######## design 1 ########
design_1/layer_met1.png
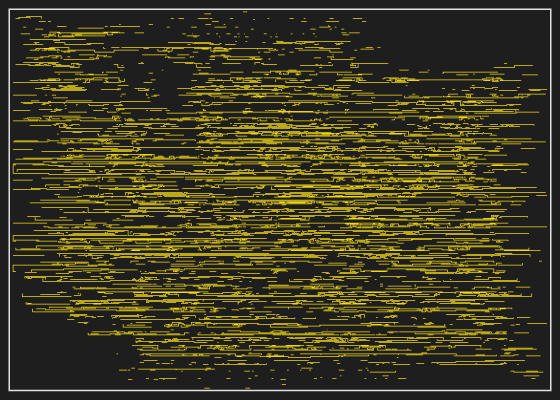

<file path="src/rtl/ram_arbiter.sv">
// ram_arbiter
// Arbitrates a single-port synchronous RAM between an instruction fetch port
// and a load/store port. Sub-word stores are done as read-modify-write.
//
// Ports
//   iCLK, iRST_N           clock, asynchronous active-low reset
//   iIF_REQ, iIF_ADDR      fetch request (held until oIF_ACK), word address
//   oIF_ACK, oIF_DATA      fetch completion pulse, fetched word
//   iLS_REQ, iLS_WR        load/store request (held until oLS_ACK), 1 = store
//   iLS_SIZE, iLS_ADDR     00 byte, 01 half, 10 word, 11 illegal; byte address
//   iLS_WDATA              right-aligned store data
//   oLS_ACK, oLS_ERR       completion pulse, misaligned/illegal flag
//   oLS_RDATA              raw RAM word for loads
//   oRAM_CE/RD/WR          RAM strobes
//   oRAM_ADDR, oRAM_WDATA  RAM word address and write data
//   iRAM_DATA              RAM read data, valid the cycle after RD
//   oBUSY                  high whenever the FSM is not idle
module ram_arbiter (
  input  logic        iCLK,
  input  logic        iRST_N,
  input  logic        iIF_REQ,
  input  logic [7:0]  iIF_ADDR,
  output logic        oIF_ACK,
  output logic [31:0] oIF_DATA,
  input  logic        iLS_REQ,
  input  logic        iLS_WR,
  input  logic [1:0]  iLS_SIZE,
  input  logic [9:0]  iLS_ADDR,
  input  logic [31:0] iLS_WDATA,
  output logic        oLS_ACK,
  output logic        oLS_ERR,
  output logic [31:0] oLS_RDATA,
  output logic        oRAM_CE,
  output logic        oRAM_RD,
  output logic        oRAM_WR,
  output logic [7:0]  oRAM_ADDR,
  output logic [31:0] oRAM_WDATA,
  input  logic [31:0] iRAM_DATA,
  output logic        oBUSY
);

  typedef enum logic [2:0] {
    IDLE  = 3'd0,
    READ  = 3'd1,
    RESP  = 3'd2,
    WRITE = 3'd3,
    ERR   = 3'd4
  } state_t;

  state_t      state;
  logic        prefer_data;   // 1: data port wins a tie
  logic        cur_fetch;
  logic        cur_wr;
  logic [1:0]  cur_size;
  logic [1:0]  cur_lane;
  logic [31:0] cur_wdata;
  logic        if_ack;
  logic        ls_ack;
  logic        ls_err;
  logic        ram_ce;
  logic        ram_rd;
  logic        ram_wr;
  logic [7:0]  ram_addr;
  logic [31:0] ram_wdata;
  logic [31:0] if_data;
  logic [31:0] ls_rdata;
  logic        busy;

  logic        grant_data;
  logic        grant_fetch;
  logic        ls_illegal;
  logic        ls_resp;

  // Size/alignment legality of a data access.
  function automatic logic illegal_access(input logic [1:0] size,
                                          input logic [1:0] lane);
    logic bad;
    case (size)
      2'b00:   bad = 1'b0;
      2'b01:   bad = lane[0];
      2'b10:   bad = (lane != 2'b00);
      default: bad = 1'b1;
    endcase
    return bad;
  endfunction

  // Replace the addressed byte/half lane of the old word with store data.
  function automatic logic [31:0] merge_word(input logic [31:0] old,
                                             input logic [31:0] wdata,
                                             input logic [1:0]  size,
                                             input logic [1:0]  lane);
    logic [31:0] m;
    m = old;
    case (size)
      2'b00: begin
        case (lane)
          2'b00:   m[7:0]   = wdata[7:0];
          2'b01:   m[15:8]  = wdata[7:0];
          2'b10:   m[23:16] = wdata[7:0];
          default: m[31:24] = wdata[7:0];
        endcase
      end
      2'b01: begin
        if (lane[1]) m[31:16] = wdata[15:0];
        else         m[15:0]  = wdata[15:0];
      end
      default: m = wdata;
    endcase
    return m;
  endfunction

  // Alternating arbitration: on a tie the side not served last wins.
  assign grant_data  = iLS_REQ && (!iIF_REQ || prefer_data);
  assign grant_fetch = iIF_REQ && !grant_data;
  assign ls_illegal  = illegal_access(iLS_SIZE, iLS_ADDR[1:0]);

  // The RAM word only becomes valid in the RESP cycle, so during the ACK
  // cycle the data outputs bypass straight from the RAM; afterwards the
  // captured copy holds until the next ACK.
  assign ls_resp    = ls_ack && (state == RESP);
  assign oIF_DATA   = if_ack  ? iRAM_DATA : if_data;
  assign oLS_RDATA  = ls_resp ? iRAM_DATA : ls_rdata;

  assign oIF_ACK    = if_ack;
  assign oLS_ACK    = ls_ack;
  assign oLS_ERR    = ls_err;
  assign oRAM_CE    = ram_ce;
  assign oRAM_RD    = ram_rd;
  assign oRAM_WR    = ram_wr;
  assign oRAM_ADDR  = ram_addr;
  assign oRAM_WDATA = ram_wdata;
  assign oBUSY      = busy;

  // Main FSM; strobes and acks are registered for the state being entered.
  always_ff @(posedge iCLK or negedge iRST_N) begin
    if (!iRST_N) begin
      state       <= IDLE;
      prefer_data <= 1'b1;
      cur_fetch   <= 1'b0;
      cur_wr      <= 1'b0;
      cur_size    <= 2'b00;
      cur_lane    <= 2'b00;
      cur_wdata   <= 32'h0000_0000;
      if_ack      <= 1'b0;
      ls_ack      <= 1'b0;
      ls_err      <= 1'b0;
      ram_ce      <= 1'b0;
      ram_rd      <= 1'b0;
      ram_wr      <= 1'b0;
      ram_addr    <= 8'h00;
      ram_wdata   <= 32'h0000_0000;
      if_data     <= 32'h0000_0000;
      ls_rdata    <= 32'h0000_0000;
      busy        <= 1'b0;
    end else begin
      if_ack <= 1'b0;
      ls_ack <= 1'b0;
      ls_err <= 1'b0;
      ram_ce <= 1'b0;
      ram_rd <= 1'b0;
      ram_wr <= 1'b0;
      case (state)
        IDLE: begin
          if (grant_data) begin
            prefer_data <= 1'b0;
            cur_fetch   <= 1'b0;
            cur_wr      <= iLS_WR;
            cur_size    <= iLS_SIZE;
            cur_lane    <= iLS_ADDR[1:0];
            cur_wdata   <= iLS_WDATA;
            ram_addr    <= iLS_ADDR[9:2];
            busy        <= 1'b1;
            if (ls_illegal) begin
              state  <= ERR;
              ls_ack <= 1'b1;
              ls_err <= 1'b1;
            end else if (iLS_WR && (iLS_SIZE == 2'b10)) begin
              state     <= WRITE;
              ram_ce    <= 1'b1;
              ram_wr    <= 1'b1;
              ram_wdata <= iLS_WDATA;
              ls_ack    <= 1'b1;
            end else begin
              state  <= READ;
              ram_ce <= 1'b1;
              ram_rd <= 1'b1;
            end
          end else if (grant_fetch) begin
            prefer_data <= 1'b1;
            cur_fetch   <= 1'b1;
            cur_wr      <= 1'b0;
            ram_addr    <= iIF_ADDR;
            busy        <= 1'b1;
            state       <= READ;
            ram_ce      <= 1'b1;
            ram_rd      <= 1'b1;
          end else begin
            busy <= 1'b0;
          end
        end
        READ: begin
          state <= RESP;
          if (cur_fetch) begin
            if_ack <= 1'b1;
          end else if (!cur_wr) begin
            ls_ack <= 1'b1;
          end else begin
            if_ack <= 1'b0;
          end
        end
        RESP: begin
          if (cur_fetch) begin
            if_data <= iRAM_DATA;
            state   <= IDLE;
            busy    <= 1'b0;
          end else if (!cur_wr) begin
            ls_rdata <= iRAM_DATA;
            state    <= IDLE;
            busy     <= 1'b0;
          end else begin
            ram_wdata <= merge_word(iRAM_DATA, cur_wdata, cur_size, cur_lane);
            ram_ce    <= 1'b1;
            ram_wr    <= 1'b1;
            ls_ack    <= 1'b1;
            state     <= WRITE;
          end
        end
        WRITE: begin
          state <= IDLE;
          busy  <= 1'b0;
        end
        ERR: begin
          state <= IDLE;
          busy  <= 1'b0;
        end
        default: begin
          state <= IDLE;
          busy  <= 1'b0;
        end
      endcase
    end
  end

endmodule

</file>
<file path="config.mk">
export PLATFORM = sky130hd
export DESIGN_NAME = ram_arbiter
export DESIGN_NICKNAME = d
export VERILOG_FILES = /design/src/rtl/ram_arbiter.sv
export SDC_FILE = /design/constraint.sdc
export NUM_CORES = 1
export LEC_CHECK = 0
export ABC_AREA = 1
export ABC_CLOCK_PERIOD_IN_PS = 1800
export CAP_MARGIN = 30
export CORE_ASPECT_RATIO = 0.7
export CORE_UTILIZATION = 33
export DETAILED_ROUTE_END_ITERATION = 8
export GPL_TIMING_DRIVEN = 0
export PLACE_DENSITY_LB_ADDON = 0.12
export SLEW_MARGIN = 0
export SYNTH_ARGS = -nofsm -noshare
export SYNTH_HDL_FRONTEND = slang
export SYNTH_SLANG_ARGS = --single-unit
</file>
<file path="constraint.sdc">
create_clock -name iCLK -period 1.8 [get_ports iCLK]
set_input_delay 0.54 -clock iCLK [delete_from_list [all_inputs] [get_ports iCLK]]
set_output_delay 0.54 -clock iCLK [all_outputs]
set_load 0.05 [all_outputs]
</file>
######## design 2 ########
<file path="config.mk">
export PLATFORM = sky130hd
export DESIGN_NAME = fetch_redirect_unit
export DESIGN_NICKNAME = d
export VERILOG_FILES = /design/src/rtl/fetch_redirect_unit.sv
export SDC_FILE = /design/constraint.sdc
export NUM_CORES = 1
export LEC_CHECK = 0
export ABC_AREA = 1
export CAP_MARGIN = 20
export CORE_AREA = 2 2 164 166
export CTS_BUF_LIST = sky130_fd_sc_hd__clkbuf_2 sky130_fd_sc_hd__clkbuf_4 sky130_fd_sc_hd__clkbuf_8
export CTS_CLUSTER_SIZE = 25
export DETAILED_ROUTE_END_ITERATION = 8
export DIE_AREA = 0 0 166 168
export GPL_TIMING_DRIVEN = 0
export PLACE_DENSITY = 0.78
export SLEW_MARGIN = 20
export SYNTH_ARGS = -nofsm -noshare
export SYNTH_HDL_FRONTEND = slang
export SYNTH_SLANG_ARGS = --single-unit
</file>
<file path="constraint.sdc">
create_clock -name CLK -period 6.63 [get_ports CLK]
set_clock_uncertainty 0.2 [all_clocks]
set_input_delay 0.663 -clock CLK [delete_from_list [all_inputs] [get_ports CLK]]
set_output_delay 0.663 -clock CLK [all_outputs]
set_load 0.01 [all_outputs]
</file>
<file path="src/rtl/fetch_redirect_unit.sv">
`default_nettype none
// ============================================================================
// Module   : fetch_redirect_unit
// Brief    : Owns the IF program counter. Follows predictor redirects, keeps
//            a FIFO of in-flight predictions, checks each against the ID-stage
//            resolution and recovers (flush + one-cycle Redirect) on mispredict.
// Revision : 1.0 - initial release
// ============================================================================
module fetch_redirect_unit #(
    parameter logic [31:0] RESET_PC = 32'h0000_0000,
    parameter int          DEPTH    = 4,
    parameter int          PTR_W    = 2
) (
    input  logic        CLK,
    input  logic        RESET,
    input  logic        STALL,
    input  logic        Pred_Take,
    input  logic [31:0] Pred_Alt_Address,
    input  logic        ID_Valid,
    input  logic        ID_Resolve,
    input  logic        ID_Taken,
    input  logic [31:0] ID_Target,
    output logic [31:0] IF_PC,
    output logic        Redirect,
    output logic        Queue_Full,
    output logic [15:0] Mispredict_Count,
    output logic        Underflow
);

    localparam logic [PTR_W:0] C_DEPTH   = (PTR_W+1)'(DEPTH);
    localparam logic [15:0]    C_CNT_MAX = 16'hFFFF;

    // Prediction FIFO storage, one entry per fetched PC
    logic [31:0]      r_fifo_pc   [DEPTH];
    logic             r_fifo_take [DEPTH];
    logic [31:0]      r_fifo_tgt  [DEPTH];

    logic [PTR_W-1:0] r_rd;
    logic [PTR_W-1:0] r_wr;
    logic [PTR_W:0]   r_count;
    logic [31:0]      r_pc;
    logic             r_redirect;
    logic [15:0]      r_mispredict_count;
    logic             r_underflow;

    logic             w_full;
    logic             w_push;
    logic             w_push_eff;
    logic             w_pop;
    logic             w_underflow_evt;
    logic [31:0]      w_head_pc;
    logic             w_head_take;
    logic [31:0]      w_head_tgt;
    logic             w_mispredict;
    logic [31:0]      w_correct_pc;
    logic [31:0]      w_next_pc;

    assign w_head_pc   = r_fifo_pc[r_rd];
    assign w_head_take = r_fifo_take[r_rd];
    assign w_head_tgt  = r_fifo_tgt[r_rd];

    // Push/pop qualification, mispredict detection and next-PC selection.
    // Full is judged on the count before this cycle's pop, so a full FIFO
    // never accepts a push even when it is also being drained.
    always_comb begin
        w_full          = (r_count == C_DEPTH);
        w_push          = !STALL && !w_full;
        w_pop           = !STALL && ID_Valid && (r_count != '0);
        w_underflow_evt = !STALL && ID_Valid && (r_count == '0);

        w_mispredict = 1'b0;
        if (w_pop) begin
            if (ID_Resolve) begin
                w_mispredict = (w_head_take != ID_Taken) ||
                               (ID_Taken && w_head_take && (w_head_tgt != ID_Target));
            end else begin
                w_mispredict = w_head_take;
            end
        end

        // Non-branch (ID_Resolve=0) always recovers to the fall-through PC
        w_correct_pc = (ID_Resolve && ID_Taken) ? ID_Target : (w_head_pc + 32'd4);

        // A recovery flushes the queue, so this cycle's push must be dropped
        w_push_eff = w_push && !w_mispredict;

        if (w_mispredict) begin
            w_next_pc = w_correct_pc;
        end else if (STALL || w_full) begin
            w_next_pc = r_pc;
        end else if (Pred_Take) begin
            w_next_pc = Pred_Alt_Address;
        end else begin
            w_next_pc = r_pc + 32'd4;
        end
    end

    // FIFO data write; contents need no reset since count gates every read
    always_ff @(posedge CLK) begin
        if (w_push_eff) begin
            r_fifo_pc[r_wr]   <= r_pc;
            r_fifo_take[r_wr] <= Pred_Take;
            r_fifo_tgt[r_wr]  <= Pred_Alt_Address;
        end
    end

    // FIFO pointers and occupancy; a mispredict empties the queue in place
    always_ff @(posedge CLK) begin
        if (RESET) begin
            r_rd    <= '0;
            r_wr    <= '0;
            r_count <= '0;
        end else if (w_mispredict) begin
            r_rd    <= r_wr;
            r_count <= '0;
        end else begin
            if (w_push_eff) begin
                r_wr <= r_wr + 1'b1;
            end
            if (w_pop) begin
                r_rd <= r_rd + 1'b1;
            end
            case ({w_push_eff, w_pop})
                2'b10:   r_count <= r_count + 1'b1;
                2'b01:   r_count <= r_count - 1'b1;
                default: r_count <= r_count;
            endcase
        end
    end

    // PC register, redirect pulse, saturating mispredict counter, sticky underflow
    always_ff @(posedge CLK) begin
        if (RESET) begin
            r_pc               <= RESET_PC;
            r_redirect         <= 1'b0;
            r_mispredict_count <= '0;
            r_underflow        <= 1'b0;
        end else begin
            r_pc       <= w_next_pc;
            r_redirect <= w_mispredict;
            if (w_mispredict && (r_mispredict_count != C_CNT_MAX)) begin
                r_mispredict_count <= r_mispredict_count + 16'd1;
            end
            if (w_underflow_evt) begin
                r_underflow <= 1'b1;
            end
        end
    end

    assign IF_PC            = r_pc;
    assign Redirect         = r_redirect;
    assign Queue_Full       = (r_count == C_DEPTH);
    assign Mispredict_Count = r_mispredict_count;
    assign Underflow        = r_underflow;

endmodule
`default_nettype wire
</file>
######## design 3 ########
**config.mk**
```make
export PLATFORM = sky130hd
export DESIGN_NAME = xil_fifo_ctl_1024x16
export DESIGN_NICKNAME = d
export VERILOG_FILES = /design/src/rtl/xil_fifo_ctl_1024x16.sv
export SDC_FILE = /design/constraint.sdc
export NUM_CORES = 1
export LEC_CHECK = 0
export ABC_AREA = 1
export CAP_MARGIN = 10
export CORE_UTILIZATION = 35
export DETAILED_ROUTE_END_ITERATION = 8
export PLACE_DENSITY_LB_ADDON = 0.12
export SLEW_MARGIN = 10
export SYNTH_ARGS = -nofsm -noshare
export SYNTH_HDL_FRONTEND = slang
export SYNTH_SLANG_ARGS = --single-unit
```
**constraint.sdc**
```tcl
create_clock -name clk -period 8.03 [get_ports clk]
set_input_delay 0.803 -clock clk [delete_from_list [all_inputs] [get_ports clk]]
set_output_delay 0.803 -clock clk [all_outputs]
set_load 0.01 [all_outputs]
```
**src/rtl/xil_fifo_ctl_1024x16.sv**
```systemverilog
// FWFT FIFO controller for the 1024x16 dual-port block RAM.
// Two-entry output register stage hides the RAM's one-cycle read latency.
module xil_fifo_ctl_1024x16 #(
    parameter int unsigned AFULL_LEVEL  = 1020,
    parameter int unsigned AEMPTY_LEVEL = 2
) (
    input  logic        clk,
    input  logic        rst,
    input  logic        i_push,
    input  logic [15:0] i_wdata,
    output logic        o_ready,
    input  logic        i_pop,
    output logic        o_valid,
    output logic [15:0] o_rdata,
    output logic [10:0] o_level,
    output logic        o_almost_full,
    output logic        o_almost_empty,
    output logic        o_mem_en0,
    output logic [1:0]  o_mem_wen0,
    output logic [9:0]  o_mem_adr0,
    output logic [15:0] o_mem_wdata0,
    output logic        o_mem_en1,
    output logic [9:0]  o_mem_adr1,
    input  logic [15:0] i_mem_rdata1
);

    localparam logic [10:0] MEM_DEPTH = 11'd1024;
    localparam logic [10:0] AFULL_L   = 11'(AFULL_LEVEL);
    localparam logic [10:0] AEMPTY_L  = 11'(AEMPTY_LEVEL);

    logic [9:0]  wr_ptr, rd_ptr;
    logic [10:0] mem_cnt, mem_cnt_n;
    logic        inflight;
    logic [1:0]  out_cnt, out_cnt_n, after_pop;
    logic [15:0] slot0, slot1, slot0_n, slot1_n;
    logic        ready_q;
    logic [10:0] level_q;
    logic        push_acc, pop_acc, issue;

    always_comb begin
        push_acc  = i_push && ready_q;
        pop_acc   = i_pop && (out_cnt != 2'd0);
        // issue only if the output stage still has room once this cycle's pop lands
        issue     = (mem_cnt != 11'd0) &&
                    ((3'(out_cnt) + 3'(inflight) - 3'(pop_acc)) < 3'd2);
        mem_cnt_n = mem_cnt + 11'(push_acc) - 11'(issue);

        after_pop = out_cnt - 2'(pop_acc);
        slot0_n   = slot0;
        slot1_n   = slot1;
        if (pop_acc)
            slot0_n = slot1;
        if (inflight) begin
            if (after_pop == 2'd0)
                slot0_n = i_mem_rdata1;
            else
                slot1_n = i_mem_rdata1;
        end
        out_cnt_n = after_pop + 2'(inflight);
    end

    always_ff @(posedge clk) begin
        if (rst) begin
            wr_ptr   <= '0;
            rd_ptr   <= '0;
            mem_cnt  <= '0;
            inflight <= 1'b0;
            out_cnt  <= '0;
            slot0    <= '0;
            slot1    <= '0;
            ready_q  <= 1'b1;
            level_q  <= '0;
        end else begin
            if (push_acc)
                wr_ptr <= wr_ptr + 10'd1;
            if (issue)
                rd_ptr <= rd_ptr + 10'd1;
            inflight <= issue;
            mem_cnt  <= mem_cnt_n;
            out_cnt  <= out_cnt_n;
            slot0    <= slot0_n;
            slot1    <= slot1_n;
            ready_q  <= (mem_cnt_n != MEM_DEPTH);
            level_q  <= mem_cnt_n + 11'(issue) + 11'(out_cnt_n);
        end
    end

    always_comb begin
        o_ready        = ready_q;
        o_valid        = (out_cnt != 2'd0);
        o_rdata        = slot0;
        o_level        = level_q;
        o_almost_full  = (level_q >= AFULL_L);
        o_almost_empty = (level_q <= AEMPTY_L);
        o_mem_en0      = push_acc;
        o_mem_wen0     = {2{push_acc}};
        o_mem_adr0     = wr_ptr;
        o_mem_wdata0   = i_wdata;
        o_mem_en1      = issue;
        o_mem_adr1     = rd_ptr;
    end

endmodule

```
design_3/clocks.png
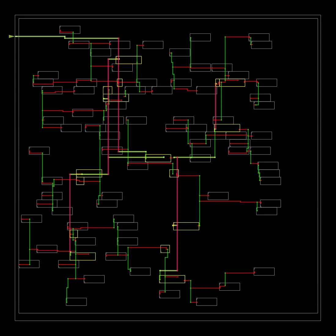
clk sinks: 78
Clk power: 0.383 mW
CTS buffer count: 9

==> impl_metrics.env, design 3 <==
# implementation run metrics
export IMPL_gr_usage_all_layers=0.1745
export IMPL_synth_cells=569
export IMPL_ir_drop_uv=164.9
export IMPL_row_count=39
export IMPL_top_layer="met4"
export IMPL_final_hold_viol_count=0
export IMPL_critPathKind="input pin to register"
export IMPL_hpwlAfterDp_mm=7.131
export IMPL_drc=0
export IMPL_status="finished clean"
export IMPL_n_tap_cell=143
export IMPL_grt_use_met1=0.2236
export IMPL_die_w_um=110.1
export IMPL_critical_path_max_stage_delay_ps=590
export IMPL_firstDrtPassIters=4
export IMPL_whs_endpoint="o_mem_adr0[9]"
export IMPL_dpl_cell_area_um2=4826
export IMPL_mux_share=0
export IMPL_clk_latency_ps=340
export IMPL_cts_tree="done"
export IMPL_top_area_cell="dfxtp_1"
export IMPL_top_usage_layer="met2"
[design 3: per-stage QoR]
| step | total power [mW] | util |
|---|---|---|
| after global routing | 2.691 | 0.4467 |
| after floorplan | 1.649 | - |
| after CTS | 2.463 | 0.4467 |
| after global placement | 2.046 | 0.4226 |
| after detailed placement | 2.072 | 0.4226 |
| final | 2.440 | 0.4467 |
[design 3: where the power goes]
part           switching (mW)  internal, mW  leakage (nW)
registers              0.0778         0.514         0.641
logic                   0.910         0.555          1.33
clock network           0.172         0.211         0.129
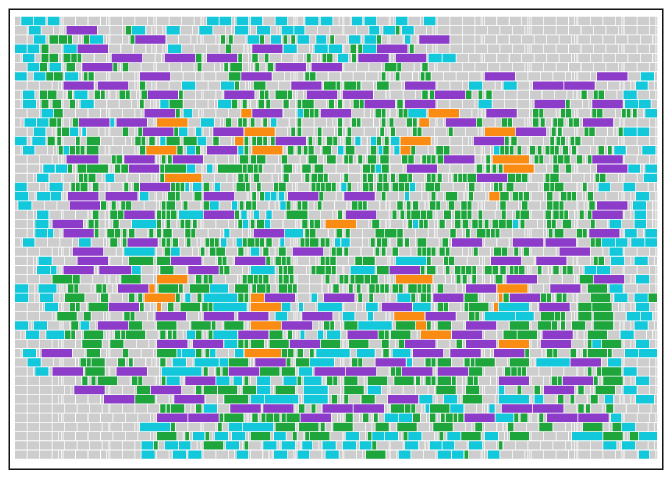
design_1/placement_by_type.png
Fill, decap, tap and diode cells in gray.
[purple] flops | cells: 153 | share of their area: 29%
[green] combinational and other logic | cells: 906 | share of their area: 40%
[orange] clock drivers and dummy loads | cells: 32 | share of their area: 4.7%
[cyan] other buffers and delay cells | cells: 320 | share of their area: 26%

About design_1/layer_met1.png:
wire length on this layer: 15,600 um
longest straight run: 81.4 um
share of all routed wire: 48%
nets with wire on the layer: 1,318
main direction: horizontal

==> impl_metrics.env, design 1 <==
# implementation run metrics
export IMPL_fmax_ghz=0.4080
export IMPL_worstReg2RegEnd="if_data[21]"
export IMPL_failed_checks="setup timing"
export IMPL_ys_warn_count=0
export IMPL_worst_pin_slew_ps=573.4
export IMPL_top_layer="met5"
export IMPL_p_clk_mw=3.92
export IMPL_power_total_mw=29.01
export IMPL_n_all_inverters=113
export IMPL_status="finished with violations"
export IMPL_post_route_worst_setup_slack_ps=-651.1
export IMPL_clk_pin_slew_ps=70
export IMPL_yosys_cell_types_count=30
export IMPL_cts_tree="done"
export IMPL_ys_area_um2=8361
export IMPL_design_area_um2=13560
export IMPL_ctsResizeCount=757
export IMPL_vias_per_cell=5.183
export IMPL_finalSetupViolations=64
export IMPL_lay_top_cells="294 x nand2_1, 150 x dfrtp_1, 131 x nand3_1"
export IMPL_clk_path_buf_depth=2
==> design 1: synthesized netlist by cell type, drive strengths merged <==
library cell | number | share of area
o22ai | 1 | 0.00075
dfrtp | 152 | 0.45
o21ai | 148 | 0.089
nor3 | 2 | 0.0018
or2 | 24 | 0.018
o211ai | 40 | 0.036
a21oi | 34 | 0.020
nor2 | 77 | 0.037
nand2 | 318 | 0.15
inv | 113 | 0.051
clkbuf | 24 | 0.011
dfstp | 1 | 0.0031
buf | 50 | 0.034
o21a | 1 | 0.00090
nand3 | 147 | 0.095
design_2/metal_density.png
The bar under the picture is 50 um long. 33 x 34 tiles, from dark blue (low) to red (high), scaled to the fullest tile. Values are wire area over tile area, all layers added.
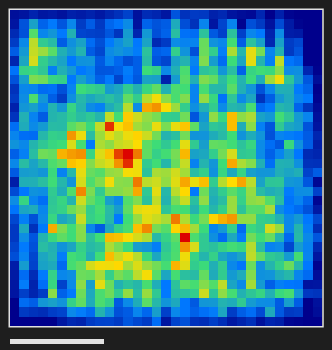
nearly empty tiles: 3.3%
densest ninth of the die: center
mean over tiles: 0.30

==> impl_metrics.env, design 2 <==
# implementation run metrics
export IMPL_lay_top_cells="648 x nand2_1, 265 x nand3_1, 260 x edfxtp_1"
export IMPL_worst_setup_path_start_kind="register"
export IMPL_top_usage_layer="met2"
export IMPL_ir_drop_uv=205.6
export IMPL_status="finished clean"
export IMPL_n_tap_cell=341
export IMPL_ctsHoldBuffers=0
export IMPL_port_buffers=120
export IMPL_fin_crit_ps=4285
export IMPL_top_area_cell="edfxtp_1"
export IMPL_die_w_um=166
export IMPL_ys_area_um2=15750
export IMPL_finalClockPeriodUsage=0.6463
export IMPL_hpwlAfterDp_mm=35.51
export IMPL_end_kind="register"
export IMPL_synth_edff_count=260
export IMPL_hold_ws_ps=257.8
export IMPL_drc=0
export IMPL_post_cts_setup_buffer_count=0
[design 2: worst paths after layout]
path	startpoint	endpoint	slack, ps	depth (start not counted)
worst max-delay path	register	r_fifo_pc[0][5]	2350	14
worst min-delay path	Underflow	Underflow	260	2
worst max register to register	register	r_fifo_pc[0][5]	2350	14
worst min register to register	Underflow	Underflow	260	2
[design 2: critical path, stage by stage (launching register included)]
cell	delay [ps]
dfxtp_1	390
buf_6	190
buf_6	170
buf_6	170
nor2_1	60
o22ai_1	580
ha_1	360
nor2_1	220
nand2_4	160
nand2_4	120
buf_6	160
nand2_2	190
nor2_4	550
buf_16	240
buf_16	170

######## design 4 ########
[config.mk]
export PLATFORM = sky130hd
export DESIGN_NAME = freq_meter
export DESIGN_NICKNAME = d
export VERILOG_FILES = /design/src/rtl/freq_meter.sv
export SDC_FILE = /design/constraint.sdc
export NUM_CORES = 1
export LEC_CHECK = 0
export CAP_MARGIN = 25
export CORE_MARGIN = 2
export CORE_UTILIZATION = 35
export CTS_BUF_LIST = sky130_fd_sc_hd__clkbuf_8
export CTS_CLUSTER_DIAMETER = 100
export CTS_CLUSTER_SIZE = 12
export DETAILED_ROUTE_END_ITERATION = 10
export PLACE_DENSITY_LB_ADDON = 0.25
export SLEW_MARGIN = 10
export SYNTH_ARGS = -nofsm -noshare
export SYNTH_HDL_FRONTEND = slang
export SYNTH_SLANG_ARGS = --single-unit
[constraint.sdc]
create_clock -name clk_in -period 2.39 [get_ports clk_in]
set_input_delay 0.478 -clock clk_in [delete_from_list [all_inputs] [get_ports clk_in]]
set_output_delay 0.478 -clock clk_in [all_outputs]
set_load 0.03 [all_outputs]
[src/rtl/freq_meter.sv]
// freq_meter: counts rising edges of an asynchronous input over a gate
// window of SYS_FREQUENCY clk_in cycles and reports the count in Hz.
// Optional build macro: FREQ_METER_RANGE_CHECK_EN enables the F_MIN..F_MAX
// range comparator driving freq_ok; without it freq_ok is tied high.
//
// state | meaning
// IDLE  | measurement disabled, counters held at zero
// COUNT | gate window running, rising edges being counted
module freq_meter #(
  parameter logic [25:0] SYS_FREQUENCY = 26'd50_000_000,
  parameter logic [25:0] F_MIN         = 26'd1,
  parameter logic [25:0] F_MAX         = 26'd25_000_000
) (
  input  logic        clk_in,
  input  logic        rst,
  input  logic        en,
  input  logic        sig_in,
  output logic [25:0] freq,
  output logic        valid,
  output logic        no_signal,
  output logic        freq_ok
);

  typedef enum logic {
    IDLE  = 1'b0,
    COUNT = 1'b1
  } state_t;

  state_t      state_q, state_d;
  logic        s1_q, s2_q, s3_q;
  logic        s1_d, s2_d, s3_d;
  logic [25:0] gate_cnt_q, gate_cnt_d;
  logic [25:0] edge_cnt_q, edge_cnt_d;
  logic [25:0] freq_q, freq_d;
  logic        valid_q, valid_d;
  logic        no_signal_q, no_signal_d;
  logic        edge_det;
  logic        terminal;
  logic [25:0] edge_sum;

`ifdef FREQ_METER_RANGE_CHECK_EN
  logic        freq_ok_q, freq_ok_d;
  logic        in_range;
`else
  logic        unused_range_params;
`endif

  // Synchronizer, edge detect and window bookkeeping derived from current state
  always_comb begin
    s1_d     = sig_in;
    s2_d     = s1_q;
    s3_d     = s2_q;
    edge_det = s2_q & ~s3_q;
    // An edge seen in the terminal cycle still belongs to the closing window
    edge_sum = edge_cnt_q + {25'd0, edge_det};
    terminal = (gate_cnt_q == (SYS_FREQUENCY - 26'd1));
  end

`ifdef FREQ_METER_RANGE_CHECK_EN
  // Range comparison on the result being published this cycle
  always_comb begin
    in_range = (edge_sum >= F_MIN) && (edge_sum <= F_MAX);
  end
`else
  assign unused_range_params = ^{F_MIN, F_MAX};
`endif

  // Next-state and datapath updates for the gate FSM
  always_comb begin
    state_d     = state_q;
    gate_cnt_d  = gate_cnt_q;
    edge_cnt_d  = edge_cnt_q;
    freq_d      = freq_q;
    valid_d     = 1'b0;
    no_signal_d = no_signal_q;
`ifdef FREQ_METER_RANGE_CHECK_EN
    freq_ok_d   = freq_ok_q;
`endif
    case (state_q)
      IDLE: begin
        gate_cnt_d = 26'd0;
        edge_cnt_d = 26'd0;
        if (en) begin
          state_d = COUNT;
        end
      end
      COUNT: begin
        if (!en) begin
          // Abandon the partial window; published results stay as they were
          state_d    = IDLE;
          gate_cnt_d = 26'd0;
          edge_cnt_d = 26'd0;
        end else if (terminal) begin
          freq_d      = edge_sum;
          valid_d     = 1'b1;
          no_signal_d = (edge_sum == 26'd0);
`ifdef FREQ_METER_RANGE_CHECK_EN
          freq_ok_d   = in_range;
`endif
          gate_cnt_d  = 26'd0;
          edge_cnt_d  = 26'd0;
        end else begin
          gate_cnt_d = gate_cnt_q + 26'd1;
          edge_cnt_d = edge_sum;
        end
      end
      default: begin
        state_d    = IDLE;
        gate_cnt_d = 26'd0;
        edge_cnt_d = 26'd0;
      end
    endcase
  end

  // State register with synchronous active-low reset
  always_ff @(posedge clk_in) begin
    if (!rst) begin
      state_q     <= IDLE;
      s1_q        <= 1'b0;
      s2_q        <= 1'b0;
      s3_q        <= 1'b0;
      gate_cnt_q  <= 26'd0;
      edge_cnt_q  <= 26'd0;
      freq_q      <= 26'd0;
      valid_q     <= 1'b0;
      no_signal_q <= 1'b0;
`ifdef FREQ_METER_RANGE_CHECK_EN
      freq_ok_q   <= 1'b0;
`endif
    end else begin
      state_q     <= state_d;
      s1_q        <= s1_d;
      s2_q        <= s2_d;
      s3_q        <= s3_d;
      gate_cnt_q  <= gate_cnt_d;
      edge_cnt_q  <= edge_cnt_d;
      freq_q      <= freq_d;
      valid_q     <= valid_d;
      no_signal_q <= no_signal_d;
`ifdef FREQ_METER_RANGE_CHECK_EN
      freq_ok_q   <= freq_ok_d;
`endif
    end
  end

  assign freq      = freq_q;
  assign valid     = valid_q;
  assign no_signal = no_signal_q;
`ifdef FREQ_METER_RANGE_CHECK_EN
  assign freq_ok   = freq_ok_q;
`else
  assign freq_ok   = 1'b1;
`endif

endmodule
######## design 5 ########
===== src/rtl/conv_pkg.sv =====
// Shared frame geometry, read-FSM state encoding and pixel indexing for the
// convolution datapath.
package conv_pkg;
  localparam int ROWS    = 8;
  localparam int COLS    = 8;
  localparam int PIX_W   = 8;
  localparam int FRAME_W = ROWS * COLS * PIX_W;
  localparam int ROW_W   = $clog2(ROWS);
  localparam int COL_W   = $clog2(COLS);

  typedef enum logic [1:0] {
    IDLE,
    PRESENT,
    WAIT_DONE
  } rd_state_e;

  function automatic int pix_idx(input int r, input int c);
    return r * COLS + c;
  endfunction
endpackage


===== src/rtl/conv_frame_bank.sv =====
// One frame of pixel storage: single write port addressed by row/col,
// whole frame visible on a flat read bus.
module conv_frame_bank
  import conv_pkg::*;
(
  input  logic                    clk,
  input  logic                    reset,
  input  logic                    we_i,
  input  logic [ROW_W-1:0]        row_i,
  input  logic [COL_W-1:0]        col_i,
  input  logic signed [PIX_W-1:0] pix_i,
  output logic [FRAME_W-1:0]      frame_o
);

  logic [FRAME_W-1:0] mem_q;

  always_ff @(posedge clk) begin
    if (reset) begin
      mem_q <= '0;
    end else if (we_i) begin
      mem_q[pix_idx(int'(row_i), int'(col_i)) * PIX_W +: PIX_W] <= pix_i;
    end
  end

  assign frame_o = mem_q;

endmodule


===== src/rtl/conv_frame_loader.sv =====
// Ping-pong frame loader: fills one bank from the pixel stream while the
// other bank is presented to the convolution stage until it signals done.
module conv_frame_loader #(
  parameter int ROWS  = 8,
  parameter int COLS  = 8,
  parameter int PIX_W = 8
) (
  input  logic                         clk,
  input  logic                         reset,
  input  logic signed [PIX_W-1:0]      pix_in,
  input  logic                         pix_valid,
  input  logic                         pix_sof,
  output logic                         pix_ready,
  output logic [ROWS*COLS*PIX_W-1:0]   frame_out,
  output logic                         in_st,
  input  logic                         conv_done,
  output logic                         err_sync
);
  import conv_pkg::*;

  localparam int RCNT_W = $clog2(ROWS);
  localparam int CCNT_W = $clog2(COLS);
  localparam int FW     = ROWS * COLS * PIX_W;

  rd_state_e         state_q, state_d;
  logic [1:0]        full_q, full_d;
  logic              wr_bank_q, wr_bank_d;
  logic              rd_bank_q, rd_bank_d;
  logic [RCNT_W-1:0] row_q, row_d, wr_row;
  logic [CCNT_W-1:0] col_q, col_d, wr_col;
  logic              in_st_q, err_q, err_d;
  logic              xfer, last_pix, release_fr;
  logic [FW-1:0]     frame0, frame1;

  assign pix_ready  = ~full_q[wr_bank_q];
  assign xfer       = pix_valid & pix_ready;
  // An SOF pixel always lands at (0,0), whatever the counters say.
  assign wr_row     = pix_sof ? '0 : row_q;
  assign wr_col     = pix_sof ? '0 : col_q;
  assign last_pix   = (wr_row == RCNT_W'(ROWS - 1)) && (wr_col == CCNT_W'(COLS - 1));
  assign release_fr = (state_q == WAIT_DONE) && conv_done;

  always_comb begin
    row_d     = row_q;
    col_d     = col_q;
    full_d    = full_q;
    wr_bank_d = wr_bank_q;
    rd_bank_d = rd_bank_q;
    err_d     = 1'b0;
    if (release_fr) begin
      full_d[rd_bank_q] = 1'b0;
      rd_bank_d         = ~rd_bank_q;
    end
    if (xfer) begin
      err_d = pix_sof && ((row_q != '0) || (col_q != '0));
      if (last_pix) begin
        full_d[wr_bank_q] = 1'b1;
        wr_bank_d         = ~wr_bank_q;
        row_d             = '0;
        col_d             = '0;
      end else if (wr_col == CCNT_W'(COLS - 1)) begin
        row_d = wr_row + 1'b1;
        col_d = '0;
      end else begin
        row_d = wr_row;
        col_d = wr_col + 1'b1;
      end
    end
  end

  always_comb begin
    state_d = state_q;
    case (state_q)
      IDLE:      if (full_q[rd_bank_q]) state_d = PRESENT;
      PRESENT:   state_d = WAIT_DONE;
      WAIT_DONE: if (conv_done) state_d = IDLE;
      default:   state_d = IDLE;
    endcase
  end

  always_ff @(posedge clk) begin
    if (reset) begin
      state_q   <= IDLE;
      full_q    <= '0;
      wr_bank_q <= 1'b0;
      rd_bank_q <= 1'b0;
      row_q     <= '0;
      col_q     <= '0;
      in_st_q   <= 1'b0;
      err_q     <= 1'b0;
    end else begin
      state_q   <= state_d;
      full_q    <= full_d;
      wr_bank_q <= wr_bank_d;
      rd_bank_q <= rd_bank_d;
      row_q     <= row_d;
      col_q     <= col_d;
      in_st_q   <= (state_d == PRESENT);
      err_q     <= err_d;
    end
  end

  conv_frame_bank u_bank0 (
    .clk     (clk),
    .reset   (reset),
    .we_i    (xfer & ~wr_bank_q),
    .row_i   (wr_row),
    .col_i   (wr_col),
    .pix_i   (pix_in),
    .frame_o (frame0)
  );

  conv_frame_bank u_bank1 (
    .clk     (clk),
    .reset   (reset),
    .we_i    (xfer & wr_bank_q),
    .row_i   (wr_row),
    .col_i   (wr_col),
    .pix_i   (pix_in),
    .frame_o (frame1)
  );

  assign frame_out = rd_bank_q ? frame1 : frame0;
  assign in_st     = in_st_q;
  assign err_sync  = err_q;

endmodule


===== config.mk =====
export PLATFORM = sky130hd
export DESIGN_NAME = conv_frame_loader
export DESIGN_NICKNAME = d
export VERILOG_FILES = /design/src/rtl/conv_pkg.sv /design/src/rtl/conv_frame_bank.sv /design/src/rtl/conv_frame_loader.sv
export SDC_FILE = /design/constraint.sdc
export NUM_CORES = 2
export LEC_CHECK = 0
export CORE_MARGIN = 2
export CORE_UTILIZATION = 40
export DETAILED_ROUTE_END_ITERATION = 10
export GPL_ROUTABILITY_DRIVEN = 1
export GPL_TIMING_DRIVEN = 0
export PLACE_DENSITY = 0.72
export SYNTH_ARGS = -nofsm -noshare
export SYNTH_HDL_FRONTEND = slang
export SYNTH_SLANG_ARGS = --single-unit

===== constraint.sdc =====
create_clock -name clk -period 3.75 [get_ports clk]
set_input_delay 0.75 -clock clk [delete_from_list [all_inputs] [get_ports clk]]
set_output_delay 0.75 -clock clk [all_outputs]
set_load 0.01 [all_outputs]

######## design 6 ########
<file path="src/rtl/core_pkg.sv">
// Shared core constants: register file geometry, architectural reset values
// and the register file sequencer states.
package core_pkg;

  localparam int          DATA_W     = 32;
  localparam int          REG_ADDR_W = 5;
  localparam logic [31:0] STACK_INIT = 32'h0001_FFFC;
  localparam logic [31:0] MMIO_INIT  = 32'hFFFF_F000;
  localparam int          STACK_ADDR = 2;
  localparam int          MMIO_ADDR  = 3;

  typedef enum logic {
    RF_CLEAR,
    RF_READY
  } regfile_state_e;

endpackage

</file>
<file path="src/rtl/regfile_bypass.sv">
// One read port's view of the write ports: picks same-cycle write data over
// stored data, the highest-numbered matching port winning.
module regfile_bypass #(
  parameter int DATA_W = 32,
  parameter int AW     = 5,
  parameter int NUM_WR = 1
) (
  input  logic [AW-1:0]            rd_addr,
  input  logic [NUM_WR-1:0]        wr_en,
  input  logic [NUM_WR*AW-1:0]     wr_addr,
  input  logic [NUM_WR*DATA_W-1:0] wr_data,
  input  logic [DATA_W-1:0]        reg_data,
  input  logic                     reg_pending,
  output logic [DATA_W-1:0]        rd_data,
  output logic                     rd_pending
);

  logic              hit;
  logic [DATA_W-1:0] hit_data;

  always_comb begin
    hit      = 1'b0;
    hit_data = '0;
    // Ascending scan so the last matching port overrides earlier ones.
    for (int i = 0; i < NUM_WR; i++) begin
      if (wr_en[i] && (wr_addr[i*AW +: AW] == rd_addr)) begin
        hit      = 1'b1;
        hit_data = wr_data[i*DATA_W +: DATA_W];
      end
    end
  end

  always_comb begin
    rd_data    = reg_data;
    rd_pending = reg_pending;
    if (rd_addr == '0) begin
      rd_data    = '0;
      rd_pending = 1'b0;
    end else if (hit) begin
      rd_data    = hit_data;
      rd_pending = 1'b0;
    end
  end

endmodule

</file>
<file path="src/rtl/regfile_mp.sv">
// Multi-port integer register file with write-to-read bypass, per-register
// pending bits and a one-register-per-cycle initialisation sequence.
module regfile_mp #(
  parameter int                DATA_W     = core_pkg::DATA_W,
  parameter int                DEPTH      = 1 << core_pkg::REG_ADDR_W,
  parameter int                NUM_RD     = 2,
  parameter int                NUM_WR     = 1,
  parameter logic [DATA_W-1:0] STACK_INIT = DATA_W'(core_pkg::STACK_INIT),
  parameter logic [DATA_W-1:0] MMIO_INIT  = DATA_W'(core_pkg::MMIO_INIT),
  localparam int               AW         = $clog2(DEPTH)
) (
  input  logic                     clk,
  input  logic                     reset,
  input  logic [NUM_RD*AW-1:0]     rd_addr,
  output logic [NUM_RD*DATA_W-1:0] rd_data,
  output logic [NUM_RD-1:0]        rd_pending,
  input  logic [NUM_WR-1:0]        wr_en,
  input  logic [NUM_WR*AW-1:0]     wr_addr,
  input  logic [NUM_WR*DATA_W-1:0] wr_data,
  input  logic                     issue_en,
  input  logic [AW-1:0]            issue_addr,
  output logic                     ready
);

  import core_pkg::*;

  regfile_state_e    state_reg, state_next;
  logic [AW-1:0]     idx_reg, idx_next;
  logic [DEPTH-1:0]  pending_reg, pending_next;
  logic [DATA_W-1:0] mem [DEPTH];

  function automatic logic [DATA_W-1:0] init_value(input logic [AW-1:0] a);
    logic [DATA_W-1:0] v;
    v = '0;
    if (a == AW'(STACK_ADDR)) v = STACK_INIT;
    else if (a == AW'(MMIO_ADDR)) v = MMIO_INIT;
    return v;
  endfunction

  assign ready = (state_reg == RF_READY);

  always_comb begin
    state_next = state_reg;
    idx_next   = idx_reg;
    case (state_reg)
      RF_CLEAR: begin
        idx_next = idx_reg + 1'b1;
        if (idx_reg == AW'(DEPTH - 1)) state_next = RF_READY;
      end
      RF_READY: state_next = RF_READY;
      default:  state_next = RF_CLEAR;
    endcase
  end

  // A new producer issued in the same cycle as a write keeps the register pending.
  always_comb begin
    pending_next = pending_reg;
    if (state_reg == RF_READY) begin
      for (int i = 0; i < NUM_WR; i++) begin
        if (wr_en[i]) pending_next[wr_addr[i*AW +: AW]] = 1'b0;
      end
      if (issue_en) pending_next[issue_addr] = 1'b1;
    end
    pending_next[0] = 1'b0;
  end

  always_ff @(posedge clk) begin
    if (reset) begin
      state_reg   <= RF_CLEAR;
      idx_reg     <= '0;
      pending_reg <= '0;
    end else begin
      state_reg   <= state_next;
      idx_reg     <= idx_next;
      pending_reg <= pending_next;
    end
  end

  // Storage has no reset of its own; the CLEAR walk initialises it.
  always_ff @(posedge clk) begin
    if (!reset) begin
      if (state_reg == RF_CLEAR) begin
        mem[idx_reg] <= init_value(idx_reg);
      end else begin
        for (int i = 0; i < NUM_WR; i++) begin
          if (wr_en[i] && (wr_addr[i*AW +: AW] != '0))
            mem[wr_addr[i*AW +: AW]] <= wr_data[i*DATA_W +: DATA_W];
        end
      end
    end
  end

  genvar gi;
  generate
    for (gi = 0; gi < NUM_RD; gi++) begin : g_rd
      logic [AW-1:0]     addr;
      logic [DATA_W-1:0] byp_data;
      logic              byp_pend;

      assign addr = rd_addr[gi*AW +: AW];

      regfile_bypass #(
        .DATA_W (DATA_W),
        .AW     (AW),
        .NUM_WR (NUM_WR)
      ) u_bypass (
        .rd_addr     (addr),
        .wr_en       (wr_en),
        .wr_addr     (wr_addr),
        .wr_data     (wr_data),
        .reg_data    (mem[addr]),
        .reg_pending (pending_reg[addr]),
        .rd_data     (byp_data),
        .rd_pending  (byp_pend)
      );

      assign rd_data[gi*DATA_W +: DATA_W] = ready ? byp_data : '0;
      assign rd_pending[gi]               = ready & byp_pend;
    end
  endgenerate

endmodule

</file>
<file path="config.mk">
export PLATFORM = sky130hd
export DESIGN_NAME = regfile_mp
export DESIGN_NICKNAME = d
export VERILOG_FILES = /design/src/rtl/core_pkg.sv /design/src/rtl/regfile_bypass.sv /design/src/rtl/regfile_mp.sv
export SDC_FILE = /design/constraint.sdc
export NUM_CORES = 1
export LEC_CHECK = 0
export ABC_AREA = 0
export CORE_ASPECT_RATIO = 1.4
export CORE_MARGIN = 2
export CORE_UTILIZATION = 28
export DETAILED_ROUTE_END_ITERATION = 16
export PLACE_DENSITY_LB_ADDON = 0.3
export SYNTH_ARGS = -nofsm -noshare
export SYNTH_HDL_FRONTEND = slang
export SYNTH_SLANG_ARGS = --single-unit
</file>
<file path="constraint.sdc">
create_clock -name clk -period 5.7 [get_ports clk]
set_input_delay 1.14 -clock clk [delete_from_list [all_inputs] [get_ports clk]]
set_output_delay 1.14 -clock clk [all_outputs]
set_load 0.02 [all_outputs]
</file>
design_5/layer_met3.png
The bar under the picture is 100 um long.
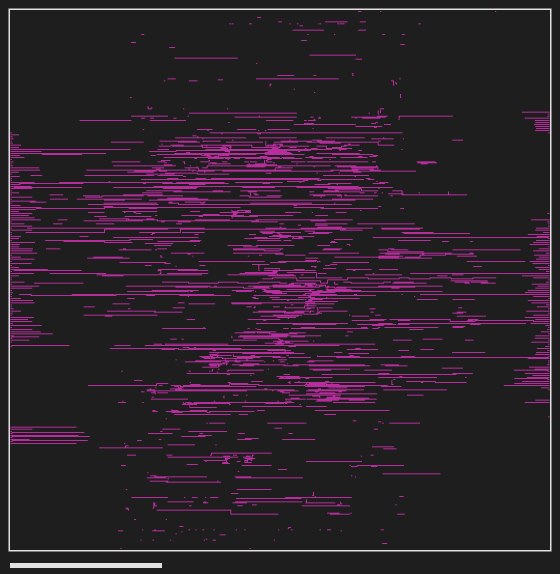
nets with wire on the layer: 745
longest straight run: 139 um
main direction: horizontal
wire length on this layer: 17,800 um
share of all routed wire: 9.2%

==> impl_metrics.env, design 5 <==
# implementation run metrics
export IMPL_yosys_cell_types_count=62
export IMPL_grt_antenna_before_repair=14
export IMPL_clk_pin_slew_ps=60
export IMPL_ir_drop_uv=312.9
export IMPL_dr_wl_met3_mm=17.81
export IMPL_power_total_mw=23.49
export IMPL_ys_seq_frac=0.4235
export IMPL_drtIter0Drc=3762
export IMPL_lay_top_cells="1,038 x dfxtp_1, 946 x mux2i_1, 933 x nand2b_1"
export IMPL_place_ws_ps=-1897
export IMPL_synth_async_reset_ratio=0
export IMPL_ys_warn_count=0
export IMPL_gr_usage_all_layers=0.2957
export IMPL_buffers=941
export IMPL_fmax_ghz=0.2678
export IMPL_p_seq_mw=11.0
export IMPL_fin_tns_setup_ps=0
export IMPL_drv_cap=1
export IMPL_top_power_group="the clock network"
export IMPL_failed_checks="capacitance limit, slew limit"
export IMPL_drv_slew=11
export IMPL_p_clk_mw=11.3
export IMPL_drive_above_1_share=0.1936
export IMPL_status="finished with violations"
export IMPL_startpoint="rd_bank_q"
export IMPL_n_all_inverters=10
export IMPL_critPathRequiredTime_ps=3000
export IMPL_top_usage_layer="met2"
export IMPL_area_growth_pct=26.17
[design 5: logic make-up after synthesis]
family,Yosys count,share of synthesized area
buffers and inverters,361,0.03007
flip-flops,1038,0.4235
multiplexers,1460,0.3110
adder cells (fa/ha/maj),7,0.001785
XOR/XNOR,4,0.0007142
AND/OR/NAND/NOR,1694,0.2097
AND-OR/OR-AND,211,0.02321
[design 5: flip-flops by register name (all words and copies together) (netlist names), 2 cells and up]
register         flops
u_bank1.frame_o    512
row_q                3
u_bank0.frame_o    512
state_q              2
full_q               2
col_q                3
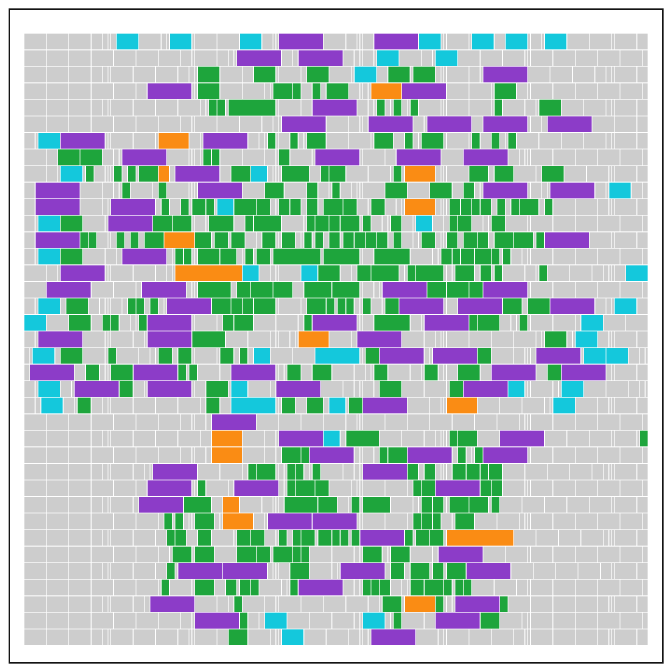
design_4/placement_by_type.png
Fill, decap, tap and diode cells in gray.
[green] combinational and other logic | cells: 301 | share of their area: 46%
[cyan] other buffers and delay cells | cells: 43 | share of their area: 9.9%
[orange] clock drivers and dummy loads | cells: 15 | share of their area: 5.2%
[purple] flops | cells: 84 | share of their area: 39%

design_4/layer_met3.png
The bar under the picture is 20 um long.
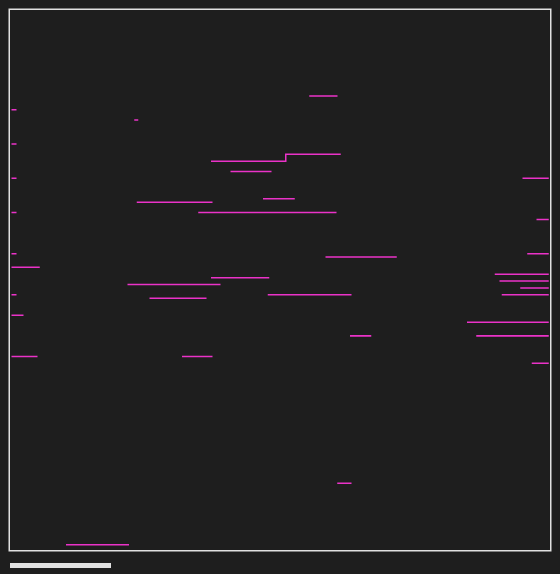
share of all routed wire: 3.7%
nets with wire on the layer: 25

==> impl_metrics.env, design 4 <==
# implementation run metrics
export IMPL_gr_usage_met2=0.2025
export IMPL_sh_seq_area=0.3770
export IMPL_status="finished clean"
export IMPL_grt_util_met3=0.02736
export IMPL_dr_wl_met3_um=277
export IMPL_ir_drop_uv=212.5
export IMPL_final_hold_viol_count=0
export IMPL_ys_sh_adder=0.01007
export IMPL_hpwlAfterDp_mm=5.219
export IMPL_post_cts_setup_buffer_count=0
export IMPL_cts_root_buffer="clkbuf_8"
export IMPL_die_w_um=107.2
export IMPL_firstDrtPassIters=4
export IMPL_fp_util=0.3609
export IMPL_top_usage_layer="met2"
export IMPL_grt_antenna_before_repair=0
export IMPL_place_ws_ps=62.77
design 4: power by group:
part / switching [mW] / internal, mW / leakage [nW] / total (mW)
registers: 0.00149 / 1.40 / 0.677 / 1.40
logic: 0.0213 / 0.0127 / 0.927 / 0.0340
clock network: 0.496 / 0.638 / 0.111 / 1.13
design 4: critical path, cell delays in order, from the launching register on:
cell      delay, ps
dfxtp_1         320
nor2b_1         140
ha_2            230
nand2_1         180
or2_1           370
o31ai_2         240
o211ai_1        150
nor4_2          250
nand4_1         130
o22ai_2          90
design_6/placement_by_type.png
Fill, decap, tap and diode cells in gray.
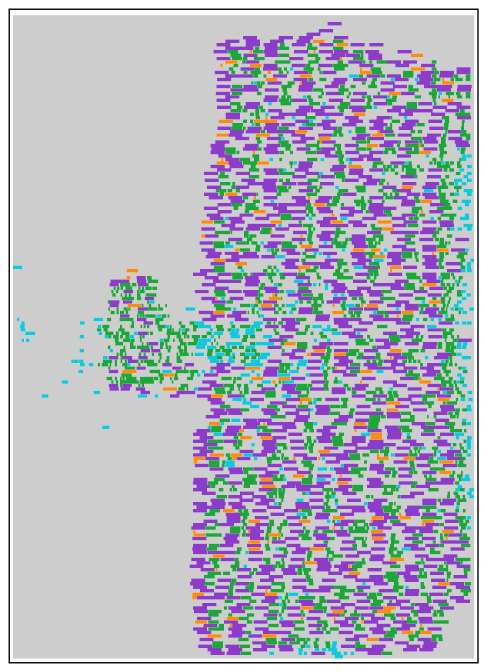
[orange] clock drivers and dummy loads | cells: 196 | share of their area: 6.1%
[cyan] other buffers and delay cells | cells: 358 | share of their area: 6.7%
[green] combinational and other logic | cells: 1,750 | share of their area: 33%
[purple] flops | cells: 1,061 | share of their area: 55%

design_6/metal_density.png
The bar under the picture is 100 um long. 18 x 25 tiles, from dark blue (low) to red (high), scaled to the fullest tile. Values are wire area over tile area, all layers added.
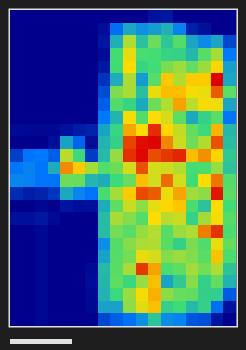
mean over tiles: 0.16
nearly empty tiles: 32%
tiles over half the peak: 39%
densest ninth of the die: east
emptiest ninth of the die: north-west
fullest tile: 0.45

==> impl_metrics.env, design 6 <==
# implementation run metrics
export IMPL_wl_met1_mm=71.12
export IMPL_power_total_mw=17.52
export IMPL_finalSetupViolations=0
export IMPL_yosys_cells=3075
export IMPL_arrival_ps=4470
export IMPL_drv_slew=0
export IMPL_nNetsFinal=3335
export IMPL_ys_sh_adder=0.0007332
export IMPL_status="finished clean"
export IMPL_simple_gate_area_frac=0.03255
export IMPL_logic_family="multiplexers"
export IMPL_r2r_setup_slack_ps=2390
export IMPL_fin_util=0.3342
export IMPL_port_buffers=122
export IMPL_p_int_mw=13.35
export IMPL_power_switching_mw=4.168
export IMPL_clockBufferCount=122
export IMPL_post_route_worst_setup_slack_ps=85.87
export IMPL_overflow=0
export IMPL_comb_power_mw=1.68
export IMPL_finalClockPeriodUsage=0.9849
export IMPL_place_ws_ps=170.8
## design 6: synthesized netlist by cell type, drive strengths merged (9+ instances only)
cell and instances:
nand2b 10, and2 9, mux4 336, a21o 30, dfxtp 37, a221oi 9
o221ai 99, nand2 95, o22ai 79, buf 138, a31oi 36, mux2 45
o2111ai 21, a21oi 68, o211a 21, nand3 30, mux2i 447, a41oi 24
a22oi 43, o311ai 14, o221a 11, clkbuf 126, o21ai 98, edfxtp 1024
nor2b 94, nor2 54

==> layout pictures side by side <==
Metal 1.
image #1
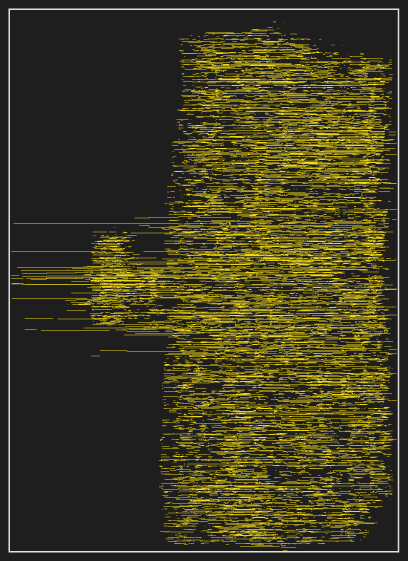
image #2
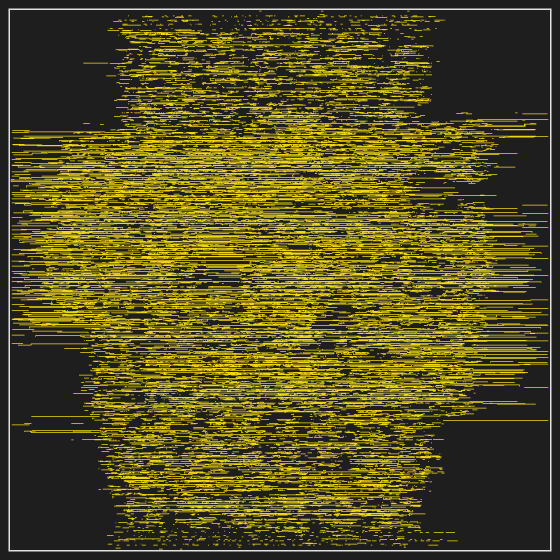
image #3
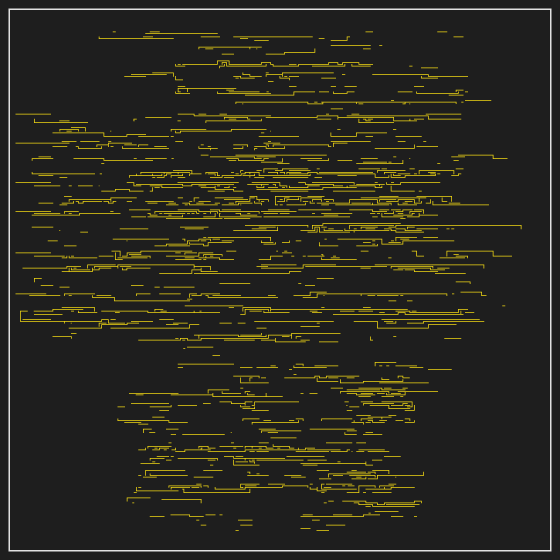
For design 4, see image #3.
For design 6, see image #1.
For design 5, see image #2.


######## design 7 ########
design_7/placement_by_type.png
Fill, decap, tap and diode cells in gray.
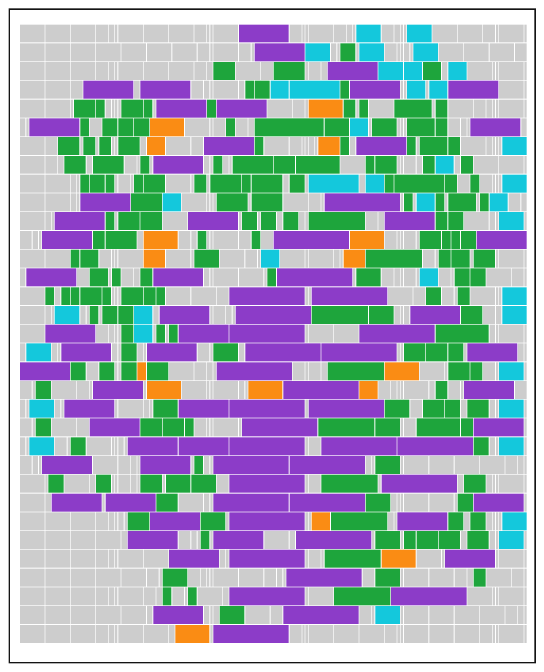

**config.mk**
```make
export PLATFORM = sky130hd
export DESIGN_NAME = stbus_rx_deser
export DESIGN_NICKNAME = d
export VERILOG_FILES = /design/src/rtl/stbus_rx_deser.sv
export SDC_FILE = /design/constraint.sdc
export NUM_CORES = 1
export LEC_CHECK = 0
export CORE_ASPECT_RATIO = 1.25
export CORE_UTILIZATION = 50
export DETAILED_ROUTE_END_ITERATION = 10
export PLACE_DENSITY = 0.69
export SYNTH_ARGS = -nofsm -noshare
export SYNTH_HDL_FRONTEND = slang
export SYNTH_SLANG_ARGS = --single-unit
```
**constraint.sdc**
```tcl
create_clock -name clk50 -period 2.5 [get_ports clk50]
set_clock_uncertainty 0.05 [all_clocks]
set_input_delay 0.5 -clock clk50 [delete_from_list [all_inputs] [get_ports clk50]]
set_output_delay 0.5 -clock clk50 [all_outputs]
set_load 0.005 [all_outputs]
```
**src/rtl/stbus_rx_deser.sv**
```systemverilog
// ST-BUS receive deserializer: extracts one 8-bit channel per frame from the
// serial stream and buffers it in a 4-entry first-word-fall-through FIFO.
module stbus_rx_deser #(
    parameter int unsigned CH_SEL = 0
) (
    input  logic       clk50,
    input  logic       reset_in_rg,
    input  logic       c4,
    input  logic       f0,
    input  logic       data_from_dt,
    input  logic       select,
    input  logic       rd_en,
    input  logic       clr_ovf,
    output logic [7:0] rd_data,
    output logic       cpu_int,
    output logic [2:0] fifo_cnt,
    output logic       overflow,
    output logic       locked
);

    localparam logic [4:0] CH = 5'(CH_SEL);

    logic       c4_s1, c4_s2, c4_s3;
    logic       f0_s1, f0_s2;
    logic       d_s1, d_s2;
    logic       c4_rise;

    logic       phase;
    logic [7:0] bitcnt;
    logic [7:0] shreg;
    logic [7:0] byte_val;
    logic       byte_done;

    logic [7:0] mem [4];
    logic [1:0] wr_ptr, rd_ptr;

    logic       pop, push, push_ok, drop;
    logic [1:0] nxt_rd_ptr;
    logic [2:0] nxt_cnt;
    logic [7:0] head_nxt;

    assign c4_rise = c4_s2 & ~c4_s3;

    assign pop        = rd_en && (fifo_cnt != 3'd0);
    assign push       = byte_done && select;
    assign push_ok    = push && ((fifo_cnt != 3'd4) || pop);
    assign drop       = push && (fifo_cnt == 3'd4) && !pop;
    assign nxt_rd_ptr = rd_ptr + (pop ? 2'd1 : 2'd0);

    // NOTE: every signal assigned in always_comb gets a default first, so no latch is inferred.
    always_comb begin
        nxt_cnt = fifo_cnt;
        case ({push_ok, pop})
            2'b10:   nxt_cnt = fifo_cnt + 3'd1;
            2'b01:   nxt_cnt = fifo_cnt - 3'd1;
            default: nxt_cnt = fifo_cnt;
        endcase
        // A byte written this cycle into the slot that becomes the head bypasses the array.
        head_nxt = mem[nxt_rd_ptr];
        if (push_ok && (wr_ptr == nxt_rd_ptr))
            head_nxt = byte_val;
    end

    // NOTE: non-blocking assignments so every flop samples the values from before the edge.
    always_ff @(posedge clk50) begin
        if (reset_in_rg) begin
            c4_s1     <= 1'b0;
            c4_s2     <= 1'b0;
            c4_s3     <= 1'b0;
            f0_s1     <= 1'b0;
            f0_s2     <= 1'b0;
            d_s1      <= 1'b0;
            d_s2      <= 1'b0;
            phase     <= 1'b0;
            bitcnt    <= 8'd0;
            shreg     <= 8'd0;
            byte_val  <= 8'd0;
            byte_done <= 1'b0;
            locked    <= 1'b0;
        end else begin
            c4_s1     <= c4;
            c4_s2     <= c4_s1;
            c4_s3     <= c4_s2;
            f0_s1     <= f0;
            f0_s2     <= f0_s1;
            d_s1      <= data_from_dt;
            d_s2      <= d_s1;
            byte_done <= 1'b0;
            if (c4_rise) begin
                if (!f0_s2) begin
                    phase  <= 1'b0;
                    bitcnt <= 8'd0;
                    shreg  <= 8'd0;
                    locked <= 1'b1;
                end else if (locked) begin
                    phase <= ~phase;
                    if (phase) begin
                        shreg  <= {shreg[6:0], d_s2};
                        bitcnt <= bitcnt + 8'd1;
                        if ((bitcnt[7:3] == CH) && (bitcnt[2:0] == 3'd7)) begin
                            byte_val  <= {shreg[6:0], d_s2};
                            byte_done <= 1'b1;
                        end
                    end
                end
            end
        end
    end

    // NOTE: the storage array is not reset; pointers and count define which entries are valid.
    always_ff @(posedge clk50) begin
        if (!reset_in_rg && push_ok)
            mem[wr_ptr] <= byte_val;
    end

    always_ff @(posedge clk50) begin
        if (reset_in_rg) begin
            wr_ptr   <= 2'd0;
            rd_ptr   <= 2'd0;
            fifo_cnt <= 3'd0;
            rd_data  <= 8'd0;
            cpu_int  <= 1'b0;
            overflow <= 1'b0;
        end else begin
            if (push_ok)
                wr_ptr <= wr_ptr + 2'd1;
            rd_ptr   <= nxt_rd_ptr;
            fifo_cnt <= nxt_cnt;
            if (nxt_cnt != 3'd0)
                rd_data <= head_nxt;
            cpu_int <= (fifo_cnt != 3'd0);
            if (drop)
                overflow <= 1'b1;
            else if (clr_ovf)
                overflow <= 1'b0;
        end
    end

endmodule

```
######## design 8 ########
### config.mk
export PLATFORM = sky130hd
export DESIGN_NAME = dcache_ctrl
export DESIGN_NICKNAME = d
export VERILOG_FILES = /design/src/rtl/dcache_pkg.sv /design/src/rtl/dcache_array.sv /design/src/rtl/dcache_ctrl.sv
export SDC_FILE = /design/constraint.sdc
export NUM_CORES = 2
export LEC_CHECK = 0
export CAP_MARGIN = 10
export CORE_MARGIN = 8
export CORE_UTILIZATION = 45
export CTS_BUF_LIST = sky130_fd_sc_hd__clkbuf_16
export CTS_CLUSTER_SIZE = 28
export DETAILED_ROUTE_END_ITERATION = 12
export GPL_ROUTABILITY_DRIVEN = 0
export GPL_TIMING_DRIVEN = 1
export SYNTH_ARGS = -nofsm -noshare
export SYNTH_HDL_FRONTEND = slang
export SYNTH_SLANG_ARGS = --single-unit
### constraint.sdc
create_clock -name clk -period 12.7 [get_ports clk]
set_input_delay 3.81 -clock clk [delete_from_list [all_inputs] [get_ports clk]]
set_output_delay 3.81 -clock clk [all_outputs]
set_load 0.005 [all_outputs]
### src/rtl/dcache_pkg.sv
// Shared types, geometry and helpers for the direct-mapped write-through data cache.
package dcache_pkg;

   localparam int LINES_DEF = 16;
   localparam int WORDS_DEF = 4;
   localparam int OFF_W     = $clog2(WORDS_DEF);
   localparam int IDX_W     = $clog2(LINES_DEF);
   localparam int TAG_W     = 32 - IDX_W - OFF_W - 2;

   typedef enum logic [1:0] {
      IDLE   = 2'd0,
      REFILL = 2'd1,
      WRITE  = 2'd2,
      DONE   = 2'd3
   } state_e;

   function automatic logic [31:0] byte_merge(input logic [31:0] old_w,
                                              input logic [31:0] new_w,
                                              input logic [3:0]  strb);
      logic [31:0] res;
      for (int b = 0; b < 4; b++) begin
         res[8*b +: 8] = strb[b] ? new_w[8*b +: 8] : old_w[8*b +: 8];
      end
      return res;
   endfunction

endpackage

### src/rtl/dcache_array.sv
// Valid/tag/data storage: one combinational read port, one byte-enabled write port.
module dcache_array
   import dcache_pkg::*;
#(
   parameter int LINES      = LINES_DEF,
   parameter int WORDS      = WORDS_DEF,
   parameter int DATA_WIDTH = 32
) (
   input  logic                  clk,
   input  logic                  rst_n,
   input  logic [IDX_W-1:0]      rd_idx_i,
   input  logic [OFF_W-1:0]      rd_off_i,
   output logic                  rd_valid_o,
   output logic [TAG_W-1:0]      rd_tag_o,
   output logic [DATA_WIDTH-1:0] rd_data_o,
   input  logic [IDX_W-1:0]      wr_idx_i,
   input  logic [OFF_W-1:0]      wr_off_i,
   input  logic [3:0]            wr_be_i,
   input  logic [DATA_WIDTH-1:0] wr_data_i,
   input  logic                  tag_we_i,
   input  logic                  tag_valid_i,
   input  logic [TAG_W-1:0]      tag_i
);

   logic [LINES-1:0]      valid_q;
   logic [TAG_W-1:0]      tag_q  [LINES];
   logic [DATA_WIDTH-1:0] data_q [LINES][WORDS];

   assign rd_valid_o = valid_q[rd_idx_i];
   assign rd_tag_o   = tag_q[rd_idx_i];
   assign rd_data_o  = data_q[rd_idx_i][rd_off_i];

   // Only the valid bits need a reset; tag and data are qualified by them.
   always_ff @(posedge clk or negedge rst_n) begin
      if (!rst_n) begin
         valid_q <= '0;
      end else if (tag_we_i) begin
         valid_q[wr_idx_i] <= tag_valid_i;
      end
   end

   always_ff @(posedge clk) begin
      if (tag_we_i) begin
         tag_q[wr_idx_i] <= tag_i;
      end
      if (|wr_be_i) begin
         data_q[wr_idx_i][wr_off_i] <= byte_merge(data_q[wr_idx_i][wr_off_i], wr_data_i, wr_be_i);
      end
   end

endmodule

### src/rtl/dcache_ctrl.sv
// Direct-mapped, write-through, no-write-allocate D-cache controller for the MEM stage.
module dcache_ctrl
   import dcache_pkg::*;
#(
   parameter int LINES      = LINES_DEF,
   parameter int WORDS      = WORDS_DEF,
   parameter int DATA_WIDTH = 32
) (
   input  logic                  clk,
   input  logic                  rst_n,
   input  logic                  cpu_rd,
   input  logic                  cpu_wr,
   input  logic [DATA_WIDTH-1:0] cpu_addr,
   input  logic [DATA_WIDTH-1:0] cpu_wdata,
   input  logic [3:0]            cpu_wstrb,
   output logic [DATA_WIDTH-1:0] cpu_rdata,
   output logic                  cpu_stall,
   output logic                  mem_req,
   output logic                  mem_we,
   output logic [DATA_WIDTH-1:0] mem_addr,
   output logic [DATA_WIDTH-1:0] mem_wdata,
   output logic [3:0]            mem_wstrb,
   input  logic                  mem_ready,
   input  logic [DATA_WIDTH-1:0] mem_rdata
);

   localparam int AW = DATA_WIDTH - 2;

   state_e                state_q, state_d;
   logic [OFF_W-1:0]      beat_q, beat_d;
   logic [AW-1:0]         addr_q, addr_d;
   logic [DATA_WIDTH-1:0] wdata_q, wdata_d;
   logic [3:0]            wstrb_q, wstrb_d;
   logic                  hit_q, hit_d;

   logic [AW-1:0]         rd_addr;
   logic                  rd_valid, hit;
   logic [TAG_W-1:0]      rd_tag;
   logic [DATA_WIDTH-1:0] rd_data;
   logic [IDX_W-1:0]      wr_idx;
   logic [OFF_W-1:0]      wr_off;
   logic [3:0]            wr_be;
   logic [DATA_WIDTH-1:0] wr_data;
   logic                  tag_we, tag_valid;
   logic [TAG_W-1:0]      tag_wd;
   logic                  unused_byte_off;

   assign unused_byte_off = ^cpu_addr[1:0];

   // DONE presents the word of the request just serviced, not whatever is on the bus now.
   assign rd_addr   = (state_q == DONE) ? addr_q : cpu_addr[DATA_WIDTH-1:2];
   assign hit       = rd_valid && (rd_tag == rd_addr[AW-1 -: TAG_W]);
   assign cpu_rdata = rd_data;

   dcache_array #(.LINES(LINES), .WORDS(WORDS), .DATA_WIDTH(DATA_WIDTH)) u_array (
      .clk        (clk),
      .rst_n      (rst_n),
      .rd_idx_i   (rd_addr[OFF_W +: IDX_W]),
      .rd_off_i   (rd_addr[OFF_W-1:0]),
      .rd_valid_o (rd_valid),
      .rd_tag_o   (rd_tag),
      .rd_data_o  (rd_data),
      .wr_idx_i   (wr_idx),
      .wr_off_i   (wr_off),
      .wr_be_i    (wr_be),
      .wr_data_i  (wr_data),
      .tag_we_i   (tag_we),
      .tag_valid_i(tag_valid),
      .tag_i      (tag_wd)
   );

   always_ff @(posedge clk or negedge rst_n) begin
      if (!rst_n) begin
         state_q <= IDLE;
         beat_q  <= '0;
         addr_q  <= '0;
         wdata_q <= '0;
         wstrb_q <= '0;
         hit_q   <= 1'b0;
      end else begin
         state_q <= state_d;
         beat_q  <= beat_d;
         addr_q  <= addr_d;
         wdata_q <= wdata_d;
         wstrb_q <= wstrb_d;
         hit_q   <= hit_d;
      end
   end

   always_comb begin
      state_d   = state_q;
      beat_d    = beat_q;
      addr_d    = addr_q;
      wdata_d   = wdata_q;
      wstrb_d   = wstrb_q;
      hit_d     = hit_q;
      cpu_stall = 1'b0;
      mem_req   = 1'b0;
      mem_we    = 1'b0;
      mem_addr  = '0;
      mem_wdata = '0;
      mem_wstrb = '0;
      wr_idx    = addr_q[OFF_W +: IDX_W];
      wr_off    = addr_q[OFF_W-1:0];
      wr_be     = 4'b0000;
      wr_data   = wdata_q;
      tag_we    = 1'b0;
      tag_valid = 1'b0;
      tag_wd    = addr_q[AW-1 -: TAG_W];
      unique case (state_q)
         IDLE: begin
            if (cpu_wr) begin
               cpu_stall = 1'b1;
               addr_d    = cpu_addr[DATA_WIDTH-1:2];
               wdata_d   = cpu_wdata;
               wstrb_d   = cpu_wstrb;
               hit_d     = hit;
               state_d   = WRITE;
            end else if (cpu_rd && !hit) begin
               // The victim line is invalidated up front so a partial refill is never visible.
               cpu_stall = 1'b1;
               addr_d    = cpu_addr[DATA_WIDTH-1:2];
               beat_d    = '0;
               tag_we    = 1'b1;
               wr_idx    = cpu_addr[OFF_W+2 +: IDX_W];
               tag_wd    = cpu_addr[DATA_WIDTH-1 -: TAG_W];
               state_d   = REFILL;
            end
         end
         REFILL: begin
            cpu_stall = 1'b1;
            mem_req   = 1'b1;
            mem_addr  = {addr_q[AW-1:OFF_W], beat_q, 2'b00};
            if (mem_ready) begin
               wr_off  = beat_q;
               wr_be   = 4'b1111;
               wr_data = mem_rdata;
               beat_d  = beat_q + OFF_W'(1);
               if (beat_q == OFF_W'(WORDS - 1)) begin
                  tag_we    = 1'b1;
                  tag_valid = 1'b1;
                  state_d   = DONE;
               end
            end
         end
         WRITE: begin
            cpu_stall = 1'b1;
            mem_req   = 1'b1;
            mem_we    = 1'b1;
            mem_addr  = {addr_q, 2'b00};
            mem_wdata = wdata_q;
            mem_wstrb = wstrb_q;
            if (mem_ready) begin
               wr_be   = hit_q ? wstrb_q : 4'b0000;
               state_d = DONE;
            end
         end
         DONE: begin
            state_d = IDLE;
         end
         default: state_d = IDLE;
      endcase
   end

endmodule

######## design 9 ########
==> config.mk <==
export PLATFORM = sky130hd
export DESIGN_NAME = sopc_system_linux_cpu_oci_dct_packer
export DESIGN_NICKNAME = d
export VERILOG_FILES = /design/src/rtl/sopc_system_linux_cpu_oci_dct_pkg.sv /design/src/rtl/sopc_system_linux_cpu_oci_dct_frame_reg.sv /design/src/rtl/sopc_system_linux_cpu_oci_dct_packer.sv
export SDC_FILE = /design/constraint.sdc
export NUM_CORES = 1
export LEC_CHECK = 0
export CAP_MARGIN = 20
export CORE_ASPECT_RATIO = 1.4
export CORE_MARGIN = 8
export CORE_UTILIZATION = 58
export CTS_CLUSTER_DIAMETER = 120
export DETAILED_ROUTE_END_ITERATION = 10
export PLACE_DENSITY_LB_ADDON = 0.05
export REMOVE_ABC_BUFFERS = 1
export SLEW_MARGIN = 0
export SYNTH_ARGS = -nofsm -noshare
export SYNTH_HDL_FRONTEND = slang
export SYNTH_SLANG_ARGS = --single-unit
==> constraint.sdc <==
create_clock -name clk -period 10.4 [get_ports clk]
set_clock_uncertainty 0.2 [all_clocks]
set_input_delay 1.04 -clock clk [delete_from_list [all_inputs] [get_ports clk]]
set_output_delay 1.04 -clock clk [all_outputs]
set_load 0.01 [all_outputs]
==> src/rtl/sopc_system_linux_cpu_oci_dct_pkg.sv <==
// Shared constants and types for the OCI trace DCT atom packer.
// Optional DCT_TIMESTAMP_EN adds a 16-bit frame timestamp (see DCT_TS_W).
package sopc_system_linux_cpu_oci_dct_pkg;

  localparam logic [1:0] DCT_ATOM_NONE = 2'b00;
  localparam logic [1:0] DCT_ATOM_NT   = 2'b01;
  localparam logic [1:0] DCT_ATOM_TK   = 2'b10;
  localparam logic [1:0] DCT_ATOM_IND  = 2'b11;

  localparam int unsigned DCT_MAX_ATOMS = 15;
  localparam int unsigned DCT_BUF_W     = 30;
  localparam int unsigned DCT_CNT_W     = 4;
  localparam int unsigned DCT_TS_W      = 16;

  // Working register either collects atoms or holds a completed frame waiting for the output.
  typedef enum logic {
    WORK_FILL,
    WORK_PEND
  } work_state_e;

  function automatic logic dct_atom_is_real(input logic [1:0] a);
    return a != DCT_ATOM_NONE;
  endfunction

endpackage

==> src/rtl/sopc_system_linux_cpu_oci_dct_frame_reg.sv <==
// Output frame register with valid/ready hold; data stays stable until accepted.
// With DCT_TIMESTAMP_EN defined, also holds the frame timestamp.
module sopc_system_linux_cpu_oci_dct_frame_reg
  import sopc_system_linux_cpu_oci_dct_pkg::*;
#(
  parameter int unsigned BUF_W = DCT_BUF_W,
  parameter int unsigned CNT_W = DCT_CNT_W
) (
  input  logic               i_clk,
  input  logic               i_rst,
  input  logic               i_load,
  input  logic [BUF_W-1:0]   i_buf,
  input  logic [CNT_W-1:0]   i_cnt,
`ifdef DCT_TIMESTAMP_EN
  input  logic [DCT_TS_W-1:0] i_ts,
  output logic [DCT_TS_W-1:0] o_ts,
`endif
  input  logic               i_ready,
  output logic               o_valid,
  output logic [BUF_W-1:0]   o_buf,
  output logic [CNT_W-1:0]   o_cnt,
  output logic               o_free
);

  logic             r_valid;
  logic [BUF_W-1:0] r_buf;
  logic [CNT_W-1:0] r_cnt;

  always_ff @(posedge i_clk or posedge i_rst) begin
    if (i_rst) begin
      r_valid <= 1'b0;
      r_buf   <= '0;
      r_cnt   <= '0;
    end else if (i_load) begin
      r_valid <= 1'b1;
      r_buf   <= i_buf;
      r_cnt   <= i_cnt;
    end else if (r_valid && i_ready) begin
      r_valid <= 1'b0;
    end
  end

`ifdef DCT_TIMESTAMP_EN
  logic [DCT_TS_W-1:0] r_ts;

  always_ff @(posedge i_clk or posedge i_rst) begin
    if (i_rst) begin
      r_ts <= '0;
    end else if (i_load) begin
      r_ts <= i_ts;
    end
  end

  assign o_ts = r_ts;
`endif

  assign o_valid = r_valid;
  assign o_buf   = r_buf;
  assign o_cnt   = r_cnt;
  assign o_free  = !r_valid || i_ready;

endmodule

==> src/rtl/sopc_system_linux_cpu_oci_dct_packer.sv <==
// Packs 2-bit DCT trace atoms into frames of up to MAX_ATOMS, double-buffered.
// Define DCT_TIMESTAMP_EN to add the dct_timestamp output and cycle counter.
module sopc_system_linux_cpu_oci_dct_packer
  import sopc_system_linux_cpu_oci_dct_pkg::*;
#(
  parameter int unsigned MAX_ATOMS = DCT_MAX_ATOMS,
  parameter int unsigned BUF_W     = 2 * MAX_ATOMS
) (
  input  logic             clk,
  input  logic             reset,
  input  logic             trace_en,
  input  logic             atom_valid,
  input  logic [1:0]       atom,
  input  logic             flush,
  input  logic             out_ready,
  output logic             out_valid,
  output logic [BUF_W-1:0] dct_buffer,
  output logic [DCT_CNT_W-1:0] dct_count,
  output logic             overflow,
  input  logic             overflow_clr
`ifdef DCT_TIMESTAMP_EN
  ,
  output logic [DCT_TS_W-1:0] dct_timestamp
`endif
);

  localparam int unsigned CNT_W = DCT_CNT_W;

  work_state_e r_state;
  work_state_e w_state_nxt;

  logic [BUF_W-1:0] r_work_buf;
  logic [CNT_W-1:0] r_work_cnt;
  logic             r_overflow;

  logic             w_pending;
  logic             w_atom_live;
  logic             w_acc;
  logic             w_drop;
  logic [BUF_W-1:0] w_buf_upd;
  logic [CNT_W-1:0] w_cnt_upd;
  logic             w_complete;
  logic             w_out_free;
  logic             w_load;
  logic             w_clear;
  logic [BUF_W-1:0] w_load_buf;
  logic [CNT_W-1:0] w_load_cnt;

  assign w_pending   = (r_state == WORK_PEND);
  assign w_atom_live = trace_en && atom_valid && dct_atom_is_real(atom);
  assign w_acc       = w_atom_live && !w_pending;
  assign w_drop      = w_atom_live && w_pending;

  assign w_buf_upd = w_acc ? ((r_work_buf << 2) | BUF_W'(atom)) : r_work_buf;
  assign w_cnt_upd = r_work_cnt + CNT_W'(w_acc);

  // Completion looks at the post-update count so a same-cycle atom joins a flushed frame.
  assign w_complete = !w_pending &&
                      ((w_acc && (w_cnt_upd == CNT_W'(MAX_ATOMS))) ||
                       (flush && (w_cnt_upd != '0)));

  always_ff @(posedge clk or posedge reset) begin
    if (reset) begin
      r_state <= WORK_FILL;
    end else begin
      r_state <= w_state_nxt;
    end
  end

  always_comb begin
    w_state_nxt = r_state;
    case (r_state)
      WORK_FILL: if (w_complete && !w_out_free) w_state_nxt = WORK_PEND;
      WORK_PEND: if (out_ready)                 w_state_nxt = WORK_FILL;
      default:                                  w_state_nxt = WORK_FILL;
    endcase
  end

  always_comb begin
    w_load     = 1'b0;
    w_clear    = 1'b0;
    w_load_buf = w_buf_upd;
    w_load_cnt = w_cnt_upd;
    case (r_state)
      WORK_FILL: begin
        if (w_complete && w_out_free) begin
          w_load  = 1'b1;
          w_clear = 1'b1;
        end
      end
      WORK_PEND: begin
        // Output is always occupied while pending, so out_ready alone means it is accepted.
        if (out_ready) begin
          w_load     = 1'b1;
          w_clear    = 1'b1;
          w_load_buf = r_work_buf;
          w_load_cnt = r_work_cnt;
        end
      end
      default: ;
    endcase
  end

  always_ff @(posedge clk or posedge reset) begin
    if (reset) begin
      r_work_buf <= '0;
      r_work_cnt <= '0;
    end else if (w_clear) begin
      r_work_buf <= '0;
      r_work_cnt <= '0;
    end else begin
      r_work_buf <= w_buf_upd;
      r_work_cnt <= w_cnt_upd;
    end
  end

  always_ff @(posedge clk or posedge reset) begin
    if (reset) begin
      r_overflow <= 1'b0;
    end else if (w_drop) begin
      r_overflow <= 1'b1;
    end else if (overflow_clr) begin
      r_overflow <= 1'b0;
    end
  end

  assign overflow = r_overflow;

`ifdef DCT_TIMESTAMP_EN
  logic [DCT_TS_W-1:0] r_ts_cnt;
  logic [DCT_TS_W-1:0] w_ts_load;

  always_ff @(posedge clk or posedge reset) begin
    if (reset) begin
      r_ts_cnt <= '0;
    end else begin
      r_ts_cnt <= r_ts_cnt + 1'b1;
    end
  end

  // Latch the counter value it takes on at the handoff edge.
  assign w_ts_load = r_ts_cnt + 1'b1;
`endif

  sopc_system_linux_cpu_oci_dct_frame_reg #(
    .BUF_W (BUF_W),
    .CNT_W (CNT_W)
  ) u_frame_reg (
    .i_clk   (clk),
    .i_rst   (reset),
    .i_load  (w_load),
    .i_buf   (w_load_buf),
    .i_cnt   (w_load_cnt),
`ifdef DCT_TIMESTAMP_EN
    .i_ts    (w_ts_load),
    .o_ts    (dct_timestamp),
`endif
    .i_ready (out_ready),
    .o_valid (out_valid),
    .o_buf   (dct_buffer),
    .o_cnt   (dct_count),
    .o_free  (w_out_free)
  );

endmodule

######## design 10 ########
### src/rtl/ctlb_refill.sv
// ---------------------------------------------------------------------------
// ctlb_refill
//
// Purpose:
//   Miss handler sitting directly behind the code TLB lookup. A fetch-side
//   lookup that misses stalls fetch and issues exactly one page-walk request.
//   A good walk response is written back through the code TLB write port, and
//   one replay cycle follows so that fetch re-looks-up and hits. Walk faults
//   (and, optionally, walk timeouts) are reported to the frontend exception
//   logic. A saturating miss counter feeds the performance CSRs.
//
// Optional feature (compile-time macro):
//   CTLB_REFILL_TIMEOUT_EN - enables an 8-bit walk-response timeout. When it
//   is undefined, WAIT lasts until the response and fault_code is never 10.
//
// Ports:
//   clk, rst                  clock, synchronous active-high reset
//   lookup_en/addr/nat/hit    code TLB lookup of this cycle and its hit result
//   flush                     frontend redirect, abandons the current miss
//   refill_stall              fetch stall while a refill is active
//   walk_req/addr/nat, gnt    page-walk request handshake
//   walk_rsp/fault/data       one-cycle walk response
//   ctlb_wdata/wen/wnat       code TLB write port
//   fault_valid/addr/code     one-cycle fault report (01 fault, 10 timeout)
//   miss_cnt                  saturating 16-bit miss count
// ---------------------------------------------------------------------------
`ifndef ctlbData_width
`define ctlbData_width 64
`endif

module ctlb_refill #(
    parameter int OUTDATA_WIDTH  = `ctlbData_width,
    parameter int IP_WIDTH       = 52,
    parameter int TIMEOUT_CYCLES = 255
) (
    input  logic                     clk,
    input  logic                     rst,
    input  logic                     lookup_en,
    input  logic [IP_WIDTH-1:0]      lookup_addr,
    input  logic                     lookup_nat,
    input  logic                     lookup_hit,
    input  logic                     flush,
    output logic                     refill_stall,
    output logic                     walk_req,
    input  logic                     walk_gnt,
    output logic [IP_WIDTH-1:0]      walk_addr,
    output logic                     walk_nat,
    input  logic                     walk_rsp,
    input  logic                     walk_fault,
    input  logic [OUTDATA_WIDTH-1:0] walk_data,
    output logic [OUTDATA_WIDTH-1:0] ctlb_wdata,
    output logic                     ctlb_wen,
    output logic                     ctlb_wnat,
    output logic                     fault_valid,
    output logic [IP_WIDTH-1:0]      fault_addr,
    output logic [1:0]               fault_code,
    output logic [15:0]              miss_cnt
);

    typedef enum logic [2:0] {
        S_IDLE,
        S_REQ,
        S_WAIT,
        S_WRITE,
        S_REPLAY,
        S_FAULT
    } state_t;

    state_t                   r_state;
    logic [IP_WIDTH-1:0]      r_addr;
    logic                     r_nat;
    logic [OUTDATA_WIDTH-1:0] r_data;
    logic                     r_drop;
    logic                     r_walk_req;
    logic                     r_wen;
    logic                     r_fault;
    logic [1:0]               r_code;
    logic [15:0]              r_miss_cnt;

    logic w_miss;
    logic w_discard;
    logic w_timeout;

    // Only lookups seen while idle can start a refill; a redirect in the
    // same cycle means the lookup is stale and is not counted.
    assign w_miss    = (r_state == S_IDLE) & lookup_en & ~lookup_hit & ~flush;

    // A redirect arriving together with the response also abandons it.
    assign w_discard = r_drop | flush;

`ifdef CTLB_REFILL_TIMEOUT_EN
    logic [7:0] r_tmo;

    // The counter holds the number of WAIT cycles already spent, so the
    // last permitted cycle is TIMEOUT_CYCLES-1.
    assign w_timeout = (r_tmo == 8'(TIMEOUT_CYCLES - 1));
`else
    logic [7:0] w_unused_tmo;

    assign w_unused_tmo = 8'(TIMEOUT_CYCLES);
    assign w_timeout    = 1'b0;
`endif

    // Refill state machine. Strobes (write enable, fault report) default low
    // and are raised only on the transition into their one-cycle state.
    always_ff @(posedge clk) begin
        if (rst) begin
            r_state    <= S_IDLE;
            r_addr     <= '0;
            r_nat      <= 1'b0;
            r_data     <= '0;
            r_drop     <= 1'b0;
            r_walk_req <= 1'b0;
            r_wen      <= 1'b0;
            r_fault    <= 1'b0;
            r_code     <= 2'b00;
            r_miss_cnt <= 16'h0000;
`ifdef CTLB_REFILL_TIMEOUT_EN
            r_tmo      <= 8'd0;
`endif
        end else begin
            r_wen   <= 1'b0;
            r_fault <= 1'b0;
            case (r_state)
                S_IDLE: begin
                    if (w_miss) begin
                        r_addr     <= lookup_addr;
                        r_nat      <= lookup_nat;
                        r_drop     <= 1'b0;
                        r_walk_req <= 1'b1;
                        r_state    <= S_REQ;
                        if (r_miss_cnt != 16'hFFFF) begin
                            r_miss_cnt <= r_miss_cnt + 16'd1;
                        end
                    end
                end
                S_REQ: begin
                    // Once granted, a response is owed even if flushed now.
                    if (walk_gnt) begin
                        r_walk_req <= 1'b0;
                        r_drop     <= flush;
                        r_state    <= S_WAIT;
`ifdef CTLB_REFILL_TIMEOUT_EN
                        r_tmo      <= 8'd0;
`endif
                    end else if (flush) begin
                        r_walk_req <= 1'b0;
                        r_state    <= S_IDLE;
                    end
                end
                S_WAIT: begin
`ifdef CTLB_REFILL_TIMEOUT_EN
                    r_tmo <= r_tmo + 8'd1;
`endif
                    if (walk_rsp) begin
                        if (w_discard) begin
                            r_state <= S_IDLE;
                        end else if (walk_fault) begin
                            r_fault <= 1'b1;
                            r_code  <= 2'b01;
                            r_state <= S_FAULT;
                        end else begin
                            r_data  <= walk_data;
                            r_wen   <= 1'b1;
                            r_state <= S_WRITE;
                        end
                    end else if (w_timeout) begin
                        if (w_discard) begin
                            r_state <= S_IDLE;
                        end else begin
                            r_fault <= 1'b1;
                            r_code  <= 2'b10;
                            r_state <= S_FAULT;
                        end
                    end else if (flush) begin
                        r_drop <= 1'b1;
                    end
                end
                S_WRITE: begin
                    r_state <= S_REPLAY;
                end
                S_REPLAY: begin
                    r_state <= S_IDLE;
                end
                S_FAULT: begin
                    r_code  <= 2'b00;
                    r_state <= S_IDLE;
                end
                default: begin
                    r_state <= S_IDLE;
                end
            endcase
        end
    end

    // The miss cycle itself must already stall fetch, before the state
    // register has left IDLE.
    assign refill_stall = w_miss | (r_state != S_IDLE);
    assign walk_req     = r_walk_req;
    assign walk_addr    = r_addr;
    assign walk_nat     = r_nat;
    assign ctlb_wdata   = r_data;
    assign ctlb_wen     = r_wen;
    assign ctlb_wnat    = r_nat;
    assign fault_valid  = r_fault & ~flush;
    assign fault_addr   = r_addr;
    assign fault_code   = r_code;
    assign miss_cnt     = r_miss_cnt;

endmodule

### config.mk
export PLATFORM = sky130hd
export DESIGN_NAME = ctlb_refill
export DESIGN_NICKNAME = d
export VERILOG_FILES = /design/src/rtl/ctlb_refill.sv
export SDC_FILE = /design/constraint.sdc
export NUM_CORES = 1
export LEC_CHECK = 0
export CAP_MARGIN = 20
export CORE_AREA = 2 2 124 126
export CTS_CLUSTER_DIAMETER = 30
export DETAILED_ROUTE_END_ITERATION = 16
export DIE_AREA = 0 0 126 128
export PLACE_DENSITY = 0.92
export SETUP_SLACK_MARGIN = 0.2
export SKIP_CTS_REPAIR_TIMING = 1
export SLEW_MARGIN = 15
export SYNTH_ARGS = -nofsm -noshare
export SYNTH_HDL_FRONTEND = slang
export SYNTH_SLANG_ARGS = --single-unit
### constraint.sdc
create_clock -name clk -period 2.5 [get_ports clk]
set_input_delay 0.625 -clock clk [delete_from_list [all_inputs] [get_ports clk]]
set_output_delay 0.625 -clock clk [all_outputs]
set_load 0.02 [all_outputs]

==> notes/layouts.md <==
Pictures saved along the way, in no particular order.

The clock network.
Plate I
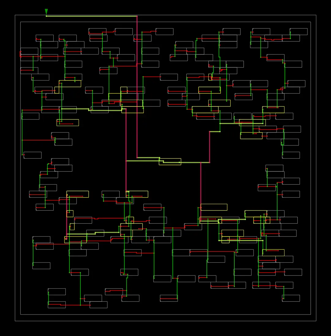
Plate II
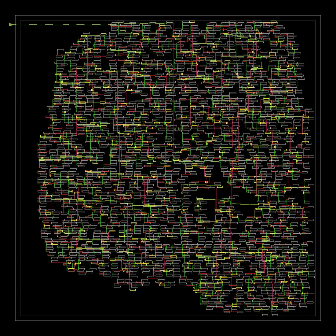
Plate III
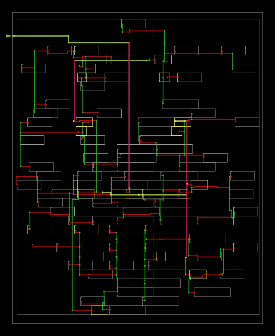
Plate IV
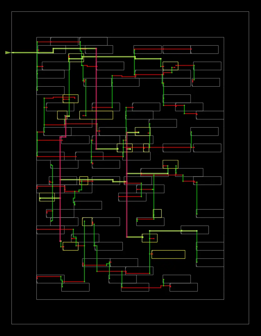
| picture | from |
|---|---|
| Plate II | design 8 |
| Plate I | design 10 |
| Plate III | design 7 |
| Plate IV | design 9 |

design_7/layer_met3.png
The bar under the picture is 20 um long.
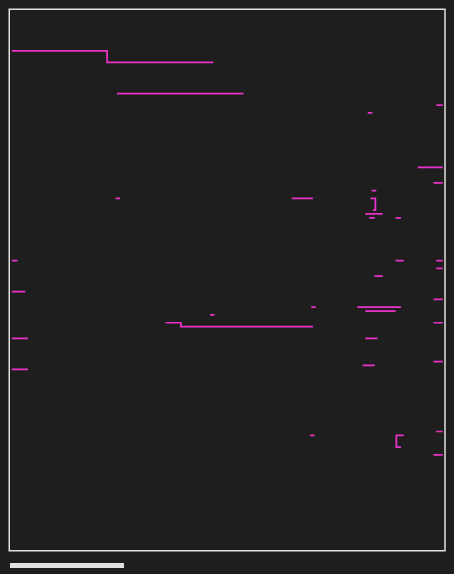
main direction: horizontal
nets with wire on the layer: 25
wire length on this layer: 141 um

About design_7/placement_by_type.png:
[cyan] other buffers and delay cells | cells: 38 | share of their area: 9.2%
[purple] flops | cells: 82 | share of their area: 50%
[green] combinational and other logic | cells: 178 | share of their area: 36%
[orange] clock drivers and dummy loads | cells: 16 | share of their area: 4.5%

==> impl_metrics.env, design 7 <==
# implementation run metrics
export IMPL_status="finished clean"
export IMPL_aoi_share=0.09901
export IMPL_power_total_mw=2.879
export IMPL_io_pins=22
export IMPL_gr_usage_met2=0.3159
export IMPL_netlist_area_um2=3425
export IMPL_finalSetupViolations=0
export IMPL_drtIter0Drc=100
export IMPL_top_power_group="sequential cells"
export IMPL_ys_sh_adder=0.03142
export IMPL_top_area_cell="dfxtp_1"
export IMPL_combPwrFrac=0.192
export IMPL_clk_path_buf_depth=2
export IMPL_critPathKind="input pin to register"
export IMPL_fp_util=0.5184
export IMPL_clkCellAreaFrac=0.04368
export IMPL_final_hold_viol_count=0
export IMPL_cts_tree="done"
export IMPL_clk_pin_slew_ps=80
export IMPL_cts_sinks=82
export IMPL_grt_pass1_vias=2145
export IMPL_path_max_fanout=9
export IMPL_comb_cells=169
export IMPL_fill_cells=531
export IMPL_mostFrequentLayoutCell="dfxtp_1"
export IMPL_yosys_cell_types_count=50
export IMPL_grt_util_met3=0.04058
export IMPL_cp_top_family="AND-OR/OR-AND gates"
export IMPL_ctsHoldBuffers=0
## design 7: worst paths after layout
kind | to | startpoint | slack, ps | depth (start not counted)
setup reg to reg | rd_data[4] | fifo_cnt[2] | 170 | 7
hold reg to reg | f0_s2 | f0_s1 | 390 | 1
setup / recovery | rd_data[3] | select | 110 | 8
hold / removal | f0_s2 | f0_s1 | 390 | 1
## design 7: state kept, by name, indices dropped and copies added, names as in the netlist, 2 cells and up
signal    count
mem          32
bitcnt        8
byte_val      8
rd_data       8
shreg         7
fifo_cnt      3
rd_ptr        2
wr_ptr        2
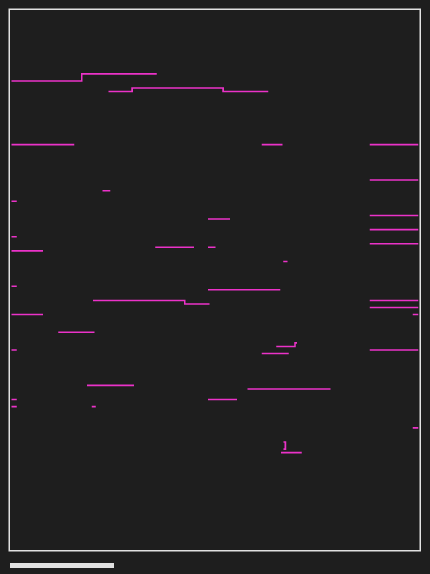
design_9/layer_met3.png
The bar under the picture is 20 um long.
wire length on this layer: 266 um
nets with wire on the layer: 28

==> impl_metrics.env, design 9 <==
# implementation run metrics
export IMPL_ys_area_um2=3188
export IMPL_ys_sh_xor=0.01138
export IMPL_ys_seq_frac=0.5573
export IMPL_synth_cells=290
export IMPL_chip_area_um2=8159
export IMPL_wl_per_cell_um=17.33
export IMPL_whs_endpoint="u_frame_reg.o_buf[22]"
export IMPL_firstDrtPassIters=4
export IMPL_io_pins=45
export IMPL_drtIter0Drc=131
export IMPL_nNetsFinal=340
export IMPL_status="finished clean"
export IMPL_place_ws_ps=4354
export IMPL_design_area_um2=3847
export IMPL_n_all_inverters=15
export IMPL_row_count=32
design 9: power by group through the flow:
stage	registers [mW]	clock network [mW]	logic [mW]
after floorplan	0.344	0	0.124
after global placement	0.339	0	0.217
after detailed placement	0.340	0	0.221
after CTS	0.334	0.249	0.223
after global routing	0.338	0.261	0.240
final	0.334	0.245	0.220
design 9: per-layer routing:
| layer | up-vias | wire length [um] |
|---|---|---|
| met1 | 1150 | 3005 |
| met3 | 13 | 266 |
| met5 | - | 0 |
| met4 | 0 | 129 |
| li1 | 1101 | - |
| met2 | 46 | 3567 |
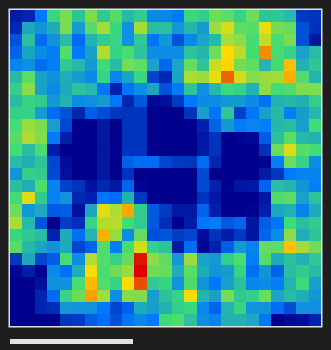
design_10/metal_density.png
The bar under the picture is 50 um long. 25 x 26 tiles, from dark blue (low) to red (high), scaled to the fullest tile. Values are wire area over tile area, all layers added.
mean over tiles: 0.17
nearly empty tiles: 13%
emptiest ninth of the die: center
densest ninth of the die: north-east
tiles over half the peak: 21%
fullest tile: 0.56

==> impl_metrics.env, design 10 <==
# implementation run metrics
export IMPL_p_clk_mw=2.59
export IMPL_wl_per_cell_um=15.80
export IMPL_comb_cells=401
export IMPL_overflow=0
export IMPL_grt_antenna_before_repair=0
export IMPL_critPathKind="input pin to output port"
export IMPL_final_hold_viol_count=0
export IMPL_top_power_group="the clock network"
export IMPL_drtIter0Drc=312
export IMPL_dominant_cell_class="buffers"
export IMPL_grt_pass1_wl_mm=26.54
export IMPL_area_growth_pct=62.16
export IMPL_sh_seq_area=0.3027
export IMPL_die_w_um=126
export IMPL_drt_total_wl_mm=17.37
export IMPL_grt_use_met1=0.2216
export IMPL_status="finished clean"
design 10: tightest hold or removal path, cell delays in order (launching register included):
cell	delay (ps)
dfxtp_1	320
nand2_1	50
a21oi_1	50
design 10: worst paths after layout:
path | to | start | slack (ps)
setup / recovery | refill_stall | flush | 180
hold / removal | fault_addr[14] | fault_addr[14] | 470
setup reg to reg | ctlb_wdata[0] | r_state[1] | 520
hold reg to reg | fault_addr[14] | fault_addr[14] | 470
design_8/placement_by_type.png
Fill, decap, tap and diode cells in gray.
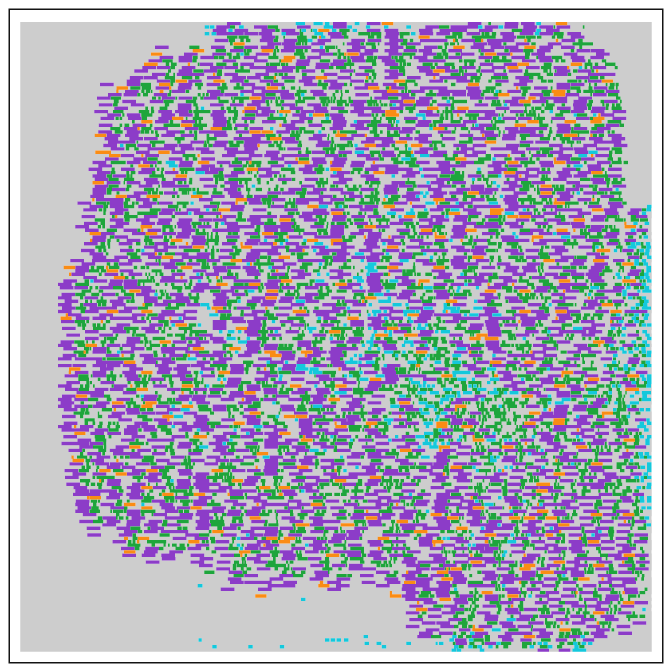
[green] combinational and other logic | cells: 4,437 | share of their area: 30%
[purple] flops | cells: 2,519 | share of their area: 58%
[cyan] other buffers and delay cells | cells: 637 | share of their area: 5.1%
[orange] clock drivers and dummy loads | cells: 482 | share of their area: 6.6%

design_8/layer_met3.png
The bar under the picture is 200 um long.
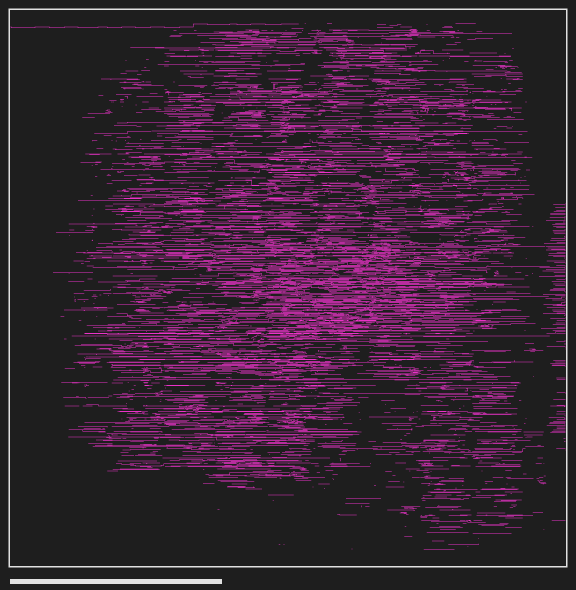
main direction: horizontal
wire length on this layer: 75.2 mm
longest straight run: 327 um

==> impl_metrics.env, design 8 <==
# implementation run metrics
export IMPL_syn_avg_cell_area_um2=15.29
export IMPL_r2r_start="state_q[0]"
export IMPL_mux_share=0.1589
export IMPL_status="finished clean"
export IMPL_yosys_cells=7582
export IMPL_critPathKind="input pin to output port"
export IMPL_firstDrtPassIters=10
export IMPL_mostFrequentLayoutCell="edfxtp_1"
export IMPL_hpwlAfterDp_mm=276.5
export IMPL_drv_cap=0
export IMPL_area_growth_pct=15.47
export IMPL_aoi_share=0.1134
export IMPL_clk_latency_ps=970
export IMPL_fmax_ghz=0.07963
export IMPL_worstHoldPathType="register to register"
export IMPL_die_w_um=523.6
-- design 8: stage by stage --
step	cells	power, mW	cell area [um2]	worst slack, ps
after floorplan	7583	23.54	116000	1489
after global placement	10973	30.38	125200	8.441
after detailed placement	10973	30.73	125200	8.907
after CTS	11455	38.40	133800	171.2
after global routing	11460	39.92	133900	47.45
final	11473	39.06	133900	141.8
-- design 8: worst max-delay path, delay by kind of cell --
| family | cells | cell delay [ps] |
|---|---|---|
| simple gates | 5 | 1870 |
| buf+inv | 3 | 1530 |
| mux | 2 | 790 |
| compound gates | 5 | 670 |

######## design 11 ########
design_11/clocks.png
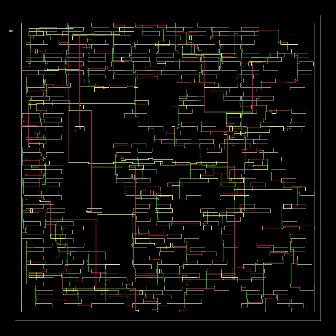

**src/rtl/bridge_arq_tx.sv**
```systemverilog
// Bridge TX engine: command queue -> framed packets (SYNC,CMD,SEQ,payload,CHK) with ACK/NACK retransmit.
// Latency: first byte on tx 2 edges after a push into an empty idle queue; 1 idle cycle between packets.
// Backpressure: tx bytes held until tx_ready; cmd_ready low while the queue is full (a same-cycle pop does not relieve it).
module bridge_arq_tx #(
  parameter int         CMD_DEPTH   = 4,
  parameter int         MAX_PAYLOAD = 6,
  parameter int         ACK_TIMEOUT = 48_000,
  parameter int         MAX_RETRIES = 3,
  parameter logic [7:0] SYNC_BYTE   = 8'hAA
) (
  input  logic                               clk,
  input  logic                               rst_n,
  input  logic                               cmd_valid,
  output logic                               cmd_ready,
  input  logic [7:0]                         cmd_type,
  input  logic [$clog2(MAX_PAYLOAD+1)-1:0]   cmd_len,
  input  logic                               cmd_noack,
  input  logic [8*MAX_PAYLOAD-1:0]           cmd_payload,
  input  logic                               flush,
  output logic [7:0]                         tx_data,
  output logic                               tx_valid,
  input  logic                               tx_ready,
  input  logic                               ack_valid,
  input  logic [7:0]                         ack_seq,
  input  logic                               ack_nack,
  output logic                               busy,
  output logic [$clog2(CMD_DEPTH+1)-1:0]     q_count,
  output logic                               done_pulse,
  output logic                               fail_pulse,
  output logic [15:0]                        retry_count,
  output logic [15:0]                        fail_count
);

  localparam int LW = $clog2(MAX_PAYLOAD + 1);
  localparam int QW = $clog2(CMD_DEPTH + 1);
  localparam int PW = $clog2(CMD_DEPTH);
  localparam int IW = $clog2(MAX_PAYLOAD + 4);
  localparam int TW = $clog2(ACK_TIMEOUT + 1);
  localparam int AW = $clog2(MAX_RETRIES + 2);
  localparam int PB = 8 * MAX_PAYLOAD;

  typedef enum logic [1:0] {S_IDLE, S_SEND, S_WAIT} state_t;

  // Queue storage (no reset needed: only read when q_count says the slot is valid)
  logic [7:0]    q_type_q  [CMD_DEPTH];
  logic [LW-1:0] q_len_q   [CMD_DEPTH];
  logic          q_noack_q [CMD_DEPTH];
  logic [PB-1:0] q_pay_q   [CMD_DEPTH];

  state_t        state_q, state_d;
  logic [PW-1:0] rd_ptr_q, rd_ptr_d, wr_ptr_q, wr_ptr_d;
  logic [QW-1:0] count_q, count_d;
  logic [7:0]    seq_q, seq_d, chk_q, chk_d, tx_data_q, tx_data_d;
  logic          tx_valid_q, tx_valid_d, done_q, done_d, fail_q, fail_d;
  logic [IW-1:0] byte_idx_q, byte_idx_d;
  logic [AW-1:0] attempt_q, attempt_d;
  logic [TW-1:0] timer_q, timer_d;
  logic [15:0]   retry_q, retry_d, fail_cnt_q, fail_cnt_d;
  logic [7:0]    cur_type_q, cur_type_d;
  logic [LW-1:0] cur_len_q, cur_len_d;
  logic          cur_noack_q, cur_noack_d;
  logic [PB-1:0] cur_pay_q, cur_pay_d;

  logic          push, pop;
  logic [LW-1:0] push_len;
  logic [7:0]    head_chk, nxt_byte;
  logic [IW-1:0] nxt_idx, last_idx;
  logic          ack_match;

  assign cmd_ready   = (count_q < QW'(CMD_DEPTH));
  assign push        = cmd_valid && cmd_ready && !flush;
  assign push_len    = (cmd_len > LW'(MAX_PAYLOAD)) ? LW'(MAX_PAYLOAD) : cmd_len;
  assign last_idx    = IW'(cur_len_q) + IW'(3);
  assign ack_match   = ack_valid && (ack_seq == seq_q);

  assign tx_data     = tx_data_q;
  assign tx_valid    = tx_valid_q;
  assign busy        = (state_q != S_IDLE);
  assign q_count     = count_q;
  assign done_pulse  = done_q;
  assign fail_pulse  = fail_q;
  assign retry_count = retry_q;
  assign fail_count  = fail_cnt_q;

  // Write the accepted command (length already clamped) into the tail slot
  always_ff @(posedge clk) begin
    if (push) begin
      q_type_q[wr_ptr_q]  <= cmd_type;
      q_len_q[wr_ptr_q]   <= push_len;
      q_noack_q[wr_ptr_q] <= cmd_noack;
      q_pay_q[wr_ptr_q]   <= cmd_payload;
    end
  end

  // Checksum of the head entry with the current sequence number, taken at latch time
  always_comb begin
    head_chk = q_type_q[rd_ptr_q] + seq_q;
    for (int k = 0; k < MAX_PAYLOAD; k++) begin
      if (LW'(k) < q_len_q[rd_ptr_q]) head_chk = head_chk + q_pay_q[rd_ptr_q][8*k +: 8];
    end
  end

  // Byte that follows the one currently on the tx port
  always_comb begin
    nxt_idx  = byte_idx_q + IW'(1);
    nxt_byte = chk_q;
    for (int k = 0; k < MAX_PAYLOAD; k++) begin
      if (nxt_idx == IW'(k + 3)) nxt_byte = cur_pay_q[8*k +: 8];
    end
    if (nxt_idx == IW'(1)) nxt_byte = cur_type_q;
    if (nxt_idx == IW'(2)) nxt_byte = seq_q;
    if (nxt_idx == last_idx) nxt_byte = chk_q;
  end

  // FSM and queue control next-state
  always_comb begin
    state_d     = state_q;
    rd_ptr_d    = rd_ptr_q;
    wr_ptr_d    = wr_ptr_q;
    seq_d       = seq_q;
    chk_d       = chk_q;
    tx_data_d   = tx_data_q;
    tx_valid_d  = tx_valid_q;
    done_d      = 1'b0;
    fail_d      = 1'b0;
    byte_idx_d  = byte_idx_q;
    attempt_d   = attempt_q;
    timer_d     = timer_q;
    retry_d     = retry_q;
    fail_cnt_d  = fail_cnt_q;
    cur_type_d  = cur_type_q;
    cur_len_d   = cur_len_q;
    cur_noack_d = cur_noack_q;
    cur_pay_d   = cur_pay_q;
    pop         = 1'b0;

    if (flush) begin
      // Abort wins over everything; an in-flight sequence number is burned
      state_d    = S_IDLE;
      tx_valid_d = 1'b0;
      rd_ptr_d   = wr_ptr_q;
      if (state_q != S_IDLE) seq_d = seq_q + 8'd1;
    end else begin
      case (state_q)
        S_IDLE: begin
          if (count_q != '0) begin
            cur_type_d  = q_type_q[rd_ptr_q];
            cur_len_d   = q_len_q[rd_ptr_q];
            cur_noack_d = q_noack_q[rd_ptr_q];
            cur_pay_d   = q_pay_q[rd_ptr_q];
            chk_d       = head_chk;
            byte_idx_d  = '0;
            attempt_d   = '0;
            tx_valid_d  = 1'b1;
            tx_data_d   = SYNC_BYTE;
            state_d     = S_SEND;
          end
        end
        S_SEND: begin
          if (tx_ready) begin
            if (byte_idx_q == last_idx) begin
              tx_valid_d = 1'b0;
              if (cur_noack_q) begin
                pop     = 1'b1;
                done_d  = 1'b1;
                state_d = S_IDLE;
              end else begin
                timer_d = '0;
                state_d = S_WAIT;
              end
            end else begin
              byte_idx_d = nxt_idx;
              tx_data_d  = nxt_byte;
            end
          end
        end
        S_WAIT: begin
          timer_d = timer_q + TW'(1);
          if (ack_match && !ack_nack) begin
            pop     = 1'b1;
            done_d  = 1'b1;
            state_d = S_IDLE;
          end else if ((ack_match && ack_nack) || (timer_q == TW'(ACK_TIMEOUT - 1))) begin
            if (attempt_q < AW'(MAX_RETRIES)) begin
              attempt_d  = attempt_q + AW'(1);
              retry_d    = (retry_q == 16'hFFFF) ? retry_q : retry_q + 16'd1;
              byte_idx_d = '0;
              tx_valid_d = 1'b1;
              tx_data_d  = SYNC_BYTE;
              state_d    = S_SEND;
            end else begin
              pop        = 1'b1;
              fail_d     = 1'b1;
              fail_cnt_d = (fail_cnt_q == 16'hFFFF) ? fail_cnt_q : fail_cnt_q + 16'd1;
              state_d    = S_IDLE;
            end
          end
        end
        default: state_d = S_IDLE;
      endcase
      if (push) wr_ptr_d = wr_ptr_q + PW'(1);
      if (pop) begin
        rd_ptr_d = rd_ptr_q + PW'(1);
        seq_d    = seq_q + 8'd1;
      end
    end

    if (flush)            count_d = '0;
    else if (push && !pop) count_d = count_q + QW'(1);
    else if (pop && !push) count_d = count_q - QW'(1);
    else                   count_d = count_q;
  end

  // Register all control state and outputs
  always_ff @(posedge clk or negedge rst_n) begin
    if (!rst_n) begin
      state_q     <= S_IDLE;
      rd_ptr_q    <= '0;
      wr_ptr_q    <= '0;
      count_q     <= '0;
      seq_q       <= '0;
      chk_q       <= '0;
      tx_data_q   <= '0;
      tx_valid_q  <= 1'b0;
      done_q      <= 1'b0;
      fail_q      <= 1'b0;
      byte_idx_q  <= '0;
      attempt_q   <= '0;
      timer_q     <= '0;
      retry_q     <= '0;
      fail_cnt_q  <= '0;
      cur_type_q  <= '0;
      cur_len_q   <= '0;
      cur_noack_q <= 1'b0;
      cur_pay_q   <= '0;
    end else begin
      state_q     <= state_d;
      rd_ptr_q    <= rd_ptr_d;
      wr_ptr_q    <= wr_ptr_d;
      count_q     <= count_d;
      seq_q       <= seq_d;
      chk_q       <= chk_d;
      tx_data_q   <= tx_data_d;
      tx_valid_q  <= tx_valid_d;
      done_q      <= done_d;
      fail_q      <= fail_d;
      byte_idx_q  <= byte_idx_d;
      attempt_q   <= attempt_d;
      timer_q     <= timer_d;
      retry_q     <= retry_d;
      fail_cnt_q  <= fail_cnt_d;
      cur_type_q  <= cur_type_d;
      cur_len_q   <= cur_len_d;
      cur_noack_q <= cur_noack_d;
      cur_pay_q   <= cur_pay_d;
    end
  end

endmodule

```
**config.mk**
```make
export PLATFORM = sky130hd
export DESIGN_NAME = bridge_arq_tx
export DESIGN_NICKNAME = d
export VERILOG_FILES = /design/src/rtl/bridge_arq_tx.sv
export SDC_FILE = /design/constraint.sdc
export NUM_CORES = 1
export LEC_CHECK = 0
export ABC_AREA = 1
export CAP_MARGIN = 10
export CORE_MARGIN = 4
export CORE_UTILIZATION = 60
export DETAILED_ROUTE_END_ITERATION = 10
export PLACE_DENSITY = 0.8
export RECOVER_POWER = 50
export SYNTH_ARGS = -nofsm -noshare
export SYNTH_HDL_FRONTEND = slang
export SYNTH_SLANG_ARGS = --single-unit
```
**constraint.sdc**
```tcl
create_clock -name clk -period 9 [get_ports clk]
set_clock_uncertainty 0.05 [all_clocks]
set_input_delay 0.9 -clock clk [delete_from_list [all_inputs] [get_ports clk]]
set_output_delay 0.9 -clock clk [all_outputs]
set_load 0.01 [all_outputs]
```
######## design 12 ########
<file path="src/rtl/program_loader_pkg.sv">
// Shared types and helpers for the program loader: FSM state encoding and
// the number of stream bytes that make up one instruction word.
package program_loader_pkg;

    typedef enum logic [2:0] {
        IDLE    = 3'd0,
        HEADER  = 3'd1,
        PAYLOAD = 3'd2,
        CHECK   = 3'd3,
        DONE    = 3'd4,
        ERROR   = 3'd5
    } state_t;

    function automatic int bytes_per_word(input int instruction_size);
        return (instruction_size + 7) / 8;
    endfunction

endpackage

</file>
<file path="src/rtl/program_loader_word_assembler.sv">
// Packs MSB-first stream bytes into instruction words; the assembled word and
// word_complete are presented combinationally in the cycle of the final byte.
module word_assembler
    import program_loader_pkg::*;
#(
    parameter int instruction_size = 24
) (
    input  logic                        clk,
    input  logic                        reset,
    input  logic [7:0]                  in_byte,
    input  logic                        accept,
    input  logic                        clear,
    output logic [instruction_size-1:0] word,
    output logic                        word_complete
);

    localparam int BPW = bytes_per_word(instruction_size);
    localparam int CW  = $clog2(BPW) + 1;
    localparam int SRW = (BPW > 1) ? (BPW - 1) * 8 : 8;

    logic [SRW-1:0]   sr;
    logic [BPW*8-1:0] sr_next;
    logic [CW-1:0]    b;

    // Only the previous BPW-1 bytes need storing; the newest byte comes straight from the input.
    always_comb begin
        sr_next      = '0;
        sr_next[7:0] = in_byte;
        for (int i = 1; i < BPW; i++) begin
            sr_next[i*8 +: 8] = sr[(i-1)*8 +: 8];
        end
    end

    assign word          = sr_next[instruction_size-1:0];
    assign word_complete = accept && (b == CW'(BPW - 1));

    always_ff @(posedge clk or posedge reset) begin
        if (reset) begin
            sr <= '0;
            b  <= '0;
        end else if (clear) begin
            sr <= '0;
            b  <= '0;
        end else if (accept) begin
            sr <= sr_next[SRW-1:0];
            b  <= word_complete ? '0 : b + 1'b1;
        end
    end

endmodule

</file>
<file path="src/rtl/program_loader.sv">
// Streams a counted image into program memory while holding the core in reset.
// Define LOADER_CHECKSUM_EN to require a trailing XOR checksum byte.
`ifndef PROGRAM_CODE_SIZE
`define PROGRAM_CODE_SIZE 4
`endif
`ifndef INSTRUCTION_SIZE
`define INSTRUCTION_SIZE 24
`endif

module program_loader
    import program_loader_pkg::*;
#(
    parameter int program_code_size = `PROGRAM_CODE_SIZE,
    parameter int instruction_size  = `INSTRUCTION_SIZE
) (
    input  logic                         clk,
    input  logic                         reset,
    input  logic                         start,
    input  logic [7:0]                   in_data,
    input  logic                         in_valid,
    output logic                         in_ready,
    output logic                         wr_en,
    output logic [program_code_size-1:0] wr_addr,
    output logic [instruction_size-1:0]  wr_data,
    output logic                         cpu_hold,
    output logic                         done,
    output logic                         error
);

    localparam int unsigned MAX_WORDS = 32'd1 << program_code_size;
`ifdef LOADER_CHECKSUM_EN
    localparam state_t END_STATE = CHECK;
`else
    localparam state_t END_STATE = DONE;
`endif

    state_t                      state, state_next;
    logic                        hs, accept, clear, last_word;
    logic                        word_complete;
    logic [instruction_size-1:0] word;
    logic [program_code_size:0]  w;
    logic [7:0]                  n_words;
`ifdef LOADER_CHECKSUM_EN
    logic [7:0]                  csum;
`endif

    assign hs        = in_valid && in_ready;
    assign accept    = hs && (state == PAYLOAD);
    assign clear     = (state_next == HEADER) && (state != HEADER);
    assign last_word = (32'(w) + 32'd1) == 32'(n_words);

    word_assembler #(.instruction_size(instruction_size)) u_asm (
        .clk          (clk),
        .reset        (reset),
        .in_byte      (in_data),
        .accept       (accept),
        .clear        (clear),
        .word         (word),
        .word_complete(word_complete)
    );

    always_comb begin
        state_next = state;
        case (state)
            IDLE:    if (start) state_next = HEADER;
            HEADER: begin
                if (hs) begin
                    if (32'(in_data) > MAX_WORDS) state_next = ERROR;
                    else if (in_data == 8'd0)     state_next = END_STATE;
                    else                          state_next = PAYLOAD;
                end
            end
            PAYLOAD: if (word_complete && last_word) state_next = END_STATE;
`ifdef LOADER_CHECKSUM_EN
            CHECK:   if (hs) state_next = (in_data == csum) ? DONE : ERROR;
`endif
            DONE:    if (start) state_next = HEADER;
            ERROR:   if (start) state_next = HEADER;
            default: state_next = IDLE;
        endcase
    end

    // Status outputs are decoded from the next state so they are registered yet track the state exactly.
    always_ff @(posedge clk or posedge reset) begin
        if (reset) begin
            state    <= IDLE;
            in_ready <= 1'b0;
            cpu_hold <= 1'b1;
            done     <= 1'b0;
            error    <= 1'b0;
            wr_en    <= 1'b0;
            wr_addr  <= '0;
            wr_data  <= '0;
            w        <= '0;
            n_words  <= '0;
        end else begin
            state    <= state_next;
            in_ready <= (state_next == HEADER) || (state_next == PAYLOAD) || (state_next == CHECK);
            cpu_hold <= (state_next != DONE);
            done     <= (state_next == DONE);
            error    <= (state_next == ERROR);
            wr_en    <= word_complete;
            if (clear) begin
                w <= '0;
            end else if (word_complete) begin
                wr_addr <= w[program_code_size-1:0];
                wr_data <= word;
                w       <= w + 1'b1;
            end
            if (state == HEADER && hs) n_words <= in_data;
        end
    end

`ifdef LOADER_CHECKSUM_EN
    always_ff @(posedge clk or posedge reset) begin
        if (reset)                     csum <= '0;
        else if (state == HEADER && hs) csum <= in_data;
        else if (accept)               csum <= csum ^ in_data;
    end
`endif

endmodule

</file>
<file path="config.mk">
export PLATFORM = sky130hd
export DESIGN_NAME = program_loader
export DESIGN_NICKNAME = d
export VERILOG_FILES = /design/src/rtl/program_loader_pkg.sv /design/src/rtl/program_loader_word_assembler.sv /design/src/rtl/program_loader.sv
export SDC_FILE = /design/constraint.sdc
export NUM_CORES = 1
export LEC_CHECK = 0
export CORE_ASPECT_RATIO = 1.2
export CORE_UTILIZATION = 50
export CTS_CLUSTER_SIZE = 30
export DETAILED_ROUTE_END_ITERATION = 6
export GPL_TIMING_DRIVEN = 0
export HOLD_SLACK_MARGIN = 0.1
export PLACE_DENSITY = 0.75
export SLEW_MARGIN = 20
export SYNTH_ARGS = -nofsm -noshare
export SYNTH_HDL_FRONTEND = slang
export SYNTH_SLANG_ARGS = --single-unit
export TNS_END_PERCENT = 50
</file>
<file path="constraint.sdc">
create_clock -name clk -period 3.7 [get_ports clk]
set_input_delay 0.925 -clock clk [delete_from_list [all_inputs] [get_ports clk]]
set_output_delay 0.925 -clock clk [all_outputs]
set_load 0.02 [all_outputs]
</file>
design_11/metal_density.png
The bar under the picture is 50 um long. 39 x 39 tiles, from dark blue (low) to red (high), scaled to the fullest tile. Values are wire area over tile area, all layers added.
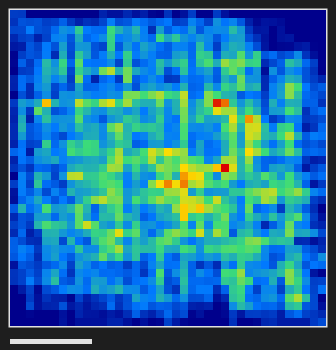
fullest tile: 0.78
densest ninth of the die: center
nearly empty tiles: 6.4%
mean over tiles: 0.23
tiles over half the peak: 14%

## Picture notes: design_11/clocks.png
Flops: 391
Late-Pin Clk Latency: 560 ps
clk sinks: 391

==> impl_metrics.env, design 11 <==
# implementation run metrics
export IMPL_cts_root_buffer="clkbuf_16"
export IMPL_simple_gate_area_frac=0.2215
export IMPL_final_hold_viol_count=0
export IMPL_lay_top_cells="567 x nand2_1, 252 x inv_1, 240 x edfxtp_1"
export IMPL_ff_latch_area_um2=10990
export IMPL_drtIter0Drc=1400
export IMPL_failed_checks="capacitance limit, slew limit"
export IMPL_end_kind="register"
export IMPL_grt_use_met1=0.3765
export IMPL_drv_slew=154
export IMPL_worst_setup_path_start_kind="register"
export IMPL_drv_cap=2
export IMPL_critical_path_max_stage_delay_ps=450
export IMPL_die_h_um=192.7
export IMPL_status="finished with violations"
export IMPL_cp_depth=52
export IMPL_aoi_share=0.09650
design 11: layout make-up:
type                            instances  area share
Clock buffer                           54     0.05230
Clock inverter                         23     0.01019
Inverter                              264     0.04226
Multi-Input combinational cell       1547      0.3462
Sequential cell                       391      0.4664
Tap cell                              448     0.02379
Timing Repair Buffer                  140     0.05888
design 11: state kept, by name, summed over array words and instances (netlist names), 3 cells and up:
register and cells:
retry_count 16, seq_q 8, timer_q 16, attempt_q 3, q_pay_q 192, tx_data 8
q_type_q 32, q_len_q 12, cur_pay_q 48, q_count 3, chk_q 8, cur_len_q 3
cur_type_q 8, fail_count 16, byte_idx_q 4, q_noack_q 4
design_12/layer_met3.png
The bar under the picture is 20 um long.
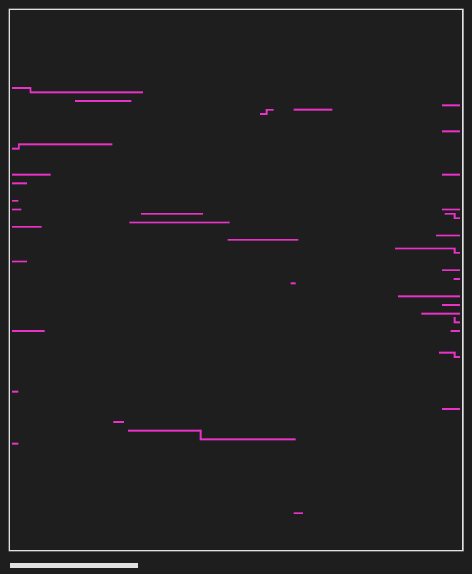
wire length on this layer: 198 um
nets with wire on the layer: 30
longest straight run: 17.5 um

==> impl_metrics.env, design 12 <==
# implementation run metrics
export IMPL_drc=8
export IMPL_failed_checks="DRC"
export IMPL_sh_seq_area=0.4714
export IMPL_skew_ps=7.464
export IMPL_ys_ff=68
export IMPL_clockBufferCount=9
export IMPL_post_route_worst_setup_slack_ps=1141
export IMPL_synth_cells=234
export IMPL_whs_path_depth=1
export IMPL_hold_ws_ps=506.1
export IMPL_worst_r2r_path_depth=5
export IMPL_area_growth_pct=26.90
export IMPL_status="finished with violations"
export IMPL_synthFlopType="dfrtp_1"
export IMPL_fp_util=0.5301
export IMPL_ctsHoldBuffers=0
export IMPL_port_buffers=44
export IMPL_whs_endpoint="wr_data[22]"
export IMPL_netlist_area_um2=2846
export IMPL_syn_num_nets=249
export IMPL_worst_setup_path_start_kind="input pin"
export IMPL_flop_count=68
export IMPL_drv_cap=0
export IMPL_sh_comb_area=0.3052
export IMPL_finalClockPeriodUsage=0.6916
[design 12: layer usage]
metal / part of all wire / GRT usage
met5: 0 / 0
met4: 0.018 / 0.1000
met3: 0.037 / 0.05762
met2: 0.48 / 0.3129
met1: 0.46 / 0.2816
[design 12: logic make-up (layout without fill, tap and decap cells)]
family	after synthesis	after routing	share of synthesized area
AOI/OAI and AO/OA	33	33	0.07165
xor gates and xnor gates	10	10	0.03077
adders and majority gates	3	3	0.01319
buffers and inverters	10	71	0.01451
DFF	68	68	0.5982
muxes	39	39	0.1534
and+or+nand+nor	71	71	0.1182


## Gallery

Metal 1.
panel A
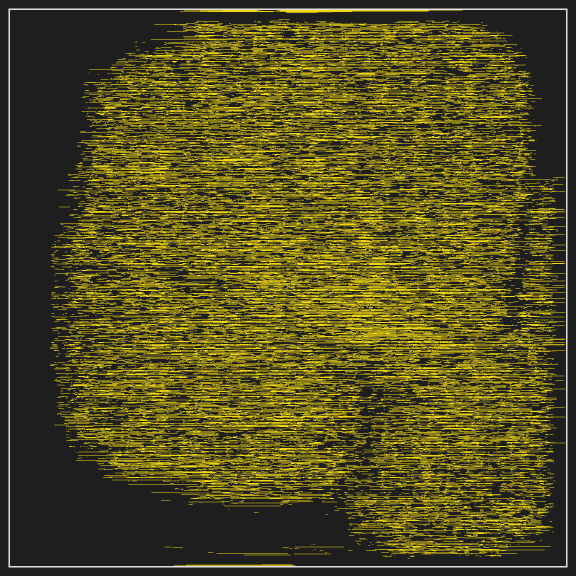
panel B
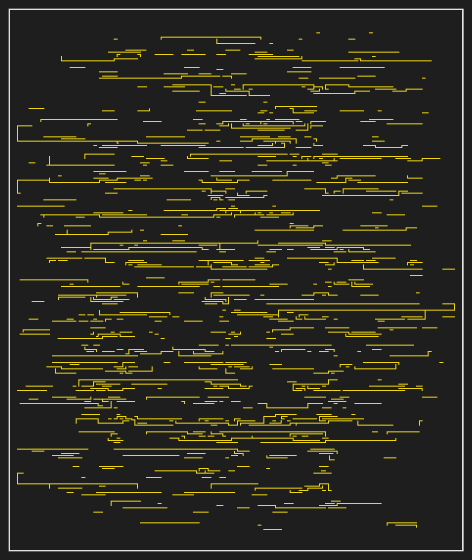
panel C
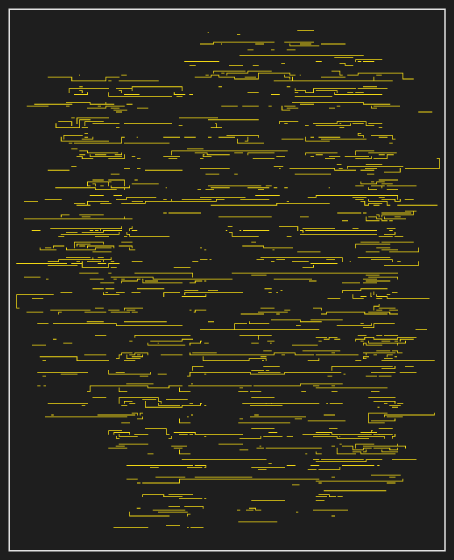
panel D
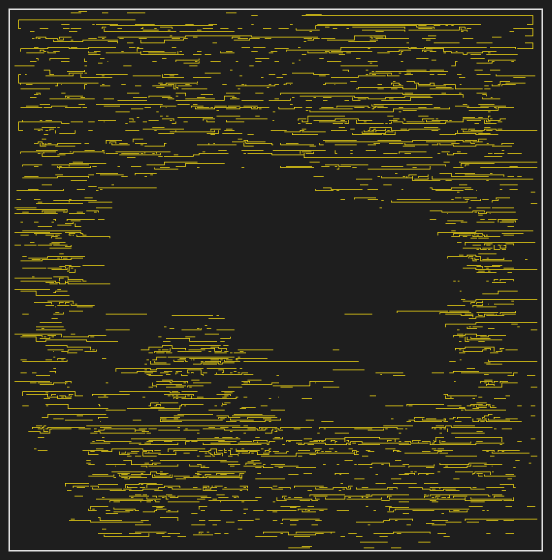
panel E
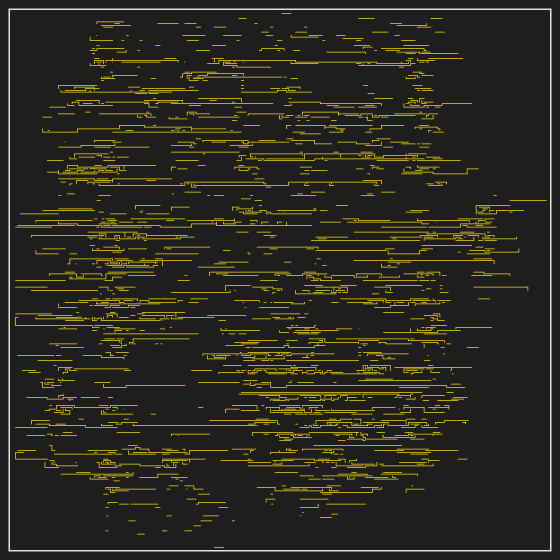
panel F
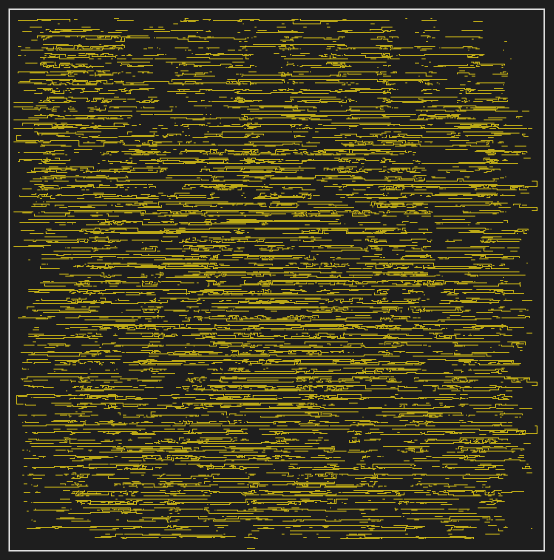
For design 8, see panel A.
For design 12, see panel B.
For design 10, see panel D.
For design 7, see panel C.
For design 2, see panel F.
For design 3, see panel E.

Key to panel A:
share of all routed wire: 34%
main direction: horizontal


## Gallery

The clock network.
shot_01.png
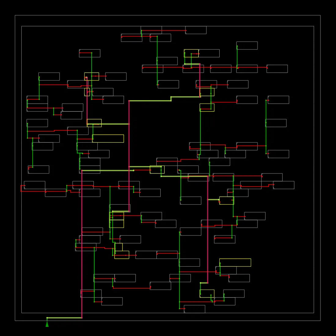
shot_02.png
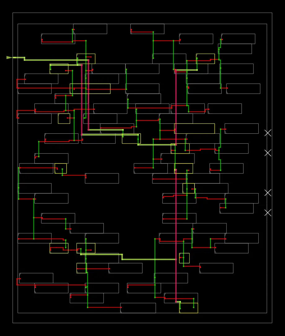
shot_03.png
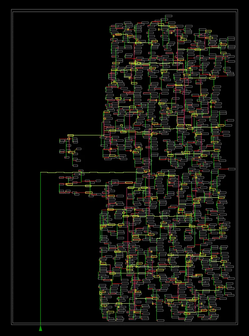
shot_04.png
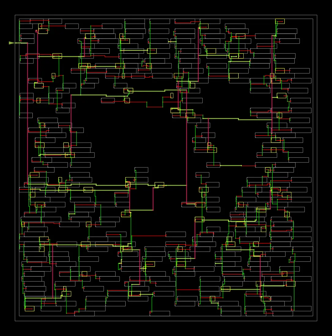
shot_05.png
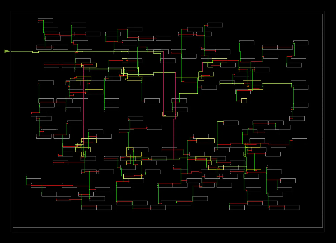
shot_06.png
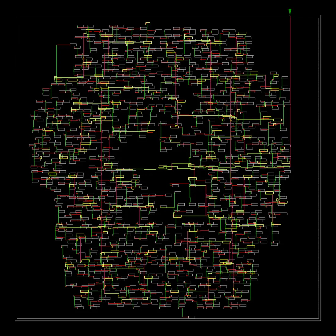
shot_06.png is design 5.
shot_04.png is design 2.
shot_02.png is design 12.
shot_01.png is design 4.
shot_03.png is design 6.
shot_05.png is design 1.
The one with the most clock buffers is shot_06.png.
The one with the fewest sequential cells is shot_02.png.

No activity file was given, so power comes from the tool's default toggle rates.
